=== block 1 ===
[config.mk]
export PLATFORM = sky130hd
export DESIGN_NAME = cluster_neighbor_scan_flat
export DESIGN_NICKNAME = d
export VERILOG_FILES = /design/src/rtl/cluster_neighbor_scan_pkg.sv /design/src/rtl/cluster_neighbor_scan_if.sv /design/src/rtl/cluster_neighbor_scan_addr_gen.sv /design/src/rtl/cluster_neighbor_scan.sv /design/src/flat_wrapper.sv
export SDC_FILE = /design/constraint.sdc
export NUM_CORES = 1
export LEC_CHECK = 0
export ABC_AREA = 1
export CELL_PAD_IN_SITES_DETAIL_PLACEMENT = 0
export CELL_PAD_IN_SITES_GLOBAL_PLACEMENT = 1
export CORE_UTILIZATION = 39
export DETAILED_ROUTE_END_ITERATION = 8
export PLACE_DENSITY_LB_ADDON = 0.15
export SYNTH_ARGS = -nofsm -noshare
export SYNTH_HDL_FRONTEND = slang
export SYNTH_HIERARCHICAL = 1
export SYNTH_SLANG_ARGS = --single-unit
[constraint.sdc]
create_clock -name clock -period 4.93 [get_ports clock]
set_clock_uncertainty 0.2 [all_clocks]
set_input_delay 0.493 -clock clock [delete_from_list [all_inputs] [get_ports clock]]
set_output_delay 0.493 -clock clock [all_outputs]
set_load 0.01 [all_outputs]
[src/rtl/cluster_neighbor_scan_pkg.sv]
// cluster_neighbor_scan_pkg: scan state encoding and default neighbour-table address map
// Q-values are unsigned Q8.8; energies are Q2.14
package cluster_neighbor_scan_pkg;
  localparam int DEF_WORD_WIDTH = 16;
  localparam int DEF_ADDR_WIDTH = 11;
  localparam int DEF_MAX_NEIGHBORS = 64;
  localparam logic [10:0] DEF_NBR_COUNT_ADDR = 11'h274;
  localparam logic [10:0] DEF_CLUSTER_BASE = 11'h0B2;
  localparam logic [10:0] DEF_QVAL_BASE = 11'h132;
  localparam logic [10:0] DEF_NBR_ID_BASE = 11'h1B2;
  localparam logic [10:0] DEF_ENERGY_BASE = 11'h032;
  localparam logic [10:0] DEF_OUT_BASE = 11'h300;
  localparam logic [15:0] DEF_NONE_ID = 16'hFFFF;
  localparam logic [15:0] DEF_ENERGY_THRESHOLD = 16'h00CD;
  typedef enum logic [3:0] {
    IDLE, WAIT_START, RD_COUNT, RD_CLUSTER, RD_ENERGY, RD_QVAL, RD_ID, WR_OUT, DONE
  } state_t;
endpackage

[src/rtl/cluster_neighbor_scan_if.sv]
// cluster_neighbor_scan_if: node memory port (registered address, read data one cycle later)
interface cluster_neighbor_scan_if #(parameter int ADDR_WIDTH = 11, parameter int WORD_WIDTH = 16);
  logic [ADDR_WIDTH-1:0] address;
  logic wr_en;
  logic [WORD_WIDTH-1:0] data_out;
  logic [WORD_WIDTH-1:0] data_in;
  modport master(output address, wr_en, data_out, input data_in);
  modport slave(input address, wr_en, data_out, output data_in);
endinterface

[src/rtl/cluster_neighbor_scan_addr_gen.sv]
// nbr_addr_gen: byte address of entry index in a word table (stride 2)
module nbr_addr_gen #(parameter int ADDR_WIDTH = 11, parameter int INDEX_WIDTH = 16) (
  input logic [ADDR_WIDTH-1:0] base,
  input logic [INDEX_WIDTH-1:0] index,
  output logic [ADDR_WIDTH-1:0] addr
);
  assign addr = base + ADDR_WIDTH'({index, 1'b0});
endmodule

[src/rtl/cluster_neighbor_scan.sv]
// cluster_neighbor_scan: in-cluster better-neighbour search writing a compacted ID list
// Optional energy pre-filter enabled by defining NBR_ENERGY_FILTER_EN
module cluster_neighbor_scan
  import cluster_neighbor_scan_pkg::*;
#(
  parameter int WORD_WIDTH = DEF_WORD_WIDTH,
  parameter int ADDR_WIDTH = DEF_ADDR_WIDTH,
  parameter int MAX_NEIGHBORS = DEF_MAX_NEIGHBORS,
  parameter logic [ADDR_WIDTH-1:0] NBR_COUNT_ADDR = DEF_NBR_COUNT_ADDR,
  parameter logic [ADDR_WIDTH-1:0] CLUSTER_BASE = DEF_CLUSTER_BASE,
  parameter logic [ADDR_WIDTH-1:0] QVAL_BASE = DEF_QVAL_BASE,
  parameter logic [ADDR_WIDTH-1:0] NBR_ID_BASE = DEF_NBR_ID_BASE,
  parameter logic [ADDR_WIDTH-1:0] OUT_BASE = DEF_OUT_BASE,
  parameter logic [WORD_WIDTH-1:0] NONE_ID = DEF_NONE_ID
`ifdef NBR_ENERGY_FILTER_EN
  , parameter logic [ADDR_WIDTH-1:0] ENERGY_BASE = DEF_ENERGY_BASE,
  parameter logic [WORD_WIDTH-1:0] ENERGY_THRESHOLD = DEF_ENERGY_THRESHOLD
`endif
) (
  input logic clock,
  input logic nrst,
  input logic en,
  input logic start,
  input logic [WORD_WIDTH-1:0] my_cluster_id,
  input logic [WORD_WIDTH-1:0] mybest,
  cluster_neighbor_scan_if.master mem,
  output logic [WORD_WIDTH-1:0] better_count,
  output logic [WORD_WIDTH-1:0] best_value,
  output logic [WORD_WIDTH-1:0] best_neighbor_id,
  output logic [WORD_WIDTH-1:0] best_index,
  output logic busy,
  output logic overflow,
  output logic done
);
`ifdef NBR_ENERGY_FILTER_EN
  localparam state_t MATCH_STATE = RD_ENERGY;
`else
  localparam state_t MATCH_STATE = RD_QVAL;
`endif
  localparam logic [WORD_WIDTH-1:0] MAX_N = WORD_WIDTH'(MAX_NEIGHBORS);
  state_t state, next_state, skip_state;
  logic [WORD_WIDTH-1:0] i, n, next_i, qval, nbr_id, clamped, gen_idx;
  logic [ADDR_WIDTH-1:0] gen_base, gen_addr;
  logic hold_addr;
  assign clamped = mem.data_in > MAX_N ? MAX_N : mem.data_in;
  assign skip_state = i + 1'b1 == n ? DONE : RD_CLUSTER;
  assign next_i = state == RD_COUNT ? '0 : next_state == RD_CLUSTER ? i + 1'b1 : i;
  assign hold_addr = next_state inside {IDLE, WAIT_START, DONE};
  assign busy = !(state inside {IDLE, WAIT_START, DONE});
  assign done = state == DONE;
  assign mem.wr_en = en && state == WR_OUT;
  assign mem.data_out = nbr_id;
  always_comb begin
    next_state = state;
    if (!en) next_state = IDLE;
    else case (state)
      IDLE: next_state = WAIT_START;
      WAIT_START, DONE: next_state = start ? RD_COUNT : state;
      RD_COUNT: next_state = clamped == '0 ? DONE : RD_CLUSTER;
      RD_CLUSTER: next_state = mem.data_in == my_cluster_id ? MATCH_STATE : skip_state;
`ifdef NBR_ENERGY_FILTER_EN
      RD_ENERGY: next_state = mem.data_in < ENERGY_THRESHOLD ? skip_state : RD_QVAL;
`endif
      RD_QVAL: next_state = mem.data_in > mybest ? RD_ID : skip_state;
      RD_ID: next_state = WR_OUT;
      WR_OUT: next_state = skip_state;
      default: next_state = IDLE;
    endcase
  end
  // address for the state being entered, so data_in is valid while in it
  always_comb begin
    gen_base = NBR_COUNT_ADDR;
    gen_idx = next_i;
    case (next_state)
      RD_CLUSTER: gen_base = CLUSTER_BASE;
`ifdef NBR_ENERGY_FILTER_EN
      RD_ENERGY: gen_base = ENERGY_BASE;
`endif
      RD_QVAL: gen_base = QVAL_BASE;
      RD_ID: gen_base = NBR_ID_BASE;
      WR_OUT: begin
        gen_base = OUT_BASE;
        gen_idx = better_count;
      end
      default: gen_idx = '0;
    endcase
  end
  nbr_addr_gen #(.ADDR_WIDTH(ADDR_WIDTH), .INDEX_WIDTH(WORD_WIDTH)) u_addr_gen (
    .base(gen_base), .index(gen_idx), .addr(gen_addr)
  );
  always_ff @(posedge clock or negedge nrst) begin
    if (!nrst) begin
      state <= IDLE;
      i <= '0;
      n <= '0;
      qval <= '0;
      nbr_id <= '0;
      mem.address <= '0;
      better_count <= '0;
      best_value <= '0;
      best_neighbor_id <= NONE_ID;
      best_index <= '0;
      overflow <= 1'b0;
    end else begin
      state <= next_state;
      i <= next_i;
      if (!hold_addr) mem.address <= gen_addr;
      if (en) begin
        if (next_state == RD_COUNT) begin
          best_value <= mybest;
          best_neighbor_id <= NONE_ID;
          best_index <= '0;
          better_count <= '0;
          overflow <= 1'b0;
        end
        if (state == RD_COUNT) begin
          n <= clamped;
          overflow <= mem.data_in > MAX_N;
        end
        if (state == RD_QVAL) qval <= mem.data_in;
        if (state == RD_ID) begin
          nbr_id <= mem.data_in;
          if (qval > best_value) begin
            best_value <= qval;
            best_neighbor_id <= mem.data_in;
            best_index <= i;
          end
        end
        if (state == WR_OUT) better_count <= better_count + 1'b1;
      end
    end
  end
endmodule

[src/flat_wrapper.sv]
// flat-port wrapper written by rule: the top's interface ports become plain ports
module cluster_neighbor_scan_flat import cluster_neighbor_scan_pkg::*;
#(
  parameter int WORD_WIDTH = DEF_WORD_WIDTH,
  parameter int ADDR_WIDTH = DEF_ADDR_WIDTH,
  parameter int MAX_NEIGHBORS = DEF_MAX_NEIGHBORS,
  parameter logic [ADDR_WIDTH-1:0] NBR_COUNT_ADDR = DEF_NBR_COUNT_ADDR,
  parameter logic [ADDR_WIDTH-1:0] CLUSTER_BASE = DEF_CLUSTER_BASE,
  parameter logic [ADDR_WIDTH-1:0] QVAL_BASE = DEF_QVAL_BASE,
  parameter logic [ADDR_WIDTH-1:0] NBR_ID_BASE = DEF_NBR_ID_BASE,
  parameter logic [ADDR_WIDTH-1:0] OUT_BASE = DEF_OUT_BASE,
  parameter logic [WORD_WIDTH-1:0] NONE_ID = DEF_NONE_ID

)
  (clock, nrst, en, start, my_cluster_id, mybest, better_count, best_value, best_neighbor_id, best_index, busy, overflow, done, mem_address, mem_wr_en, mem_data_out, mem_data_in);
  cluster_neighbor_scan_if #(.ADDR_WIDTH(ADDR_WIDTH), .WORD_WIDTH(WORD_WIDTH)) mem_i ();
  input logic clock;
  input logic nrst;
  input logic en;
  input logic start;
  input logic [WORD_WIDTH-1:0] my_cluster_id;
  input logic [WORD_WIDTH-1:0] mybest;
  output logic [WORD_WIDTH-1:0] better_count;
  output logic [WORD_WIDTH-1:0] best_value;
  output logic [WORD_WIDTH-1:0] best_neighbor_id;
  output logic [WORD_WIDTH-1:0] best_index;
  output logic busy;
  output logic overflow;
  output logic done;
  output wire logic [$bits(mem_i.address)-1:0] mem_address;
  output wire logic [$bits(mem_i.wr_en)-1:0] mem_wr_en;
  output wire logic [$bits(mem_i.data_out)-1:0] mem_data_out;
  input wire logic [$bits(mem_i.data_in)-1:0] mem_data_in;
  assign mem_address = mem_i.address;
  assign mem_wr_en = mem_i.wr_en;
  assign mem_data_out = mem_i.data_out;
  assign mem_i.data_in = mem_data_in;
  cluster_neighbor_scan #(.WORD_WIDTH(WORD_WIDTH), .ADDR_WIDTH(ADDR_WIDTH), .MAX_NEIGHBORS(MAX_NEIGHBORS), .NBR_COUNT_ADDR(NBR_COUNT_ADDR), .CLUSTER_BASE(CLUSTER_BASE), .QVAL_BASE(QVAL_BASE), .NBR_ID_BASE(NBR_ID_BASE), .OUT_BASE(OUT_BASE), .NONE_ID(NONE_ID)) u_core (.clock(clock), .nrst(nrst), .en(en), .start(start), .my_cluster_id(my_cluster_id), .mybest(mybest), .mem(mem_i), .better_count(better_count), .best_value(best_value), .best_neighbor_id(best_neighbor_id), .best_index(best_index), .busy(busy), .overflow(overflow), .done(done));
endmodule
=== block 2 ===
`config.mk`:
```
export PLATFORM = sky130hd
export DESIGN_NAME = digota_seq_ctrl
export DESIGN_NICKNAME = d
export VERILOG_FILES = /design/src/rtl/digota_seq_ctrl.sv
export SDC_FILE = /design/constraint.sdc
export NUM_CORES = 1
export LEC_CHECK = 0
export ABC_CLOCK_PERIOD_IN_PS = 5090
export CAP_MARGIN = 20
export CORE_MARGIN = 2
export CORE_UTILIZATION = 40
export DETAILED_ROUTE_END_ITERATION = 10
export SYNTH_ARGS = -nofsm -noshare
export SYNTH_HDL_FRONTEND = slang
export SYNTH_SLANG_ARGS = --single-unit
```
`constraint.sdc`:
```
create_clock -name clk -period 5.09 [get_ports clk]
set_input_delay 0.509 -clock clk [delete_from_list [all_inputs] [get_ports clk]]
set_output_delay 0.509 -clock clk [all_outputs]
set_load 0.03 [all_outputs]
```
`src/rtl/digota_seq_ctrl.sv`:
```
// Output-stage sequencer: synchronizes comparator decisions and enable, filters the decision
// code, and inserts dead-time between drivers. Optional DIGOTA_SEQ_CNT_EN adds the sw_cnt output.
module digota_seq_ctrl #(
    parameter int unsigned SYNC_STAGES = 2,
    parameter int unsigned FILT_CYCLES = 2,
    parameter int unsigned DT_CYCLES   = 4
) (
    input  logic        clk,
    input  logic        rst,
    input  logic        INmb,
    input  logic        INpb,
    input  logic        oe,
    output logic        opmos,
    output logic        onmos,
    output logic        cmpmos,
    output logic        cmnmos,
`ifdef DIGOTA_SEQ_CNT_EN
    output logic [15:0] sw_cnt,
`endif
    output logic        active
);

    localparam int unsigned FW = 4;
    localparam int unsigned DW = 8;
    localparam int unsigned CW = 16;

    // {opmos, onmos, cmpmos, cmnmos}
    localparam logic [3:0] OUT_OFF  = 4'b1010;
    localparam logic [3:0] OUT_PUSH = 4'b0010;
    localparam logic [3:0] OUT_PULL = 4'b1110;
    localparam logic [3:0] OUT_CMP  = 4'b1000;
    localparam logic [3:0] OUT_CMN  = 4'b1011;

    typedef enum logic [1:0] {
        ST_IDLE  = 2'd0,
        ST_DEAD  = 2'd1,
        ST_DRIVE = 2'd2
    } state_t;

    state_t                 r_state;
    logic [SYNC_STAGES-1:0] r_sync_pb;
    logic [SYNC_STAGES-1:0] r_sync_mb;
    logic [SYNC_STAGES-1:0] r_sync_oe;
    logic [1:0]             r_cand;
    logic [FW-1:0]          r_filt_cnt;
    logic [1:0]             r_acc_code;
    logic [1:0]             r_drv_code;
    logic [DW-1:0]          r_dead;
    logic [3:0]             r_out;
    logic                   r_active;
`ifdef DIGOTA_SEQ_CNT_EN
    logic [CW-1:0]          r_sw_cnt;
`endif

    logic [1:0]    w_scode;
    logic          w_soe;
    logic          w_same;
    logic [FW-1:0] w_cnt_nxt;
    logic          w_acc;
    logic [1:0]    w_acc_code;

    function automatic logic [3:0] drv_out(input logic [1:0] code);
        case (code)
            2'b01:   drv_out = OUT_PUSH;
            2'b10:   drv_out = OUT_PULL;
            2'b11:   drv_out = OUT_CMP;
            default: drv_out = OUT_CMN;
        endcase
    endfunction

    assign w_scode = {r_sync_pb[SYNC_STAGES-1], r_sync_mb[SYNC_STAGES-1]};
    assign w_soe   = r_sync_oe[SYNC_STAGES-1];

    // Run-length filter; acceptance fires once when the run first reaches FILT_CYCLES
    always_comb begin
        w_same    = (w_scode == r_cand);
        w_cnt_nxt = FW'(1);
        if (w_same) begin
            w_cnt_nxt = (r_filt_cnt == FW'(FILT_CYCLES)) ? r_filt_cnt : r_filt_cnt + FW'(1);
        end
        w_acc      = (w_cnt_nxt == FW'(FILT_CYCLES)) &&
                     !(w_same && (r_filt_cnt == FW'(FILT_CYCLES)));
        w_acc_code = w_acc ? w_scode : r_acc_code;
    end

    always_ff @(posedge clk) begin
        if (rst) begin
            r_state    <= ST_IDLE;
            r_sync_pb  <= '0;
            r_sync_mb  <= '0;
            r_sync_oe  <= '0;
            r_cand     <= 2'b00;
            r_filt_cnt <= '0;
            r_acc_code <= 2'b00;
            r_drv_code <= 2'b00;
            r_dead     <= '0;
            r_out      <= OUT_OFF;
            r_active   <= 1'b0;
`ifdef DIGOTA_SEQ_CNT_EN
            r_sw_cnt   <= '0;
`endif
        end else begin
            r_sync_pb  <= {r_sync_pb[SYNC_STAGES-2:0], INpb};
            r_sync_mb  <= {r_sync_mb[SYNC_STAGES-2:0], INmb};
            r_sync_oe  <= {r_sync_oe[SYNC_STAGES-2:0], oe};
            r_cand     <= w_scode;
            r_filt_cnt <= w_cnt_nxt;
            if (w_acc) begin
                r_acc_code <= w_scode;
            end

            // Disable wins over everything, with no dead-time
            if (!w_soe) begin
                r_state  <= ST_IDLE;
                r_dead   <= '0;
                r_out    <= OUT_OFF;
                r_active <= 1'b0;
            end else begin
                case (r_state)
                    ST_IDLE: begin
                        r_state  <= ST_DEAD;
                        r_dead   <= DW'(DT_CYCLES);
                        r_out    <= OUT_OFF;
                        r_active <= 1'b0;
                    end
                    ST_DEAD: begin
                        if (r_dead <= DW'(1)) begin
                            r_state    <= ST_DRIVE;
                            r_dead     <= '0;
                            r_drv_code <= w_acc_code;
                            r_out      <= drv_out(w_acc_code);
                            r_active   <= 1'b1;
`ifdef DIGOTA_SEQ_CNT_EN
                            if (r_sw_cnt != {CW{1'b1}}) begin
                                r_sw_cnt <= r_sw_cnt + CW'(1);
                            end
`endif
                        end else begin
                            r_dead <= r_dead - DW'(1);
                        end
                    end
                    ST_DRIVE: begin
                        if (w_acc && (w_scode != r_drv_code)) begin
                            r_state  <= ST_DEAD;
                            r_dead   <= DW'(DT_CYCLES);
                            r_out    <= OUT_OFF;
                            r_active <= 1'b0;
                        end
                    end
                    default: begin
                        r_state  <= ST_IDLE;
                        r_dead   <= '0;
                        r_out    <= OUT_OFF;
                        r_active <= 1'b0;
                    end
                endcase
            end
        end
    end

    assign opmos  = r_out[3];
    assign onmos  = r_out[2];
    assign cmpmos = r_out[1];
    assign cmnmos = r_out[0];
    assign active = r_active;
`ifdef DIGOTA_SEQ_CNT_EN
    assign sw_cnt = r_sw_cnt;
`endif

endmodule

```
=== block 3 ===
## config.mk

```make
export PLATFORM = sky130hd
export DESIGN_NAME = fb_port_arbiter
export DESIGN_NICKNAME = d
export VERILOG_FILES = /design/src/rtl/fb_pkg.sv /design/src/rtl/fb_wr_fifo.sv /design/src/rtl/fb_port_arbiter.sv
export SDC_FILE = /design/constraint.sdc
export NUM_CORES = 1
export LEC_CHECK = 0
export CORE_ASPECT_RATIO = 0.6
export CORE_MARGIN = 1
export CORE_UTILIZATION = 40
export CTS_CLUSTER_DIAMETER = 200
export DETAILED_ROUTE_END_ITERATION = 10
export GPL_TIMING_DRIVEN = 0
export PLACE_DENSITY = 0.56
export SLEW_MARGIN = 0
export SYNTH_ARGS = -nofsm -noshare
export SYNTH_HDL_FRONTEND = slang
export SYNTH_HIERARCHICAL = 1
export SYNTH_SLANG_ARGS = --single-unit
```

## constraint.sdc

```tcl
create_clock -name clk -period 2.9 [get_ports clk]
set_input_delay 0.29 -clock clk [delete_from_list [all_inputs] [get_ports clk]]
set_output_delay 0.29 -clock clk [all_outputs]
set_load 0.05 [all_outputs]
```

## src/rtl/fb_pkg.sv

```systemverilog
// fb_pkg: shared framebuffer widths, renderer write request and arbiter state encoding.
package fb_pkg;
    localparam int ADDR_W = 19;
    localparam int DATA_W = 4;
    typedef struct packed {
        logic [ADDR_W-1:0] addr;
        logic [DATA_W-1:0] data;
    } fb_wr_t;
    typedef enum logic [1:0] {S_SCAN, S_DRAIN, S_CLEAR} fb_arb_state_t;
endpackage

```

## src/rtl/fb_wr_fifo.sv

```systemverilog
// fb_wr_fifo: synchronous FIFO of renderer write requests with full/empty flags.
module fb_wr_fifo import fb_pkg::*; #(
    parameter int FIFO_DEPTH = 16
) (
    input  logic   clk,
    input  logic   rst,
    input  logic   push,
    input  logic   pop,
    input  fb_wr_t din,
    output fb_wr_t head,
    output logic   full,
    output logic   empty
);
    localparam int PW = $clog2(FIFO_DEPTH);
    localparam logic [PW:0] ONE = (PW+1)'(1);
    fb_wr_t mem [FIFO_DEPTH];
    logic [PW:0] wp, rp;
    assign head  = mem[rp[PW-1:0]];
    assign empty = wp == rp;
    assign full  = wp[PW] != rp[PW] && wp[PW-1:0] == rp[PW-1:0];
    always_ff @(posedge clk) begin
        if (push) mem[wp[PW-1:0]] <= din;
    end
    always_ff @(posedge clk) begin
        if (rst) begin
            wp <= '0;
            rp <= '0;
        end else begin
            if (push) wp <= wp + ONE;
            if (pop) rp <= rp + ONE;
        end
    end
endmodule

```

## src/rtl/fb_port_arbiter.sv

```systemverilog
// fb_port_arbiter: shares the framebuffer RAM port between VGA reads, buffered renderer writes and
// a bulk clear engine; the clear engine exists only when FB_CLEAR_EN is defined.
module fb_port_arbiter import fb_pkg::*; #(
    parameter int FIFO_DEPTH = 16,
    parameter int FB_WORDS   = 384000
) (
    input  logic              clk,
    input  logic              rst,
    input  logic              vga_active,
    input  logic [ADDR_W-1:0] vga_addr,
    output logic [DATA_W-1:0] vga_data,
    input  logic              wr_valid,
    output logic              wr_ready,
    input  logic [ADDR_W-1:0] wr_addr,
    input  logic [DATA_W-1:0] wr_data,
    input  logic              clear_start,
    input  logic [DATA_W-1:0] clear_color,
    output logic              clear_busy,
    output logic [ADDR_W-1:0] ram_addr,
    output logic              ram_we,
    output logic [DATA_W-1:0] ram_wdata,
    input  logic [DATA_W-1:0] ram_rdata
);
    fb_arb_state_t     state;
    fb_wr_t            head;
    logic              full, empty, push, pop, clr_we;
    logic [ADDR_W-1:0] clr_addr;
    logic [DATA_W-1:0] clr_data;
    assign wr_ready = !rst && !full;
    assign push     = wr_valid && wr_ready;
    assign pop      = !rst && !vga_active && state == S_DRAIN && !empty;
    assign vga_data = ram_rdata;
    fb_wr_fifo #(.FIFO_DEPTH(FIFO_DEPTH)) u_fifo (
        .clk(clk), .rst(rst), .push(push), .pop(pop),
        .din({wr_addr, wr_data}), .head(head), .full(full), .empty(empty)
    );
    // Reset forces the port quiet; otherwise clear beats drain, and vga_active blocks both.
    assign ram_we    = clr_we || pop;
    assign ram_addr  = clr_we ? clr_addr : pop ? head.addr : rst ? '0 : vga_addr;
    assign ram_wdata = clr_we ? clr_data : pop ? head.data : '0;
`ifdef FB_CLEAR_EN
    localparam int CW = FB_WORDS > 1 ? $clog2(FB_WORDS) : 1;
    localparam logic [CW-1:0] LAST = CW'(FB_WORDS - 1);
    logic [CW-1:0] cnt;
    logic [DATA_W-1:0] color;
    logic start;
    assign start      = clear_start && state != S_CLEAR;
    assign clr_we     = !rst && !vga_active && state == S_CLEAR;
    assign clr_addr   = ADDR_W'(cnt);
    assign clr_data   = color;
    assign clear_busy = !rst && state == S_CLEAR;
    always_ff @(posedge clk) begin
        if (rst) begin
            cnt   <= '0;
            color <= '0;
        end else if (start) begin
            cnt   <= '0;
            color <= clear_color;
        end else if (clr_we) begin
            cnt <= cnt == LAST ? '0 : cnt + CW'(1);
        end
    end
`else
    logic unused_clear;
    assign unused_clear = ^{clear_start, clear_color};
    assign clr_we       = 1'b0;
    assign clr_addr     = '0;
    assign clr_data     = '0;
    assign clear_busy   = 1'b0;
`endif
    // A clear_start seen in S_DRAIN still lets this cycle's pop complete.
    always_ff @(posedge clk) begin
        if (rst) state <= S_SCAN;
`ifdef FB_CLEAR_EN
        else if (start) state <= S_CLEAR;
        else if (state == S_CLEAR) state <= clr_we && cnt == LAST ? S_SCAN : S_CLEAR;
`endif
        else if (state == S_SCAN) state <= !vga_active && (!empty || push) ? S_DRAIN : S_SCAN;
        else state <= empty ? S_SCAN : S_DRAIN;
    end
endmodule

```

=== block 4 ===
$ cat config.mk
export PLATFORM = sky130hd
export DESIGN_NAME = bus_arbiter
export DESIGN_NICKNAME = d
export VERILOG_FILES = /design/src/rtl/bus_arbiter.sv
export SDC_FILE = /design/constraint.sdc
export NUM_CORES = 1
export LEC_CHECK = 0
export CORE_MARGIN = 2
export CORE_UTILIZATION = 40
export DETAILED_ROUTE_END_ITERATION = 16
export HOLD_SLACK_MARGIN = 0.05
export MAX_ROUTING_LAYER = met4
export PLACE_DENSITY_LB_ADDON = 0.12
export RECOVER_POWER = 100
export SLEW_MARGIN = 10
export SYNTH_ARGS = -nofsm -noshare
export SYNTH_HDL_FRONTEND = slang
export SYNTH_SLANG_ARGS = --single-unit
export TNS_END_PERCENT = 50
$ cat constraint.sdc
create_clock -name clk -period 8.2 [get_ports clk]
set_clock_uncertainty 0.05 [all_clocks]
set_input_delay 0.82 -clock clk [delete_from_list [all_inputs] [get_ports clk]]
set_output_delay 0.82 -clock clk [all_outputs]
set_load 0.005 [all_outputs]
$ cat src/rtl/bus_arbiter.sv
// Round-robin arbiter and registered select sequencer for the 8-source common bus.
// Optional owner pre-emption after HOLD_MAX cycles is enabled by defining BUS_ARB_HOLD_LIMIT_EN.
module bus_arbiter #(
  parameter int unsigned HOLD_MAX = 16
) (
  input  logic       clk,
  input  logic       rst_n,
  input  logic [7:0] req,
  output logic [7:0] gnt,
  output logic [2:0] sel,
  output logic       bus_busy,
  output logic [7:0] hold_cnt
);

`ifdef BUS_ARB_HOLD_LIMIT_EN
  localparam bit HOLD_EN = 1'b1;
`else
  localparam bit HOLD_EN = 1'b0;
`endif

  localparam logic [7:0] HOLD_LIMIT = 8'(HOLD_MAX);

  typedef enum logic {
    IDLE = 1'b0,
    BUSY = 1'b1
  } state_e;

  state_e     state_q, state_d;
  logic [2:0] ptr_q, ptr_d;
  logic [2:0] sel_q, sel_d;
  logic [7:0] gnt_q, gnt_d;
  logic       busy_q, busy_d;
  logic [7:0] hold_cnt_q, hold_cnt_d;

  logic [7:0] cand;
  logic       rearb;
  logic       win_found;
  logic [2:0] win_idx;

  // Decide whether this cycle arbitrates and which requests take part.
  // A pre-empted owner is excluded so another requester wins.
  always_comb begin
    cand  = req;
    rearb = 1'b0;
    case (state_q)
      IDLE: rearb = 1'b1;
      BUSY: begin
        if (!req[sel_q]) begin
          rearb = 1'b1;
        end else if (HOLD_EN && (hold_cnt_q == HOLD_LIMIT) && ((req & ~gnt_q) != 8'h00)) begin
          rearb = 1'b1;
          cand  = req & ~gnt_q;
        end
      end
      default: rearb = 1'b1;
    endcase
  end

  // Search ptr+1 .. ptr+8 (mod 8); the last owner is visited last.
  always_comb begin : rr_search
    logic [2:0] idx;
    win_found = 1'b0;
    win_idx   = ptr_q;
    idx       = ptr_q;
    for (int i = 1; i <= 8; i++) begin
      idx = ptr_q + 3'(i);
      if (!win_found && cand[idx]) begin
        win_found = 1'b1;
        win_idx   = idx;
      end
    end
  end

  always_comb begin
    state_d    = state_q;
    ptr_d      = ptr_q;
    sel_d      = sel_q;
    gnt_d      = gnt_q;
    busy_d     = busy_q;
    hold_cnt_d = hold_cnt_q;
    if (rearb) begin
      if (win_found) begin
        state_d    = BUSY;
        ptr_d      = win_idx;
        sel_d      = win_idx;
        gnt_d      = 8'h01 << win_idx;
        busy_d     = 1'b1;
        hold_cnt_d = 8'd1;
      end else begin
        state_d    = IDLE;
        gnt_d      = 8'h00;
        busy_d     = 1'b0;
        hold_cnt_d = 8'd0;
      end
    end else if (hold_cnt_q != 8'hFF) begin
      hold_cnt_d = hold_cnt_q + 8'd1;
    end
  end

  always_ff @(posedge clk) begin
    if (!rst_n) begin
      state_q    <= IDLE;
      ptr_q      <= 3'd7;
      sel_q      <= 3'd0;
      gnt_q      <= 8'h00;
      busy_q     <= 1'b0;
      hold_cnt_q <= 8'd0;
    end else begin
      state_q    <= state_d;
      ptr_q      <= ptr_d;
      sel_q      <= sel_d;
      gnt_q      <= gnt_d;
      busy_q     <= busy_d;
      hold_cnt_q <= hold_cnt_d;
    end
  end

  assign gnt      = gnt_q;
  assign sel      = sel_q;
  assign bus_busy = busy_q;
  assign hold_cnt = hold_cnt_q;

endmodule

Figure 1. The metal 2 layer (block 3).
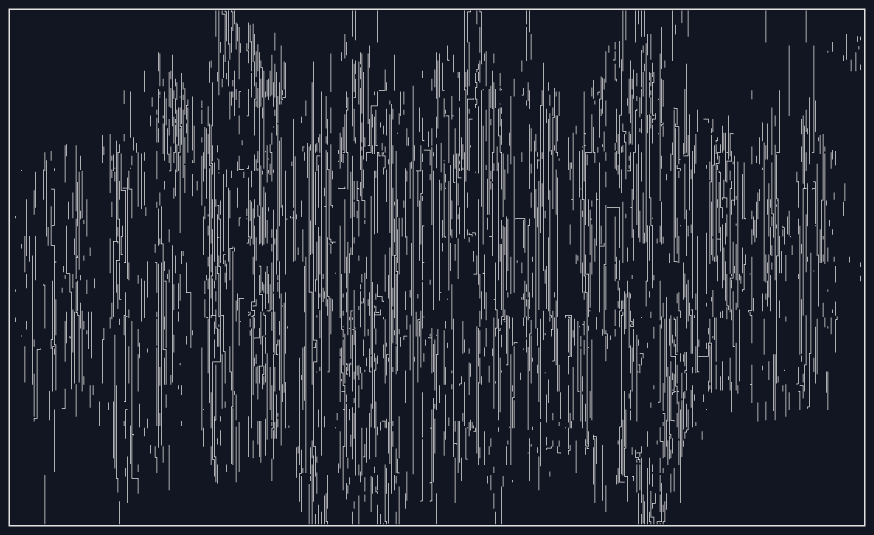
share of all routed wire	45%
nets with wire on the layer	803
DRT Wirelength: 35400 microns
via count: 7464
GR Util met2: 0.283

==> Slide: Implementation Results, block 3 <==
Flow Results at a Glance

Run status
  – Status: finished clean

Synthesis
  – Post-Syn Area per Cell: between 20 and 25 sq um
  – Cells after Synth: 726
  – Synth top cells by count: 368 x edfxtp_1, 92 x mux4_2, 46 x a22oi_1, 38 x nand2b_1, 26 x nand2_1
  – Most common reg cell: edfxtp_1
  – Synth unique cells: 29
  – Seq/Total Area, Yosys: 0.751
  – Yosys stat area: roughly 0.015 sq mm
  – Yosys Instances: about 730

Pwr
  – Worst VDD drop: ~0.00030 V

Clock tree
  – CTS Buffer Depth: 3
  – CTS sink cnt: approximately 380
  – Clock Tree Root: clkbuf_16
  – CTS tree: yes

Layout
  – Inverter count: 4
  – Non-clk buf share: 0.0613
  – Fraction of final layout cells sized beyond drive strength 1: 0.279
  – Fin cells: between 1000 and 1500
  – Comb area: between 0.003 and 0.004 sq mm
  – Buffers excl. clock: approximately 120

Place
  – Dpl ws: -571 ps
  – Placed instance count: 1304

Drt
  – DRT antenna net count: 0
  – DRC violations left: 0
  – Avg WL per Cell: 25.8 microns
  – Met3 Wirelength: 2660 microns
  – Vias per inst: 5.44

Global route
  – Largest net degree at the start of global routing: 24
  – Number of global-route vias before repair: between 7000 and 8000
  – Gr busiest metal: met1

STA
  – Final Critical Period: between 2000 and 3000 ps
  – Max Clk Rate: 356 MHz
  – Hold WS: between 300 and 400 ps

Setup path
  – Critical path's slowest cell: mux4_2
  – Worst setup path class: reg2out
  – Levels on crit path: 9

Floorplanning
  – Die Wd: about 250 microns

Hold path
  – Hold depth: 2
-- block 3: kinds of logic after synthesis --
group           Yosys count  synth area share
fa+ha+maj                 5           0.00414
flops                   383             0.751
mux                     113             0.151
xor+xnor                 13           0.00754
other cells               1          0.000248
simple gates            115            0.0435
buf+inv                  49            0.0186
compound gates           47            0.0234
-- block 3: report_power, final --
group / internal, W / switching (W)
sequential: 0.00609 / 0.0000110
combinational: 0.000163 / 0.000262
clock: 0.00250 / 0.00196
total: 0.00875 / 0.00224
-- block 3: placed cells by master, fill, tap and decap left out, types with 8 or more instances in the layout --
cell             Yosys  final
edfxtp_1           368    368
mux4_2              92     92
clkdlybuf4s50_1      0     50
a22oi_1             46     41
nand2b_1            38     38
clkbuf_16            0     38
buf_2                5     26
nand2_1             26     26
mux2i_1             21     21
buf_4               10     16
nor2_1              16     14
dfxtp_1             15     12
clkinv_1             0     11
and2_2               0     11
clkinv_2             0     10
clkbuf_1            17      8
clkbuf_2             0      8
-- block 3: worst paths after layout --
path                            end    startpoint  slack [ps]
setup / recovery       ram_addr[16]     flip-flop          90
hold / removal            flip-flop           rst         370
setup reg to reg  u_fifo/mem[8][15]  u_fifo/wp[3]         210
hold reg to reg            state[0]      state[0]         510
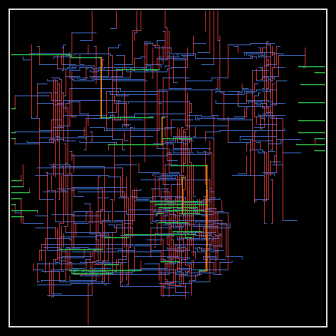
Figure 2: block 4, metal layers overlaid.
colour	layer	wire length
green	met3	257 microns
orange	met4	51.7 microns
blue	met1	1920 microns
red	met2	2020 microns

==> Slide: Implementation Results, block 4 <==
Flow Results at a Glance

Layout
  – Buffers excl. clock: 29
  – Clock buf/inv share: 0.0212
  – # diodes: 0
  – FF/Latch Area: 460 sq um
  – Clkbuf count: 4
  – Layout area overhead: 16.1%
  – Most numerous logic cell after layout: dfxtp_1
  – Comb area: approximately 0.0012 sq mm
  – Register share of the cell area: 0.217

Setup path
  – Worst EP required: 8310 ps
  – Critical-path cell list: inv_1 -> ha_1 -> mux4_1 -> mux2_2 -> or2_0 -> a211oi_1 -> a31oi_1 -> xnor2_1 -> inv_1 -> a32o_1
  – Worst setup path class: reg2reg
  – Critical path fanouts, max: 14

Run
  – Log Warnings: 27

Clock tree
  – Post-CTS Resized: 0
  – Post-CTS Setup Bufs: 0
  – H-tree Lvls: 1
  – Cts hold-fix bufs: 0
  – CTS Buf Count: 3
  – Worst skew pair latency: between 200 and 300 ps

STA
  – Worst-margin pin slew: ~740 ps
  – Final hold vios: 0

Run status
  – Status: finished clean

Floorplanning
  – Full die area: 0.00514 sq mm

Synthesis
  – Post-synth EDFFs: 0
  – Cells after Synth: 193
  – Yosys aoi share: 0.202
  – AND/OR/NAND/NOR Cells, Area Fraction: 0.171
  – Post-synthesis cell area: 0.00183 sq mm
  – Yosys Instances: between 150 and 200

Global route
  – Met3 Usage GRT: 0.0281
  – First-pass GRT wire length: slightly above 7000 microns

Hold path
  – Hold Path Sink: gnt[3]

Place
  – Port buffer count: 29

Drt
  – Avg WL per Cell: roughly 16 microns
-- block 4: metrics by stage --
| stage | setup slack [ps] | std cells | total power (W) |
|---|---|---|---|
| finish | 3460 | 270 | 0.000863 |
| global route | 3060 | 270 | 0.000933 |
| CTS | 3850 | 270 | 0.000921 |
| detailed placement | 3850 | 266 | 0.000847 |
| global placement | 4020 | 266 | 0.000834 |
| floorplan | 4710 | 193 | 0.000717 |
-- block 4: registers in the layout (all words and copies together) (netlist names) --
name      count
bus_busy      1
gnt           8
ptr_q         3
hold_cnt      8
sel           3
-- block 4: routing by layer --
metal	share of wire	vias to the layer above
met5	0	-
met4	0.012	0
met3	0.060	8
met2	0.47	63
met1	0.45	777
li1	-	783
-- block 4: worst reg2reg max path, cell delays in order (launching register included) --
cell	delay, ps
dfxtp_1	700
inv_1	230
ha_1	630
mux4_1	710
mux2_2	320
or2_0	270
a211oi_1	570
a31oi_1	200
xnor2_1	540
inv_1	140
a32o_1	270
-- block 4: report_power, final --
group	internal [W]	switching, W	total, W
sequential	0.000135	0.0000421	0.000177
combinational	0.000282	0.000335	0.000617
clock	0.0000347	0.0000351	0.0000697
total	0.000451	0.000412	0.000863
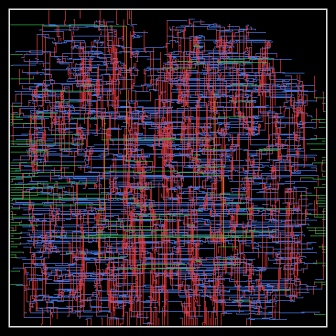
Figure 3: block 1, metal layers overlaid.
colour	layer	wire length
green	met3	1840 microns
orange	met4	214 microns
red	met2	12700 microns
blue	met1	14600 microns
Avg WL per Cell: 15.8 microns
via count: 9338
GRT Total Usage: 0.240
DRT Wirelength: 29400 microns

==> Slide: Implementation Results, block 1 <==
Flow Results at a Glance

Run status
  – Status: finished clean

Synthesis
  – Post-Syn Area per Cell: a little under 7 sq um
  – Post-synthesis cell area: around 0.0096 sq mm
  – Cells after Synth: between 1000 and 1500

Layout
  – Non-clk buf share: 0.137
  – Seq cells: 144
  – Clock buf/inv share: 0.0493

Clock tree
  – CTS tree: yes
  – H-tree Lvls: 4
  – CTS Buffer Depth: 2

Setup path
  – Critical Path End Type: flip-flop

STA
  – Cycle use final: 0.912
  – Setup ws final: 432 ps
  – Max Clk Rate: roughly 220 MHz
  – Max_slew headroom: 0.243
  – Final setup viols: 0
  – Worst-margin pin slew: between 1000 and 1500 ps
  – Max-slew violation count: 0

Pwr
  – Clk. pwr: around 0.0013 W
  – Seq. pwr: ~0.0019 W
  – Switching share of power: 0.403
  – Static leakage: just over 6 nW

Run
  – Log Warnings: 26

Drt
  – Met2 WL: around 13000 microns
  – Top sig layer: met4
  – Vias per inst: 5.01
  – Wl on met1: between 10000 and 15000 microns

Global route
  – First-pass GRT wire length: around 48000 microns
  – Number of global-route vias before repair: around 9000

Floorplanning
  – Core area: approximately 0.024 sq mm
  – Number of I/O pins: approximately 150
  – Fp_density: 0.403
  – Die height: ~160 microns
## block 1: worst max-delay path, delay by kind of cell, from the launching register on
family	cells	cell delay, ps
AND/OR/NAND/NOR	22	2290
flip-flops	1	400
buffers and inverters	5	610
adder cells (fa/ha/maj)	2	610
AND-OR/OR-AND	2	280
## block 1: cells in the final DEF, fill, tap and decap left out, types with 2 or more instances in the layout
cell and instances:
nand2_1 390, nand3b_1 2, o21ai_0 91, o32ai_1 3, o21ai_1 7, ha_1 43, nand3_1 155, a31oi_1 17
o211ai_1 2, a21oi_1 34, conb_1 3, clkinvlp_4 3, xor2_1 20, nor4_1 2, clkinv_1 2, nor2_4 7
inv_2 2, dfstp_2 16, o21a_1 3, o21bai_1 6, inv_6 6, clkdlybuf4s50_1 144, o22ai_1 11, inv_1 237
nand2_2 4, nand3_2 3, nor2_1 98, bufinv_16 2, dfrtp_1 128, nor3_1 11, buf_4 23, nand4_1 31
clkbuf_16 17
## block 1: per-stage QoR
step,instance area [sq um],utilization,hold WS [ps]
6_report,12000,0.505,248
5_1_grt,12000,0.505,243
4_1_cts,12000,0.505,222
3_5_place_dp,11400,0.480,276
3_3_place_gp,11400,0.480,267
2_1_floorplan,9590,-,-2.59
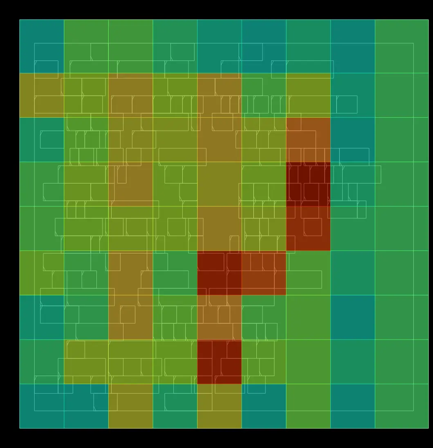
Figure 4: block 2, track usage over the die.
GRT Total Usage: 0.150
Avg WL per Cell: 12.4 microns
met3 Usage GRT: 0.0554

==> Slide: Implementation Results, block 2 <==
Flow Results at a Glance

Synthesis
  – Yosys warnings: 0
  – AND/OR/NAND/NOR Cells, Area Fraction: 0.284
  – Top non-seq family: simple AND/OR/NAND/NOR gates
  – Seq/Total Area, Yosys: 0.424

Clock tree
  – CTS Buffer Depth: 2

Global route
  – Overflow after GRT: 0
  – First-pass GRT wire length: approximately 4700 microns

Layout
  – Most numerous logic cell after layout: dfxtp_1
  – Post-route cell area: 0.00158 sq mm
  – FF/Latch Area: ~600 sq um
  – Top cells excl fill/tap: 30 x dfxtp_1, 13 x nor2_1, 11 x nor2b_1
  – Fraction of final layout cells sized beyond drive strength 1: 0.0679
  – Clkbuf count: 6

Place
  – Port buffer count: 9
  – Dpl hpwl: roughly 1900 microns
  – Final RePlAce weighted congestion: between 0.8 and 0.9

Setup path
  – Critical path buffer and inverter count: 1
  – Levels on crit path: 7
  – Critical Path AT: 2550 ps
  – Critical-path cell list: inv_1 -> ha_1 -> or4_1 -> nand3_1 -> and3_1 -> mux2_2 -> a22o_1

STA
  – Setup TNS: 0 ps
  – Final setup viols: 0
  – Hold WS: ~440 ps
  – Max-slew violation count: 0

Drt
  – DRT Wirelength: between 2000 and 3000 microns
  – Vias per inst: roughly 5.3

Run status
  – Status: finished clean

Floorplanning
  – Fp_density: 0.421
  – Num rows: 21

Run
  – Max_cap viols: 0

Hold path
  – Hold depth: 1
block 2: Yosys cell counts (2+ instances only):
cell / number / area [sq um]
nor2b_1: 11 / 68.8
dfxtp_1: 30 / 601
clkbuf_1: 3 / 11.3
a211oi_1: 2 / 15.0
ha_1: 4 / 50.1
o22ai_1: 3 / 18.8
a2bb2oi_1: 2 / 17.5
nor2_1: 13 / 48.8
nor3_1: 5 / 25.0
a31oi_1: 2 / 12.5
inv_1: 4 / 15.0
or3_1: 2 / 12.5
a21oi_1: 3 / 15.0
nand3b_1: 3 / 22.5
xnor2_1: 7 / 61.3
o21ai_0: 3 / 15.0
nand3_1: 3 / 15.0
nand2b_1: 7 / 43.8
nand4_1: 2 / 12.5
and3_1: 2 / 12.5
nand2_1: 10 / 37.5
nor3b_1: 2 / 15.0
mux2i_1: 5 / 50.1
a22o_1: 2 / 17.5
block 2: per-layer routing:
metal  GRT usage  up-vias
met4      0.0924        0
met2       0.233       31
met5           0        -
met3      0.0554        6
li1            -      558
met1       0.174      500
block 2: power breakdown:
part           internal, W  switching (W)  leakage [nW]
sequential        0.000241     0.00000576         0.244
combinational    0.0000186      0.0000199         0.312
clock            0.0000620      0.0000733        0.0302

=== block 5 ===
Figure 5. The metal 2 layer (block 5).
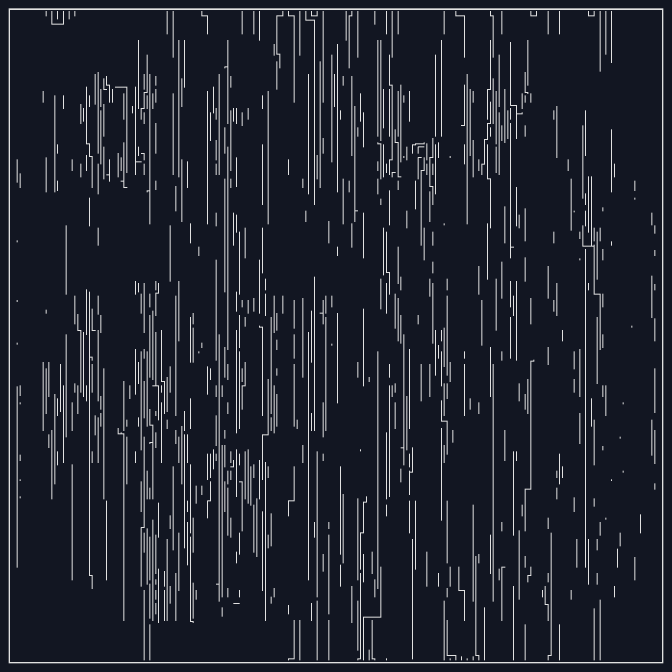

File: config.mk
export PLATFORM = sky130hd
export DESIGN_NAME = relu_layer_sequencer
export DESIGN_NICKNAME = d
export VERILOG_FILES = /design/src/rtl/nn_act_pkg.sv /design/src/rtl/fp16_sat_clamp.sv /design/src/rtl/relu_layer_sequencer.sv
export SDC_FILE = /design/constraint.sdc
export NUM_CORES = 1
export LEC_CHECK = 0
export ABC_CLOCK_PERIOD_IN_PS = 2900
export CAP_MARGIN = 15
export CORE_MARGIN = 3
export CORE_UTILIZATION = 40
export DETAILED_ROUTE_END_ITERATION = 8
export PLACE_DENSITY_LB_ADDON = 0.08
export SYNTH_ARGS = -nofsm -noshare
export SYNTH_HDL_FRONTEND = slang
export SYNTH_SLANG_ARGS = --single-unit
File: constraint.sdc
create_clock -name clk -period 2.9 [get_ports clk]
set_input_delay 0.725 -clock clk [delete_from_list [all_inputs] [get_ports clk]]
set_output_delay 0.725 -clock clk [all_outputs]
set_load 0.02 [all_outputs]
File: src/rtl/nn_act_pkg.sv
// rtl/nn_act_pkg.sv - shared fp16 activation constants and sequencer state type
package nn_act_pkg;
  localparam logic [15:0] FP16_FOUR   = 16'h4400;
  localparam logic [15:0] FP16_ZERO   = 16'h0000;
  localparam int          ACT_LATENCY = 1;

  typedef enum logic [1:0] {IDLE, RUN, DRAIN, FIN} seq_state_e;
endpackage

File: src/rtl/fp16_sat_clamp.sv
// rtl/fp16_sat_clamp.sv - clamps positive fp16 values at +4.0 (including +inf and NaN)
module fp16_sat_clamp
  import nn_act_pkg::*;
(
  input  logic [15:0] val,
  input  logic        en,
  output logic [15:0] out_val,
  output logic        hit
);
  always_comb begin
    hit     = en && !val[15] && (val[14:0] >= FP16_FOUR[14:0]);
    out_val = hit ? FP16_FOUR : val;
  end
endmodule

File: src/rtl/relu_layer_sequencer.sv
// rtl/relu_layer_sequencer.sv - streams one layer through an external registered activation unit
module relu_layer_sequencer
  import nn_act_pkg::*;
#(
  parameter int ADDR_W = 8,
  parameter int CNT_W  = ADDR_W + 1
) (
  input  logic              clk,
  input  logic              rst,
  input  logic              start,
  input  logic [CNT_W-1:0]  num_neurons,
  input  logic              sat_enable,
  output logic              busy,
  output logic              done,
  output logic              src_rd_en,
  output logic [ADDR_W-1:0] src_addr,
  input  logic [15:0]       src_rd_data,
  output logic [15:0]       act_in,
  input  logic [15:0]       act_out,
  output logic              dst_wr_en,
  output logic [ADDR_W-1:0] dst_addr,
  output logic [15:0]       dst_wr_data,
  output logic [CNT_W-1:0]  zero_count,
  output logic [CNT_W-1:0]  sat_count
);
  localparam int PIPE_W = 2 + ACT_LATENCY;
  localparam logic [CNT_W-1:0]  CNT_ONE  = 1;
  localparam logic [ADDR_W-1:0] ADDR_ONE = 1;

  seq_state_e        state_q, state_d;
  logic              busy_q, busy_d, done_q, done_d, rd_en_q, rd_en_d;
  logic              sat_en_q, sat_en_d, wr_en_q, wr_en_d;
  logic [ADDR_W-1:0] rd_idx_q, rd_idx_d, wr_idx_q, wr_idx_d, wr_addr_q, wr_addr_d;
  logic [CNT_W-1:0]  n_q, n_d, zero_q, zero_d, sat_q, sat_d;
  logic [PIPE_W-1:0] valid_q, valid_d;
  logic [15:0]       wr_data_q, wr_data_d, clamp_val;
  logic              clamp_hit;

  assign act_in = src_rd_data;

  fp16_sat_clamp u_clamp (
    .val     (act_out),
    .en      (sat_en_q),
    .out_val (clamp_val),
    .hit     (clamp_hit)
  );

  always_comb begin
    state_d   = state_q;
    busy_d    = busy_q;
    done_d    = 1'b0;
    rd_en_d   = rd_en_q;
    rd_idx_d  = rd_idx_q;
    n_d       = n_q;
    sat_en_d  = sat_en_q;
    zero_d    = zero_q;
    sat_d     = sat_q;
    wr_idx_d  = wr_idx_q;
    wr_addr_d = wr_addr_q;
    wr_data_d = wr_data_q;
    case (state_q)
      IDLE: begin
        if (start) begin
          n_d      = num_neurons;
          sat_en_d = sat_enable;
          zero_d   = '0;
          sat_d    = '0;
          rd_idx_d = '0;
          wr_idx_d = '0;
          if (num_neurons != '0) begin
            state_d = RUN;
            busy_d  = 1'b1;
            rd_en_d = 1'b1;
          end else begin
            state_d = FIN;
            done_d  = 1'b1;
          end
        end
      end
      RUN: begin
        // Hold the final address rather than wrapping when N fills the buffer.
        if (CNT_W'(rd_idx_q) == n_q - CNT_ONE) begin
          rd_en_d = 1'b0;
          state_d = DRAIN;
        end else begin
          rd_idx_d = rd_idx_q + ADDR_ONE;
        end
      end
      DRAIN: begin
        if (valid_q == '0) begin
          state_d = FIN;
          busy_d  = 1'b0;
          done_d  = 1'b1;
        end
      end
      FIN:     state_d = IDLE;
      default: state_d = IDLE;
    endcase

    valid_d = {valid_q[PIPE_W-2:0], rd_en_d};
    if (valid_q[1] && act_in[15]) zero_d = zero_q + CNT_ONE;
    wr_en_d = valid_q[PIPE_W-1];
    if (valid_q[PIPE_W-1]) begin
      wr_addr_d = wr_idx_q;
      wr_idx_d  = wr_idx_q + ADDR_ONE;
      wr_data_d = clamp_val;
      if (clamp_hit) sat_d = sat_q + CNT_ONE;
    end
  end

  always_ff @(posedge clk or posedge rst) begin
    if (rst) begin
      state_q   <= IDLE;
      busy_q    <= 1'b0;
      done_q    <= 1'b0;
      rd_en_q   <= 1'b0;
      rd_idx_q  <= '0;
      n_q       <= '0;
      sat_en_q  <= 1'b0;
      zero_q    <= '0;
      sat_q     <= '0;
      valid_q   <= '0;
      wr_en_q   <= 1'b0;
      wr_idx_q  <= '0;
      wr_addr_q <= '0;
      wr_data_q <= FP16_ZERO;
    end else begin
      state_q   <= state_d;
      busy_q    <= busy_d;
      done_q    <= done_d;
      rd_en_q   <= rd_en_d;
      rd_idx_q  <= rd_idx_d;
      n_q       <= n_d;
      sat_en_q  <= sat_en_d;
      zero_q    <= zero_d;
      sat_q     <= sat_d;
      valid_q   <= valid_d;
      wr_en_q   <= wr_en_d;
      wr_idx_q  <= wr_idx_d;
      wr_addr_q <= wr_addr_d;
      wr_data_q <= wr_data_d;
    end
  end

  assign busy        = busy_q;
  assign done        = done_q;
  assign src_rd_en   = rd_en_q;
  assign src_addr    = rd_idx_q;
  assign dst_wr_en   = wr_en_q;
  assign dst_addr    = wr_addr_q;
  assign dst_wr_data = wr_data_q;
  assign zero_count  = zero_q;
  assign sat_count   = sat_q;
endmodule

=== block 6 ===
### src/rtl/debounce_multi.sv
// rtl/debounce_multi.sv - N-channel push-button debouncer with edge and hold-to-repeat pulses
// Per channel: 2-FF synchroniser, symmetric stable-count filter, registered rise/fall, optional repeat.
module debounce_multi #(
  parameter int N_CH          = 4,
  parameter int STABLE_CYCLES = 100000,
  parameter int REPEAT_EN     = 0,
  parameter int REPEAT_DELAY  = 50000000,
  parameter int REPEAT_PERIOD = 10000000
) (
  input  logic            clk,
  input  logic            reset,
  input  logic [N_CH-1:0] btn,
  output logic [N_CH-1:0] level,
  output logic [N_CH-1:0] rise,
  output logic [N_CH-1:0] fall,
  output logic [N_CH-1:0] rpt
);

  localparam int               CNT_W    = $clog2(STABLE_CYCLES);
  localparam logic [CNT_W-1:0] CNT_LAST = CNT_W'(STABLE_CYCLES - 1);

  localparam int RC_MAX = (REPEAT_DELAY > REPEAT_PERIOD) ? REPEAT_DELAY : REPEAT_PERIOD;
  localparam int RC_W   = $clog2(RC_MAX + 1);
  localparam logic [RC_W-1:0] RC_DELAY_LAST  = RC_W'(REPEAT_DELAY - 1);
  localparam logic [RC_W-1:0] RC_PERIOD_LAST = RC_W'(REPEAT_PERIOD - 1);

  typedef enum logic {
    RPT_WAIT_DELAY,
    RPT_WAIT_PERIOD
  } rpt_state_e;

  for (genvar i = 0; i < N_CH; i++) begin : g_ch
    logic             s1_q;
    logic             s_q;
    logic [CNT_W-1:0] cnt_q;
    logic [CNT_W-1:0] cnt_d;
    logic             lvl_q;
    logic             lvl_d;
    logic             rise_q;
    logic             rise_d;
    logic             fall_q;
    logic             fall_d;

    always_ff @(posedge clk or posedge reset) begin
      if (reset) begin
        s1_q   <= 1'b0;
        s_q    <= 1'b0;
        cnt_q  <= '0;
        lvl_q  <= 1'b0;
        rise_q <= 1'b0;
        fall_q <= 1'b0;
      end else begin
        s1_q   <= btn[i];
        s_q    <= s1_q;
        cnt_q  <= cnt_d;
        lvl_q  <= lvl_d;
        rise_q <= rise_d;
        fall_q <= fall_d;
      end
    end

    // Count consecutive disagreeing samples; any agreeing sample restarts the qualification.
    always_comb begin
      cnt_d  = '0;
      lvl_d  = lvl_q;
      rise_d = 1'b0;
      fall_d = 1'b0;
      if (s_q != lvl_q) begin
        if (cnt_q == CNT_LAST) begin
          lvl_d  = s_q;
          rise_d = s_q;
          fall_d = ~s_q;
        end else begin
          cnt_d = cnt_q + 1'b1;
        end
      end
    end

    assign level[i] = lvl_q;
    assign rise[i]  = rise_q;
    assign fall[i]  = fall_q;

    if (REPEAT_EN != 0) begin : g_rpt
      rpt_state_e      st_q;
      rpt_state_e      st_d;
      logic [RC_W-1:0] rc_q;
      logic [RC_W-1:0] rc_d;
      logic            rpt_q;
      logic            rpt_d;

      always_ff @(posedge clk or posedge reset) begin
        if (reset) begin
          st_q  <= RPT_WAIT_DELAY;
          rc_q  <= '0;
          rpt_q <= 1'b0;
        end else begin
          st_q  <= st_d;
          rc_q  <= rc_d;
          rpt_q <= rpt_d;
        end
      end

      // The rise edge sees lvl_q low, so it clears rc; the fall edge suppresses any due repeat.
      always_comb begin
        st_d  = st_q;
        rc_d  = '0;
        rpt_d = 1'b0;
        if (!lvl_q || fall_d) begin
          st_d = RPT_WAIT_DELAY;
        end else begin
          case (st_q)
            RPT_WAIT_DELAY: begin
              if (rc_q == RC_DELAY_LAST) begin
                rpt_d = 1'b1;
                st_d  = RPT_WAIT_PERIOD;
              end else begin
                rc_d = rc_q + 1'b1;
              end
            end
            default: begin
              if (rc_q == RC_PERIOD_LAST) begin
                rpt_d = 1'b1;
              end else begin
                rc_d = rc_q + 1'b1;
              end
            end
          endcase
        end
      end

      assign rpt[i] = rpt_q;
    end else begin : g_no_rpt
      assign rpt[i] = 1'b0;
    end
  end

endmodule

### config.mk
export PLATFORM = sky130hd
export DESIGN_NAME = debounce_multi
export DESIGN_NICKNAME = d
export VERILOG_FILES = /design/src/rtl/debounce_multi.sv
export SDC_FILE = /design/constraint.sdc
export NUM_CORES = 1
export LEC_CHECK = 0
export ABC_AREA = 1
export CORE_MARGIN = 3
export CORE_UTILIZATION = 40
export CTS_BUF_LIST = sky130_fd_sc_hd__clkbuf_8
export CTS_CLUSTER_SIZE = 25
export DETAILED_ROUTE_END_ITERATION = 6
export GPL_ROUTABILITY_DRIVEN = 0
export GPL_TIMING_DRIVEN = 0
export PLACE_DENSITY = 0.62
export SYNTH_ARGS = -nofsm -noshare
export SYNTH_HDL_FRONTEND = slang
export SYNTH_SLANG_ARGS = --single-unit
### constraint.sdc
create_clock -name clk -period 2.78 [get_ports clk]
set_input_delay 0.278 -clock clk [delete_from_list [all_inputs] [get_ports clk]]
set_output_delay 0.278 -clock clk [all_outputs]
set_load 0.005 [all_outputs]
=== block 7 ===
[src/rtl/imem_loader_pkg.sv]
// Shared definitions for the instruction-memory boot loader: FSM state
// encoding and stream framing constants.
package moka_loader_pkg;

  typedef enum logic [3:0] {
    IDLE   = 4'd0,
    HDR0   = 4'd1,
    HDR1   = 4'd2,
    WORD   = 4'd3,
    WRITE  = 4'd4,
    FINISH = 4'd5,
    CHK    = 4'd6,
    DONE   = 4'd7,
    ERROR  = 4'd8
  } state_t;

  localparam int HDR_BYTES      = 2;
  localparam int BYTES_PER_WORD = 4;

endpackage

[src/rtl/imem_loader_if.sv]
// Byte-stream input and instruction-memory write port of the loader.
// master = loader side, slave = stream source / memory side.
interface imem_loader_if #(
  parameter int DATA_WIDTH = 32
);
  logic [7:0]            rx_data;
  logic                  rx_valid;
  logic                  rx_ready;
  logic [DATA_WIDTH-1:0] instr_mem_address;
  logic [DATA_WIDTH-1:0] instr_mem_data;
  logic                  instr_mem_we;

  modport master (
    input  rx_data, rx_valid,
    output rx_ready, instr_mem_address, instr_mem_data, instr_mem_we
  );

  modport slave (
    output rx_data, rx_valid,
    input  rx_ready, instr_mem_address, instr_mem_data, instr_mem_we
  );
endinterface

[src/rtl/imem_loader_byte_assembler.sv]
// Little-endian byte-to-word assembler with a 2-bit byte index.
// With IMEM_LOADER_CHECKSUM_EN it also keeps a running XOR of shifted bytes.
module byte_assembler
  import moka_loader_pkg::*;
(
  input  logic        clk,
  input  logic        rst,
  input  logic        clear,
  input  logic        shift_en,
  input  logic [7:0]  byte_in,
  output logic [31:0] word_next,
  output logic        word_ready
`ifdef IMEM_LOADER_CHECKSUM_EN
  ,
  output logic [7:0]  xor_acc
`endif
);

  // Only the three earlier bytes need storage; the fourth is the live input.
  logic [23:0] sr_q, sr_d;
  logic [1:0]  idx_q, idx_d;

  assign word_next  = {byte_in, sr_q};
  assign word_ready = shift_en && (idx_q == 2'(BYTES_PER_WORD - 1));

  always_comb begin
    sr_d  = sr_q;
    idx_d = idx_q;
    if (clear) begin
      sr_d  = '0;
      idx_d = '0;
    end else if (shift_en) begin
      sr_d  = word_next[31:8];
      idx_d = idx_q + 2'd1;
    end
  end

  always_ff @(posedge clk or posedge rst) begin
    if (rst) begin
      sr_q  <= '0;
      idx_q <= '0;
    end else begin
      sr_q  <= sr_d;
      idx_q <= idx_d;
    end
  end

`ifdef IMEM_LOADER_CHECKSUM_EN
  logic [7:0] xor_q, xor_d;

  assign xor_acc = xor_q;

  always_comb begin
    xor_d = xor_q;
    if (clear)         xor_d = '0;
    else if (shift_en) xor_d = xor_q ^ byte_in;
  end

  always_ff @(posedge clk or posedge rst) begin
    if (rst) xor_q <= '0;
    else     xor_q <= xor_d;
  end
`endif

endmodule

[src/rtl/imem_loader.sv]
// Boot-time loader: count header + little-endian words into instruction memory,
// then enables the core. Optional trailing XOR checksum: IMEM_LOADER_CHECKSUM_EN.
module imem_loader
  import moka_loader_pkg::*;
#(
  parameter int DATA_WIDTH   = 32,
  parameter int MEM_CAPACITY = 1024,
  parameter int COUNT_WIDTH  = 16
) (
  input  logic                   clk,
  input  logic                   rst,
  input  logic                   start,
  imem_loader_if.master          bus,
  output logic                   core_en,
  output logic                   busy,
  output logic                   error,
  output logic [COUNT_WIDTH-1:0] words_loaded
);

  localparam logic [COUNT_WIDTH-1:0] CAP = COUNT_WIDTH'(MEM_CAPACITY);

  state_t                  state_q, state_d;
  logic [COUNT_WIDTH-1:0]  count_q, count_d;
  logic [COUNT_WIDTH-1:0]  words_q, words_d;
  logic [DATA_WIDTH-1:0]   addr_q, addr_d;
  logic [DATA_WIDTH-1:0]   data_q, data_d;
  logic                    we_q, we_d;
  logic                    rx_ready_q, rx_ready_d;
  logic                    busy_q, busy_d;
  logic                    core_en_q, core_en_d;
  logic                    error_q, error_d;

  logic                    accept;
  logic                    asm_clear;
  logic                    asm_shift;
  logic [31:0]             asm_word;
  logic                    asm_word_ready;
  logic [COUNT_WIDTH-1:0]  hdr_count;
`ifdef IMEM_LOADER_CHECKSUM_EN
  logic [7:0]              asm_xor;
`endif

  byte_assembler u_asm (
    .clk        (clk),
    .rst        (rst),
    .clear      (asm_clear),
    .shift_en   (asm_shift),
    .byte_in    (bus.rx_data),
    .word_next  (asm_word),
    .word_ready (asm_word_ready)
`ifdef IMEM_LOADER_CHECKSUM_EN
    ,
    .xor_acc    (asm_xor)
`endif
  );

  assign accept    = bus.rx_valid && rx_ready_q;
  assign hdr_count = COUNT_WIDTH'({bus.rx_data, count_q[7:0]});

  always_comb begin
    state_d   = state_q;
    count_d   = count_q;
    words_d   = words_q;
    addr_d    = addr_q;
    data_d    = data_q;
    we_d      = 1'b0;
    busy_d    = busy_q;
    core_en_d = core_en_q;
    error_d   = error_q;
    asm_clear = 1'b0;
    asm_shift = 1'b0;

    // start wins in every state, discarding any partially assembled word.
    if (start) begin
      state_d   = HDR0;
      words_d   = '0;
      addr_d    = '0;
      busy_d    = 1'b1;
      core_en_d = 1'b0;
      error_d   = 1'b0;
      asm_clear = 1'b1;
    end else begin
      unique case (state_q)
        HDR0: if (accept) begin
          count_d[7:0] = bus.rx_data;
          state_d      = HDR1;
        end
        HDR1: if (accept) begin
          count_d = hdr_count;
          if (hdr_count > CAP) begin
            state_d = ERROR;
            busy_d  = 1'b0;
            error_d = 1'b1;
          end else if (hdr_count == '0) begin
            state_d = FINISH;
          end else begin
            state_d = WORD;
          end
        end
        WORD: begin
          asm_shift = accept;
          if (asm_word_ready) begin
            data_d  = DATA_WIDTH'(asm_word);
            we_d    = 1'b1;
            state_d = WRITE;
          end
        end
        WRITE: begin
          addr_d  = addr_q + 1'b1;
          words_d = words_q + 1'b1;
          state_d = ((words_q + 1'b1) == count_q) ? FINISH : WORD;
        end
`ifdef IMEM_LOADER_CHECKSUM_EN
        FINISH: state_d = CHK;
        CHK: if (accept) begin
          busy_d = 1'b0;
          if (bus.rx_data == asm_xor) begin
            state_d   = DONE;
            core_en_d = 1'b1;
          end else begin
            state_d = ERROR;
            error_d = 1'b1;
          end
        end
`else
        FINISH: begin
          state_d   = DONE;
          busy_d    = 1'b0;
          core_en_d = 1'b1;
        end
`endif
        IDLE, DONE, ERROR: state_d = state_q;
        default:           state_d = IDLE;
      endcase
    end

    rx_ready_d = state_d inside {HDR0, HDR1, WORD, CHK};
  end

  always_ff @(posedge clk or posedge rst) begin
    if (rst) begin
      state_q    <= IDLE;
      count_q    <= '0;
      words_q    <= '0;
      addr_q     <= '0;
      data_q     <= '0;
      we_q       <= 1'b0;
      rx_ready_q <= 1'b0;
      busy_q     <= 1'b0;
      core_en_q  <= 1'b0;
      error_q    <= 1'b0;
    end else begin
      state_q    <= state_d;
      count_q    <= count_d;
      words_q    <= words_d;
      addr_q     <= addr_d;
      data_q     <= data_d;
      we_q       <= we_d;
      rx_ready_q <= rx_ready_d;
      busy_q     <= busy_d;
      core_en_q  <= core_en_d;
      error_q    <= error_d;
    end
  end

  assign bus.rx_ready          = rx_ready_q;
  assign bus.instr_mem_address = addr_q;
  assign bus.instr_mem_data    = data_q;
  assign bus.instr_mem_we      = we_q;
  assign core_en               = core_en_q;
  assign busy                  = busy_q;
  assign error                 = error_q;
  assign words_loaded          = words_q;

endmodule

[src/flat_wrapper.sv]
// flat-port wrapper written by rule: the top's interface ports become plain ports
module imem_loader_flat import moka_loader_pkg::*;
#(
  parameter int DATA_WIDTH   = 32,
  parameter int MEM_CAPACITY = 1024,
  parameter int COUNT_WIDTH  = 16
)
  (clk, rst, start, core_en, busy, error, words_loaded, bus_rx_data, bus_rx_valid, bus_rx_ready, bus_instr_mem_address, bus_instr_mem_data, bus_instr_mem_we);
  imem_loader_if #(.DATA_WIDTH(DATA_WIDTH)) bus_i ();
  input  logic clk;
  input  logic rst;
  input  logic start;
  output logic core_en;
  output logic busy;
  output logic error;
  output logic [COUNT_WIDTH-1:0] words_loaded;
  input wire logic [$bits(bus_i.rx_data)-1:0] bus_rx_data;
  input wire logic [$bits(bus_i.rx_valid)-1:0] bus_rx_valid;
  output wire logic [$bits(bus_i.rx_ready)-1:0] bus_rx_ready;
  output wire logic [$bits(bus_i.instr_mem_address)-1:0] bus_instr_mem_address;
  output wire logic [$bits(bus_i.instr_mem_data)-1:0] bus_instr_mem_data;
  output wire logic [$bits(bus_i.instr_mem_we)-1:0] bus_instr_mem_we;
  assign bus_i.rx_data = bus_rx_data;
  assign bus_i.rx_valid = bus_rx_valid;
  assign bus_rx_ready = bus_i.rx_ready;
  assign bus_instr_mem_address = bus_i.instr_mem_address;
  assign bus_instr_mem_data = bus_i.instr_mem_data;
  assign bus_instr_mem_we = bus_i.instr_mem_we;
  imem_loader #(.DATA_WIDTH(DATA_WIDTH), .MEM_CAPACITY(MEM_CAPACITY), .COUNT_WIDTH(COUNT_WIDTH)) u_core (.clk(clk), .rst(rst), .start(start), .bus(bus_i), .core_en(core_en), .busy(busy), .error(error), .words_loaded(words_loaded));
endmodule
[config.mk]
export PLATFORM = sky130hd
export DESIGN_NAME = imem_loader_flat
export DESIGN_NICKNAME = d
export VERILOG_FILES = /design/src/rtl/imem_loader_pkg.sv /design/src/rtl/imem_loader_if.sv /design/src/rtl/imem_loader_byte_assembler.sv /design/src/rtl/imem_loader.sv /design/src/flat_wrapper.sv
export SDC_FILE = /design/constraint.sdc
export NUM_CORES = 1
export LEC_CHECK = 0
export ABC_AREA = 0
export CORE_ASPECT_RATIO = 2
export CORE_MARGIN = 1.5
export CORE_UTILIZATION = 50
export DETAILED_ROUTE_END_ITERATION = 10
export GPL_ROUTABILITY_DRIVEN = 0
export HOLD_SLACK_MARGIN = 0.03
export PLACE_DENSITY = 0.75
export SYNTH_ARGS = -nofsm -noshare
export SYNTH_HDL_FRONTEND = slang
export SYNTH_HIERARCHICAL = 1
export SYNTH_SLANG_ARGS = --single-unit
export TNS_END_PERCENT = 20
[constraint.sdc]
create_clock -name clk -period 4 [get_ports clk]
set_input_delay 1 -clock clk [delete_from_list [all_inputs] [get_ports clk]]
set_output_delay 1 -clock clk [all_outputs]
set_load 0.1 [all_outputs]
=== block 8 ===
**config.mk**
```make
export PLATFORM = sky130hd
export DESIGN_NAME = print_fmt
export DESIGN_NICKNAME = d
export VERILOG_FILES = /design/src/rtl/print_pkg.sv /design/src/rtl/print_hex2ascii.sv /design/src/rtl/print_fmt.sv
export SDC_FILE = /design/constraint.sdc
export NUM_CORES = 1
export LEC_CHECK = 0
export CAP_MARGIN = 25
export CORE_ASPECT_RATIO = 1.75
export CORE_MARGIN = 5
export CORE_UTILIZATION = 30
export CTS_BUF_LIST = sky130_fd_sc_hd__clkbuf_8
export CTS_CLUSTER_DIAMETER = 150
export DETAILED_ROUTE_END_ITERATION = 16
export GPL_ROUTABILITY_DRIVEN = 0
export HOLD_SLACK_MARGIN = 0.05
export SLEW_MARGIN = 25
export SYNTH_ARGS = -nofsm -noshare
export SYNTH_HDL_FRONTEND = slang
export SYNTH_SLANG_ARGS = --single-unit
```
**constraint.sdc**
```tcl
create_clock -name clk -period 6.7 [get_ports clk]
set_input_delay 1.675 -clock clk [delete_from_list [all_inputs] [get_ports clk]]
set_output_delay 1.675 -clock clk [all_outputs]
set_load 0.05 [all_outputs]
```
**src/rtl/print_pkg.sv**
```systemverilog
// Shared encodings for the print formatter: request modes, control characters, FSM states.
// Latency: n/a (package only).
// Backpressure: n/a (package only).
package print_pkg;

    // Request mode encodings as seen on the mode input
    localparam logic [1:0] MODE_BYTE  = 2'b00;
    localparam logic [1:0] MODE_HEX   = 2'b01;
    localparam logic [1:0] MODE_NL    = 2'b10;
    localparam logic [1:0] MODE_HEXNL = 2'b11;

    localparam logic [7:0] CHAR_CR = 8'h0D;
    localparam logic [7:0] CHAR_LF = 8'h0A;

    typedef enum logic [2:0] {
        ST_IDLE = 3'd0,
        ST_LOAD = 3'd1,
        ST_BYTE = 3'd2,
        ST_DIG  = 3'd3,
        ST_SEPC = 3'd4,
        ST_CR   = 3'd5,
        ST_LF   = 3'd6,
        ST_ACK  = 3'd7
    } state_t;

endpackage

```
**src/rtl/print_hex2ascii.sv**
```systemverilog
// Nibble to ASCII hex digit converter ('0'-'9', then 'a'-'f' or 'A'-'F').
// Latency: combinational, zero cycles.
// Backpressure: none; pure function of the input nibble.
// Ports: i_nib - 4-bit value; o_chr - ASCII character.
module print_hex2ascii #(
    parameter bit UPPER = 1'b0
) (
    input  logic [3:0] i_nib,
    output logic [7:0] o_chr
);
    import print_pkg::*;

    always_comb begin
        o_chr = 8'h30 + {4'h0, i_nib};
        if (i_nib > 4'd9) begin
            // 8'h37 + 10 = 'A', 8'h57 + 10 = 'a'
            o_chr = (UPPER ? 8'h37 : 8'h57) + {4'h0, i_nib};
        end
    end

endmodule

```
**src/rtl/print_fmt.sv**
```systemverilog
// Formats one latched print request (byte / hex word / CR LF / hex + CR LF) into an ASCII stream.
// Latency: request seen in IDLE -> first vld_tx two cycles later; one cycle minimum per character.
// Backpressure: vld_tx/d_tx hold until rdy_tx; the FSM waits indefinitely, no timeout.
// Ports: clk, rstn (async active-low); req_tx/mode/zsup/dout_tx request in, ack_tx/busy status out;
//        d_tx/vld_tx/rdy_tx character stream to the UART transmitter.
module print_fmt #(
    parameter int         DATA_W = 32,
    parameter int         GROUP  = 4,
    parameter logic [7:0] SEP    = 8'h5F,
    parameter int         UPPER  = 0
) (
    input  logic              clk,
    input  logic              rstn,
    input  logic              req_tx,
    input  logic [1:0]        mode,
    input  logic              zsup,
    input  logic [DATA_W-1:0] dout_tx,
    output logic              ack_tx,
    output logic              busy,
    output logic [7:0]        d_tx,
    output logic              vld_tx,
    input  logic              rdy_tx
);
    import print_pkg::*;

    localparam int                N       = DATA_W / 4;
    localparam int                IDX_W   = (N > 1) ? $clog2(N) : 1;
    localparam int unsigned       GDIV    = (GROUP == 0) ? 1 : GROUP;
    localparam logic [IDX_W-1:0]  IDX_TOP = IDX_W'(N - 1);

    // Latched request
    logic [DATA_W-1:0] r_data;
    logic [1:0]        r_mode;
    logic              r_zsup;

    // FSM state, digit index (counts down from MSB nibble), leading-zero flag
    state_t            r_state;
    logic [IDX_W-1:0]  r_idx;
    logic              r_lead;

    // Registered outputs
    logic              r_ack;
    logic              r_busy;
    logic              r_vld;
    logic [7:0]        r_dat;

    state_t            w_state_nxt;
    logic [IDX_W-1:0]  w_idx_nxt;
    logic              w_lead_nxt;

    logic              w_xfer;
    logic [3:0]        w_nib_cur;
    logic              w_skip_cur;
    logic              w_grp_end;

    logic [3:0]        w_nib_nxt;
    logic              w_skip_nxt;
    logic [7:0]        w_dig_chr;
    logic              w_vld_nxt;
    logic [7:0]        w_dat_nxt;
    logic              w_ack_nxt;
    logic              w_busy_nxt;

    function automatic logic [3:0] nib_at(input logic [DATA_W-1:0] d, input logic [IDX_W-1:0] i);
        logic [DATA_W-1:0] s;
        s = d >> {i, 2'b00};
        return s[3:0];
    endfunction

    assign w_xfer     = r_vld & rdy_tx;
    assign w_nib_cur  = nib_at(r_data, r_idx);
    // A leading zero is dropped silently, but the last nibble always prints so 0 shows as "0"
    assign w_skip_cur = r_lead && (w_nib_cur == 4'h0) && (r_idx != '0);
    // Separators sit above every GROUP-th nibble counted from the LSB
    assign w_grp_end  = (GROUP != 0) && ((32'(r_idx) % GDIV) == 32'd0);

    // State register, request latch and output registers
    always_ff @(posedge clk or negedge rstn) begin
        if (!rstn) begin
            r_state <= ST_IDLE;
            r_idx   <= '0;
            r_lead  <= 1'b0;
            r_data  <= '0;
            r_mode  <= MODE_BYTE;
            r_zsup  <= 1'b0;
            r_ack   <= 1'b0;
            r_busy  <= 1'b0;
            r_vld   <= 1'b0;
            r_dat   <= 8'h00;
        end else begin
            r_state <= w_state_nxt;
            r_idx   <= w_idx_nxt;
            r_lead  <= w_lead_nxt;
            if (r_state == ST_IDLE && req_tx) begin
                r_data <= dout_tx;
                r_mode <= mode;
                r_zsup <= zsup;
            end
            r_ack   <= w_ack_nxt;
            r_busy  <= w_busy_nxt;
            r_vld   <= w_vld_nxt;
            r_dat   <= w_dat_nxt;
        end
    end

    // Next-state logic
    always_comb begin
        w_state_nxt = r_state;
        w_idx_nxt   = r_idx;
        w_lead_nxt  = r_lead;
        case (r_state)
            ST_IDLE: begin
                if (req_tx) w_state_nxt = ST_LOAD;
            end
            ST_LOAD: begin
                w_idx_nxt  = IDX_TOP;
                w_lead_nxt = r_zsup;
                case (r_mode)
                    MODE_BYTE: w_state_nxt = ST_BYTE;
                    MODE_NL:   w_state_nxt = ST_CR;
                    default:   w_state_nxt = ST_DIG;
                endcase
            end
            ST_BYTE: begin
                if (w_xfer) w_state_nxt = ST_ACK;
            end
            ST_DIG: begin
                if (r_idx > IDX_TOP) begin
                    w_state_nxt = ST_IDLE;
                end else if (w_skip_cur) begin
                    w_idx_nxt = r_idx - IDX_W'(1);
                end else begin
                    w_lead_nxt = 1'b0;
                    if (w_xfer) begin
                        if (r_idx == '0) begin
                            w_state_nxt = (r_mode == MODE_HEXNL) ? ST_CR : ST_ACK;
                        end else if (w_grp_end) begin
                            w_state_nxt = ST_SEPC;
                        end else begin
                            w_idx_nxt = r_idx - IDX_W'(1);
                        end
                    end
                end
            end
            ST_SEPC: begin
                if (w_xfer) begin
                    w_idx_nxt   = r_idx - IDX_W'(1);
                    w_state_nxt = ST_DIG;
                end
            end
            ST_CR: begin
                if (w_xfer) w_state_nxt = ST_LF;
            end
            ST_LF: begin
                if (w_xfer) w_state_nxt = ST_ACK;
            end
            ST_ACK: begin
                w_state_nxt = ST_IDLE;
            end
            default: begin
                w_state_nxt = ST_IDLE;
            end
        endcase
    end

    // Output values are derived from the upcoming state so the outputs themselves are registered
    assign w_nib_nxt  = nib_at(r_data, w_idx_nxt);
    assign w_skip_nxt = w_lead_nxt && (w_nib_nxt == 4'h0) && (w_idx_nxt != '0);

    print_hex2ascii #(
        .UPPER (UPPER != 0)
    ) u_hex2ascii (
        .i_nib (w_nib_nxt),
        .o_chr (w_dig_chr)
    );

    always_comb begin
        w_vld_nxt  = 1'b0;
        w_dat_nxt  = 8'h00;
        w_ack_nxt  = (w_state_nxt == ST_ACK);
        w_busy_nxt = (w_state_nxt != ST_IDLE) && (w_state_nxt != ST_ACK);
        case (w_state_nxt)
            ST_BYTE: begin
                w_vld_nxt = 1'b1;
                w_dat_nxt = 8'(r_data);
            end
            ST_DIG: begin
                if (!w_skip_nxt && (w_idx_nxt <= IDX_TOP)) begin
                    w_vld_nxt = 1'b1;
                    w_dat_nxt = w_dig_chr;
                end
            end
            ST_SEPC: begin
                w_vld_nxt = 1'b1;
                w_dat_nxt = SEP;
            end
            ST_CR: begin
                w_vld_nxt = 1'b1;
                w_dat_nxt = CHAR_CR;
            end
            ST_LF: begin
                w_vld_nxt = 1'b1;
                w_dat_nxt = CHAR_LF;
            end
            default: begin
                w_vld_nxt = 1'b0;
                w_dat_nxt = 8'h00;
            end
        endcase
    end

    assign ack_tx = r_ack;
    assign busy   = r_busy;
    assign vld_tx = r_vld;
    assign d_tx   = r_dat;

endmodule
```
Figure 6. Local utilization (block 6).
11 x 11 tiles, from white (low) to dark blue (high), 0 to 100% covered.
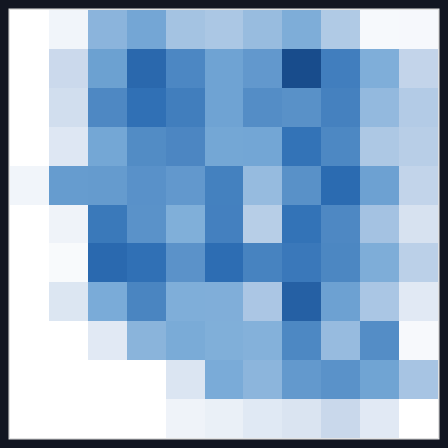
nearly empty tiles	15%
mean over tiles	39%
emptiest ninth of the die	bottom left
core area: 0.0115 sq mm
fp_density: 0.412

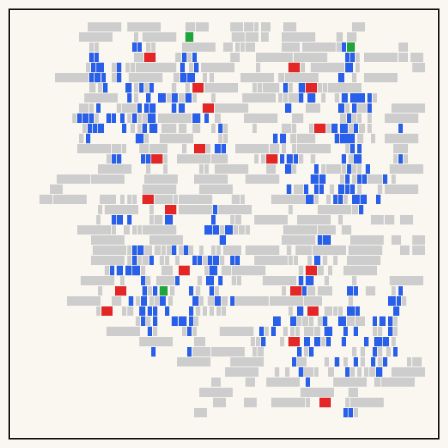
Figure 7: block 6, gate-type map.
colour	family	cells
green	AND and OR gates	3
red	XOR/XNOR gates	19
blue	NAND gates	220

==> Slide: Implementation Results, block 6 <==
Flow Results at a Glance

Layout
  – # diodes: 0
  – Layout area overhead: 12.4%
  – Top cells excl fill/tap: 148 x nor2_1, 144 x nand2_1, 88 x dfrtp_1
  – Nets: ~670
  – Fraction of final layout cells sized beyond drive strength 1: 0.103

Pwr
  – Clk network pwr share: 0.387
  – PwrDens: roughly 430 mW/mm^2

Drt
  – DRC violations left: 0
  – Top sig layer: met4
  – Met2 WL: about 4400 microns

Global route
  – Overflow after GRT: 0

Place
  – Port buffer count: 17

STA
  – Max Clk Rate: 582 MHz
  – Setup ws final: 1060 ps

Clock tree
  – H-tree Lvls: 3
  – Cts hold-fix bufs: 0

Setup path
  – Worst setup path class: reg2out
  – FF-to-FF Start: g_ch[2].cnt_q[0]

Synthesis
  – Yosys warnings: 0
  – Top non-seq family: simple AND/OR/NAND/NOR gates
  – Synth mux share: 0
  – Post-synthesis cell area: between 0.004 and 0.005 sq mm
  – Top cell type by total area after synthesis: dfrtp_1
  – Seq/Total Area, Yosys: 0.466

Run status
  – Status: finished clean

Run
  – Log Warnings: 26

Floorplanning
  – Num rows: 39
## block 6: worst max-delay path, cell delays in order, from the launching register on
cell and delay (ps):
dfrtp_1 450, buf_4 140, clkdlybuf4s50_1 490
## block 6: state kept, by name, indices dropped and copies added (netlist names)
name and flops:
g_ch.rise_q 4, g_ch.s_q 4, g_ch.cnt_q 68, g_ch.fall_q 4
g_ch.lvl_q 4, g_ch.s1_q 4
## block 6: cell type report
| type | instances | area share |
|---|---|---|
| Sequential cell | 88 | 0.415 |
| Multi-Input combinational cell | 455 | 0.406 |
| Inverter | 67 | 0.0478 |
| Timing Repair Buffer | 18 | 0.0372 |
| Tap cell | 143 | 0.0337 |
| Buffer | 17 | 0.0240 |
| Clock buffer | 9 | 0.0233 |
| Clock inverter | 7 | 0.0137 |
## block 6: stage by stage
| stage | util | power (W) | hold WS (ps) | std cells |
|---|---|---|---|---|
| floorplan | - | 0.00140 | 309 | 627 |
| global placement | 0.443 | 0.00143 | 334 | 787 |
| detailed placement | 0.446 | 0.00144 | 335 | 788 |
| CTS | 0.463 | 0.00233 | 249 | 804 |
| global route | 0.463 | 0.00241 | 250 | 804 |
| finish | 0.463 | 0.00230 | 242 | 804 |
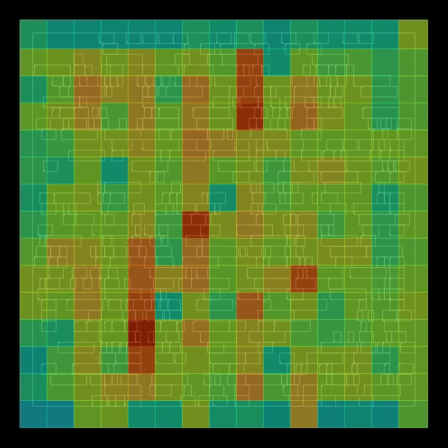
Figure 8: block 5, track usage over the die.
GR Util met2: 0.258
met3 Usage GRT: 0.0484
Avg WL per Cell: 14.4 microns
GRT Total Usage: 0.164
gr busiest metal: met2

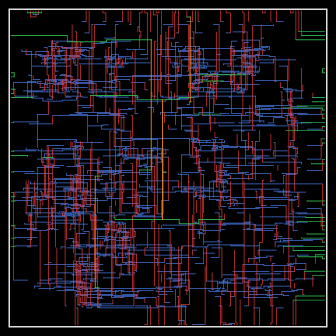
Figure 9: block 5, metal layers overlaid.
colour	layer	wire length
green	met3	392 microns
red	met2	4020 microns
orange	met4	147 microns
blue	met1	4100 microns

Notes on Figure 5 above:
main direction	vertical
nets with wire on the layer	428
wire length on this layer	4020 microns
longest straight run	50.7 microns
share of all routed wire	46%
DRT Wirelength: 8660 microns
via count: 3017

==> Slide: Implementation Results, block 5 <==
Flow Results at a Glance

Setup path
  – Worst EP required: about 3100 ps
  – Critical Path AT: about 3000 ps
  – Worst setup path class: reg2reg
  – FF-to-FF Start: n_q[0]

Drt
  – Met2 WL: 4020 microns
  – DRC violations left: 0

Floorplanning
  – Num rows: 35
  – Fp_density: 0.413
  – Die Wd: 104 microns

STA
  – Max_slew headroom: 0.661
  – Final hold vios: 0
  – Setup ws final: about 100 ps
  – Worst-margin pin slew: 503 ps
  – Final setup viols: 0

Pwr
  – Switching share of power: 0.373
  – Power Internal: roughly 0.0026 W

Run status
  – Status: finished clean

Layout
  – # diodes: 0
  – Top cells excl fill/tap: 84 x clkdlybuf4s50_1, 76 x dfrtp_1, 45 x nand2_1
  – Fin cells: 601

Global route
  – First-pass GRT wire length: ~15000 microns
  – Largest net degree at the start of global routing: 77

Synthesis
  – Top-area cell share: 0.496

Run
  – Max_cap viols: 0
## block 5: what timing repair did
item,CTS,global route
endpoints found under the setup margin,1,1
resized,1,4
pin swaps,0,2
setup buffers,0,2
## block 5: layer usage
metal	global-route usage	vias to the layer above
met1	0.218	1443
met2	0.258	69
met5	0	-
met4	0.0503	0
li1	-	1496
met3	0.0484	9
## block 5: critical path: stages (launching register included)
cell and delay (ps):
dfrtp_1 430, inv_1 130, ha_4 160, nor3b_4 330
and3_4 240, a2bb2oi_1 160, nor3_1 70, or4_4 540
a221oi_4 290, mux2_1 350
## block 5: cell families (layout without fill, tap and decap cells)
family | Yosys count | after routing | synth area share
xor+xnor | 15 | 15 | 0.0342
compound gates | 78 | 78 | 0.119
simple gates | 133 | 133 | 0.169
buf+inv | 55 | 132 | 0.0717
mux | 30 | 30 | 0.0844
flops | 76 | 76 | 0.496
fa+ha+maj | 8 | 8 | 0.0261
## block 5: final cells by class
class | count | area [sq um] | area share
clock buffers | 10 | 138 | 0.0277
clock inverters | 6 | 72.6 | 0.0146
inverters | 23 | 86.3 | 0.0173
multi-input cells | 264 | 1700 | 0.341
flip-flops and latches | 76 | 1900 | 0.382
well taps | 129 | 161 | 0.0324
repair buffers | 93 | 921 | 0.185
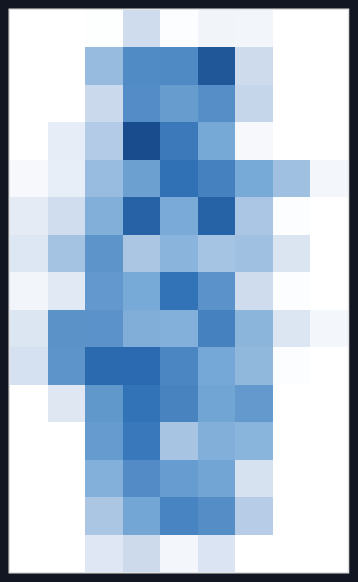
Figure 10: block 8, local utilization.
9 x 15 tiles, from white (low) to dark blue (high), 0 to 100% covered.
nearly empty tiles	33%
mean over tiles	29%
tiles over 75% full	4.4%
fullest tile	89%
final core occ: 0.372
fp_density: 0.306
core area: 0.0103 sq mm

==> Slide: Implementation Results, block 8 <==
Flow Results at a Glance

Run status
  – Status: finished clean

Layout
  – Nets: roughly 400
  – Seq cells: roughly 53
  – FF/Latch Area: 0.00133 sq mm
  – Clock buf/inv share: 0.0251
  – Inverter count: 14
  – Multi-input gate count: between 200 and 250
  – Comb area: 0.00170 sq mm

Clock tree
  – Post-CTS Setup Bufs: 0
  – Clock Tree Root: clkbuf_8
  – Post-CTS Resized: 0
  – Worst skew pair latency: around 320 ps
  – Clock transition at path regs: about 90 ps
  – Cts hold-fix bufs: 0

Setup path
  – FF-to-FF End: d_tx[0]
  – Critical Path AT: 5490 ps
  – Setup slack, reg-to-reg: about 2200 ps
  – FF-to-FF Start: r_idx[0]
  – Critical-path cell list: clkdlybuf4s50_1 -> and2_1 -> nand2_1 -> o21ai_0 -> a21oi_1 -> o32ai_2 -> mux4_2 -> nand2_1 -> nand2_2 -> ha_1 -> o22a_1 -> or4_4 -> o211ai_2
  – Most frequent CP cell: nand2_1
  – Worst setup path class: in2reg
  – Worst R2R Path Depth: 13
  – Critical Path End Type: flip-flop

Floorplanning
  – Full die area: 0.0127 sq mm
  – Number of I/O pins: roughly 50
  – Num rows: 49

Synthesis
  – Yosys stat area: ~0.0031 sq mm
  – Synth top cell by count: dfrtp_1
  – Yosys aoi share: 0.161
  – AND/OR/NAND/NOR Cells, Area Fraction: 0.180
  – Cells after Synth: about 310
  – Yosys xor share: 0.0111

STA
  – Hold WS: 549 ps
  – Max-slew violation count: 0
  – Final Critical Period: around 5300 ps
  – Worst-margin pin slew: between 900 and 1000 ps

Drt
  – Pre-antenna DRT Iters: 4
  – DRT antenna net count: 0
  – Vias per inst: approximately 5.5
  – Initial DRC count: ~190

Hold path
  – Tightest Hold Check Type: reg2reg

Place
  – Dpl ws: 1150 ps

Global route
  – GRT Total Usage: 0.137

Pwr
  – Logic pwr share: 0.579
  – Flop pwr share: 0.329
  – NetSw: between 0.0009 and 0.001 W

Run
  – Log Warnings: 30
-- block 8: registers in the layout, summed over array words and instances, names as in the netlist --
name / flops
r_state: 3
r_zsup: 1
r_data: 32
r_idx: 3
vld_tx: 1
d_tx: 8
r_mode: 2
busy: 1
r_lead: 1
ack_tx: 1
-- block 8: layout by cell type (no fill, tap or decap), types with 3 or more instances in the layout --
cell type         n
mux2i_1           8
mux2_2           31
nor3_1            3
ha_1              6
nand2b_1          5
a31oi_1           4
nor2b_1           3
nand2_1          28
inv_1            10
o211ai_1          4
a211o_1           3
nor4_1            8
nand3_1           6
o311ai_0          3
a21oi_1          12
dfrtp_1          53
o22a_1            3
and3_1            5
a21o_1            3
nand4b_1          5
o21ai_0          12
nor4b_1           3
clkbuf_8          6
nor2_1           19
o32ai_1           3
clkdlybuf4s50_1  48
-- block 8: through the flow --
step,cells,utilization
3_5_place_dp,470,0.362
6_report,478,0.372
5_1_grt,478,0.372
4_1_cts,478,0.371
2_1_floorplan,308,-
3_3_place_gp,470,0.362
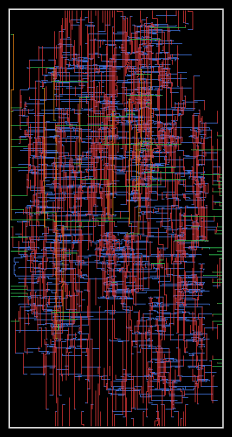
Figure 11: block 7, metal layers overlaid.
colour	layer	wire length
orange	met4	516 microns
green	met3	554 microns
blue	met1	5670 microns
red	met2	8490 microns
GRT Total Usage: 0.245
via count: 4942

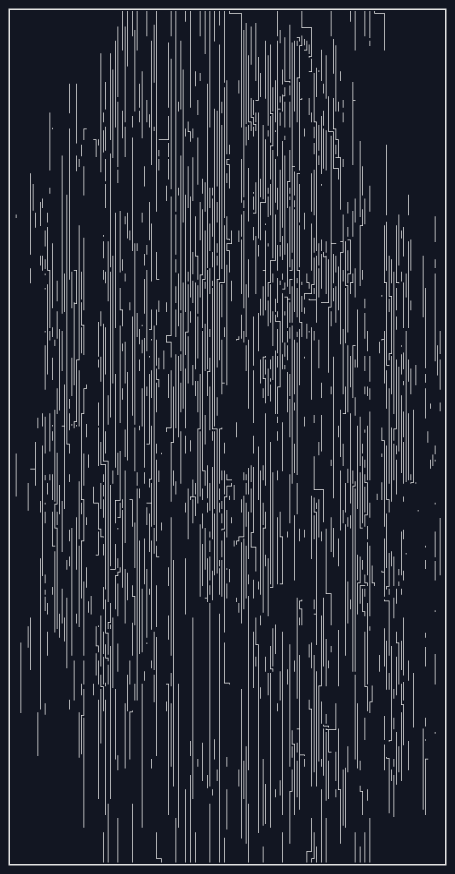
Figure 12: block 7, the metal 2 layer.
main direction	vertical
share of all routed wire	56%
nets with wire on the layer	651

==> Slide: Implementation Results, block 7 <==
Flow Results at a Glance

Layout
  – Nets: 749

Pwr
  – Static leakage: about 3.4 nW

STA
  – Final setup viols: 0
  – Setup ws final: around 780 ps

Setup path
  – Worst R2R Path Depth: 8
  – Worst setup path class: reg2out
  – Cell family with most CP delay: buffers and inverters
  – Startpoint class of the critical path: flip-flop

Synthesis
  – Seq/Total Area, Yosys: 0.518
  – Ys async rst share: 1.00
  – Synth top cell by count: dfrtp_1
  – Top non-seq family: simple AND/OR/NAND/NOR gates

Hold path
  – Hold depth: 2

Clock tree
  – H-tree Lvls: 4
  – Post-CTS Setup Bufs: 0

Run status
  – Status: finished clean

Drt
  – DRT Wirelength: between 15000 and 20000 microns
[block 7: cell families (layout without fill, tap and decap cells)]
| kind of cell | after synthesis | after routing |
|---|---|---|
| AND-OR/OR-AND | 49 | 49 |
| XOR/XNOR | 61 | 61 |
| adder cells (fa/ha/maj) | 3 | 3 |
| buffers and inverters | 51 | 146 |
| flip-flops | 131 | 131 |
| multiplexers | 41 | 41 |
| AND/OR/NAND/NOR | 316 | 316 |
[block 7: final cells by class]
cell class | instances | area [sq um]
clock buffer | 18 | 429
sequential | 131 | 3280
clock inverter | 14 | 131
multi-input combinational | 470 | 2790
inverter | 12 | 47.5
timing repair buffer | 102 | 1010
fill | 1039 | 4610
tap | 150 | 188
[block 7: power by group]
group / switching (W) / total [W] / internal, W
sequential: 0.0000999 / 0.00151 / 0.00141
clock: 0.000599 / 0.00146 / 0.000859
combinational: 0.000213 / 0.000401 / 0.000188
[block 7: per-layer routing]
layer,global-route usage,up-vias,part of all wire
met5,0,-,0
met1,0.266,2433,0.37
met3,0.0601,34,0.036
li1,-,2340,-
met2,0.437,135,0.56
met4,0.103,0,0.034


==> notes/layouts.md <==
Pictures saved along the way, in no particular order.

Gate-type map.
(a)
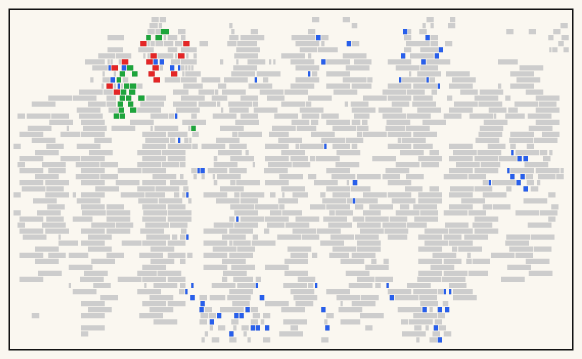
(b)
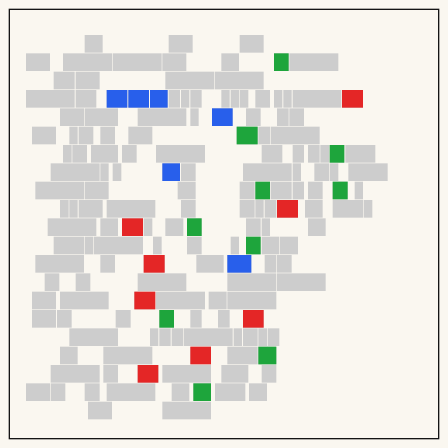
(c)
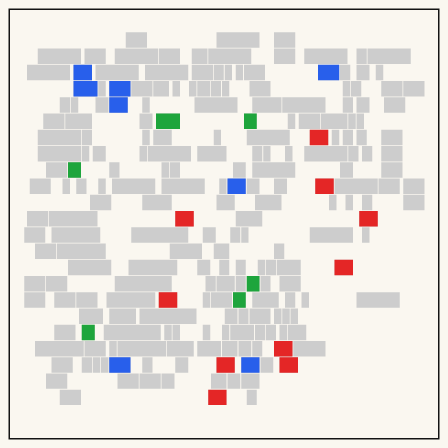
(d)
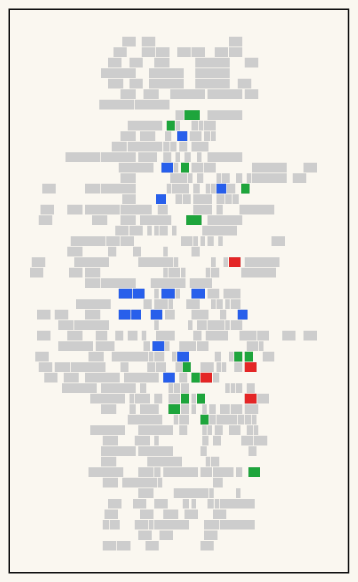
(e)
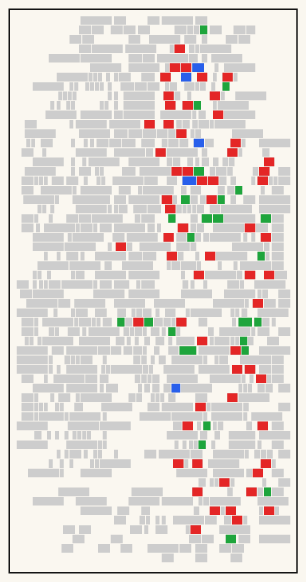
(f)
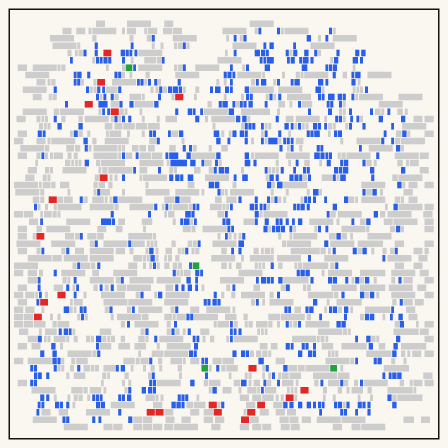
- fewest cells: (b)
- most cells: (f)
block 4: (c)
block 3: (a)
block 1: (f)
block 2: (b)
block 7: (e)
block 8: (d)


==> notes/layouts.md <==
Pictures saved along the way, in no particular order.

Local utilization.
Plate I
25 x 15 tiles, from white (low) to dark blue (high), 0 to 100% covered.
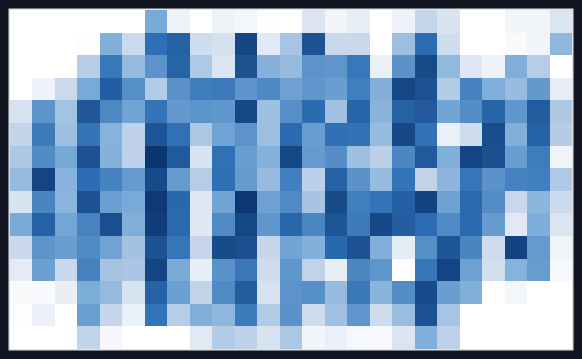
Plate II
7 x 7 tiles, from white (low) to dark blue (high), 0 to 100% covered.
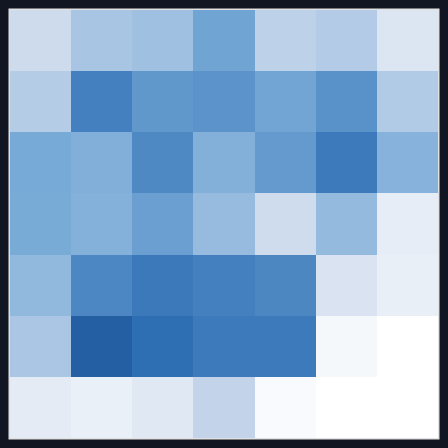
Plate III
8 x 16 tiles, from white (low) to dark blue (high), 0 to 100% covered.
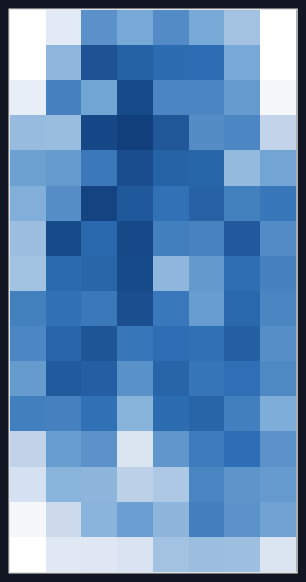
Plate IV
10 x 10 tiles, from white (low) to dark blue (high), 0 to 100% covered.
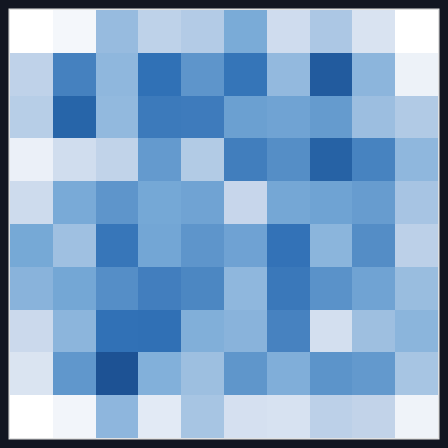
Plate V
6 x 6 tiles, from white (low) to dark blue (high), 0 to 100% covered.
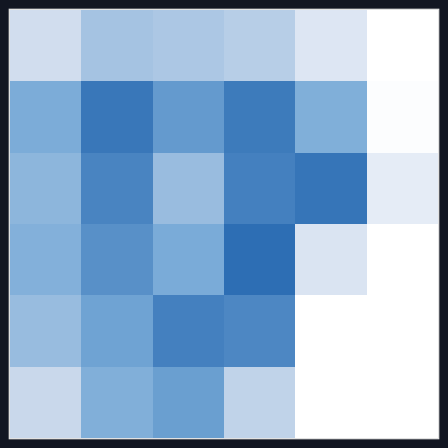
Plate VI
16 x 16 tiles, from white (low) to dark blue (high), 0 to 100% covered.
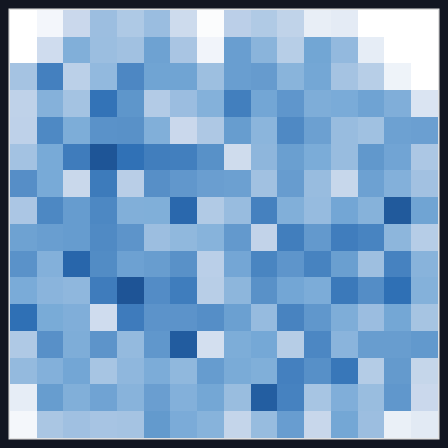
Plate III is block 7.
Plate II is block 4.
Plate IV is block 5.
Plate I is block 3.
Plate VI is block 1.
Plate V is block 2.
- highest utilization: Plate III

Key to Plate II:
emptiest ninth of the die	bottom right
mean over tiles	40%
fullest tile	81%
nearly empty tiles	6.1%

No activity file was given, so power comes from the tool's default toggle rates.
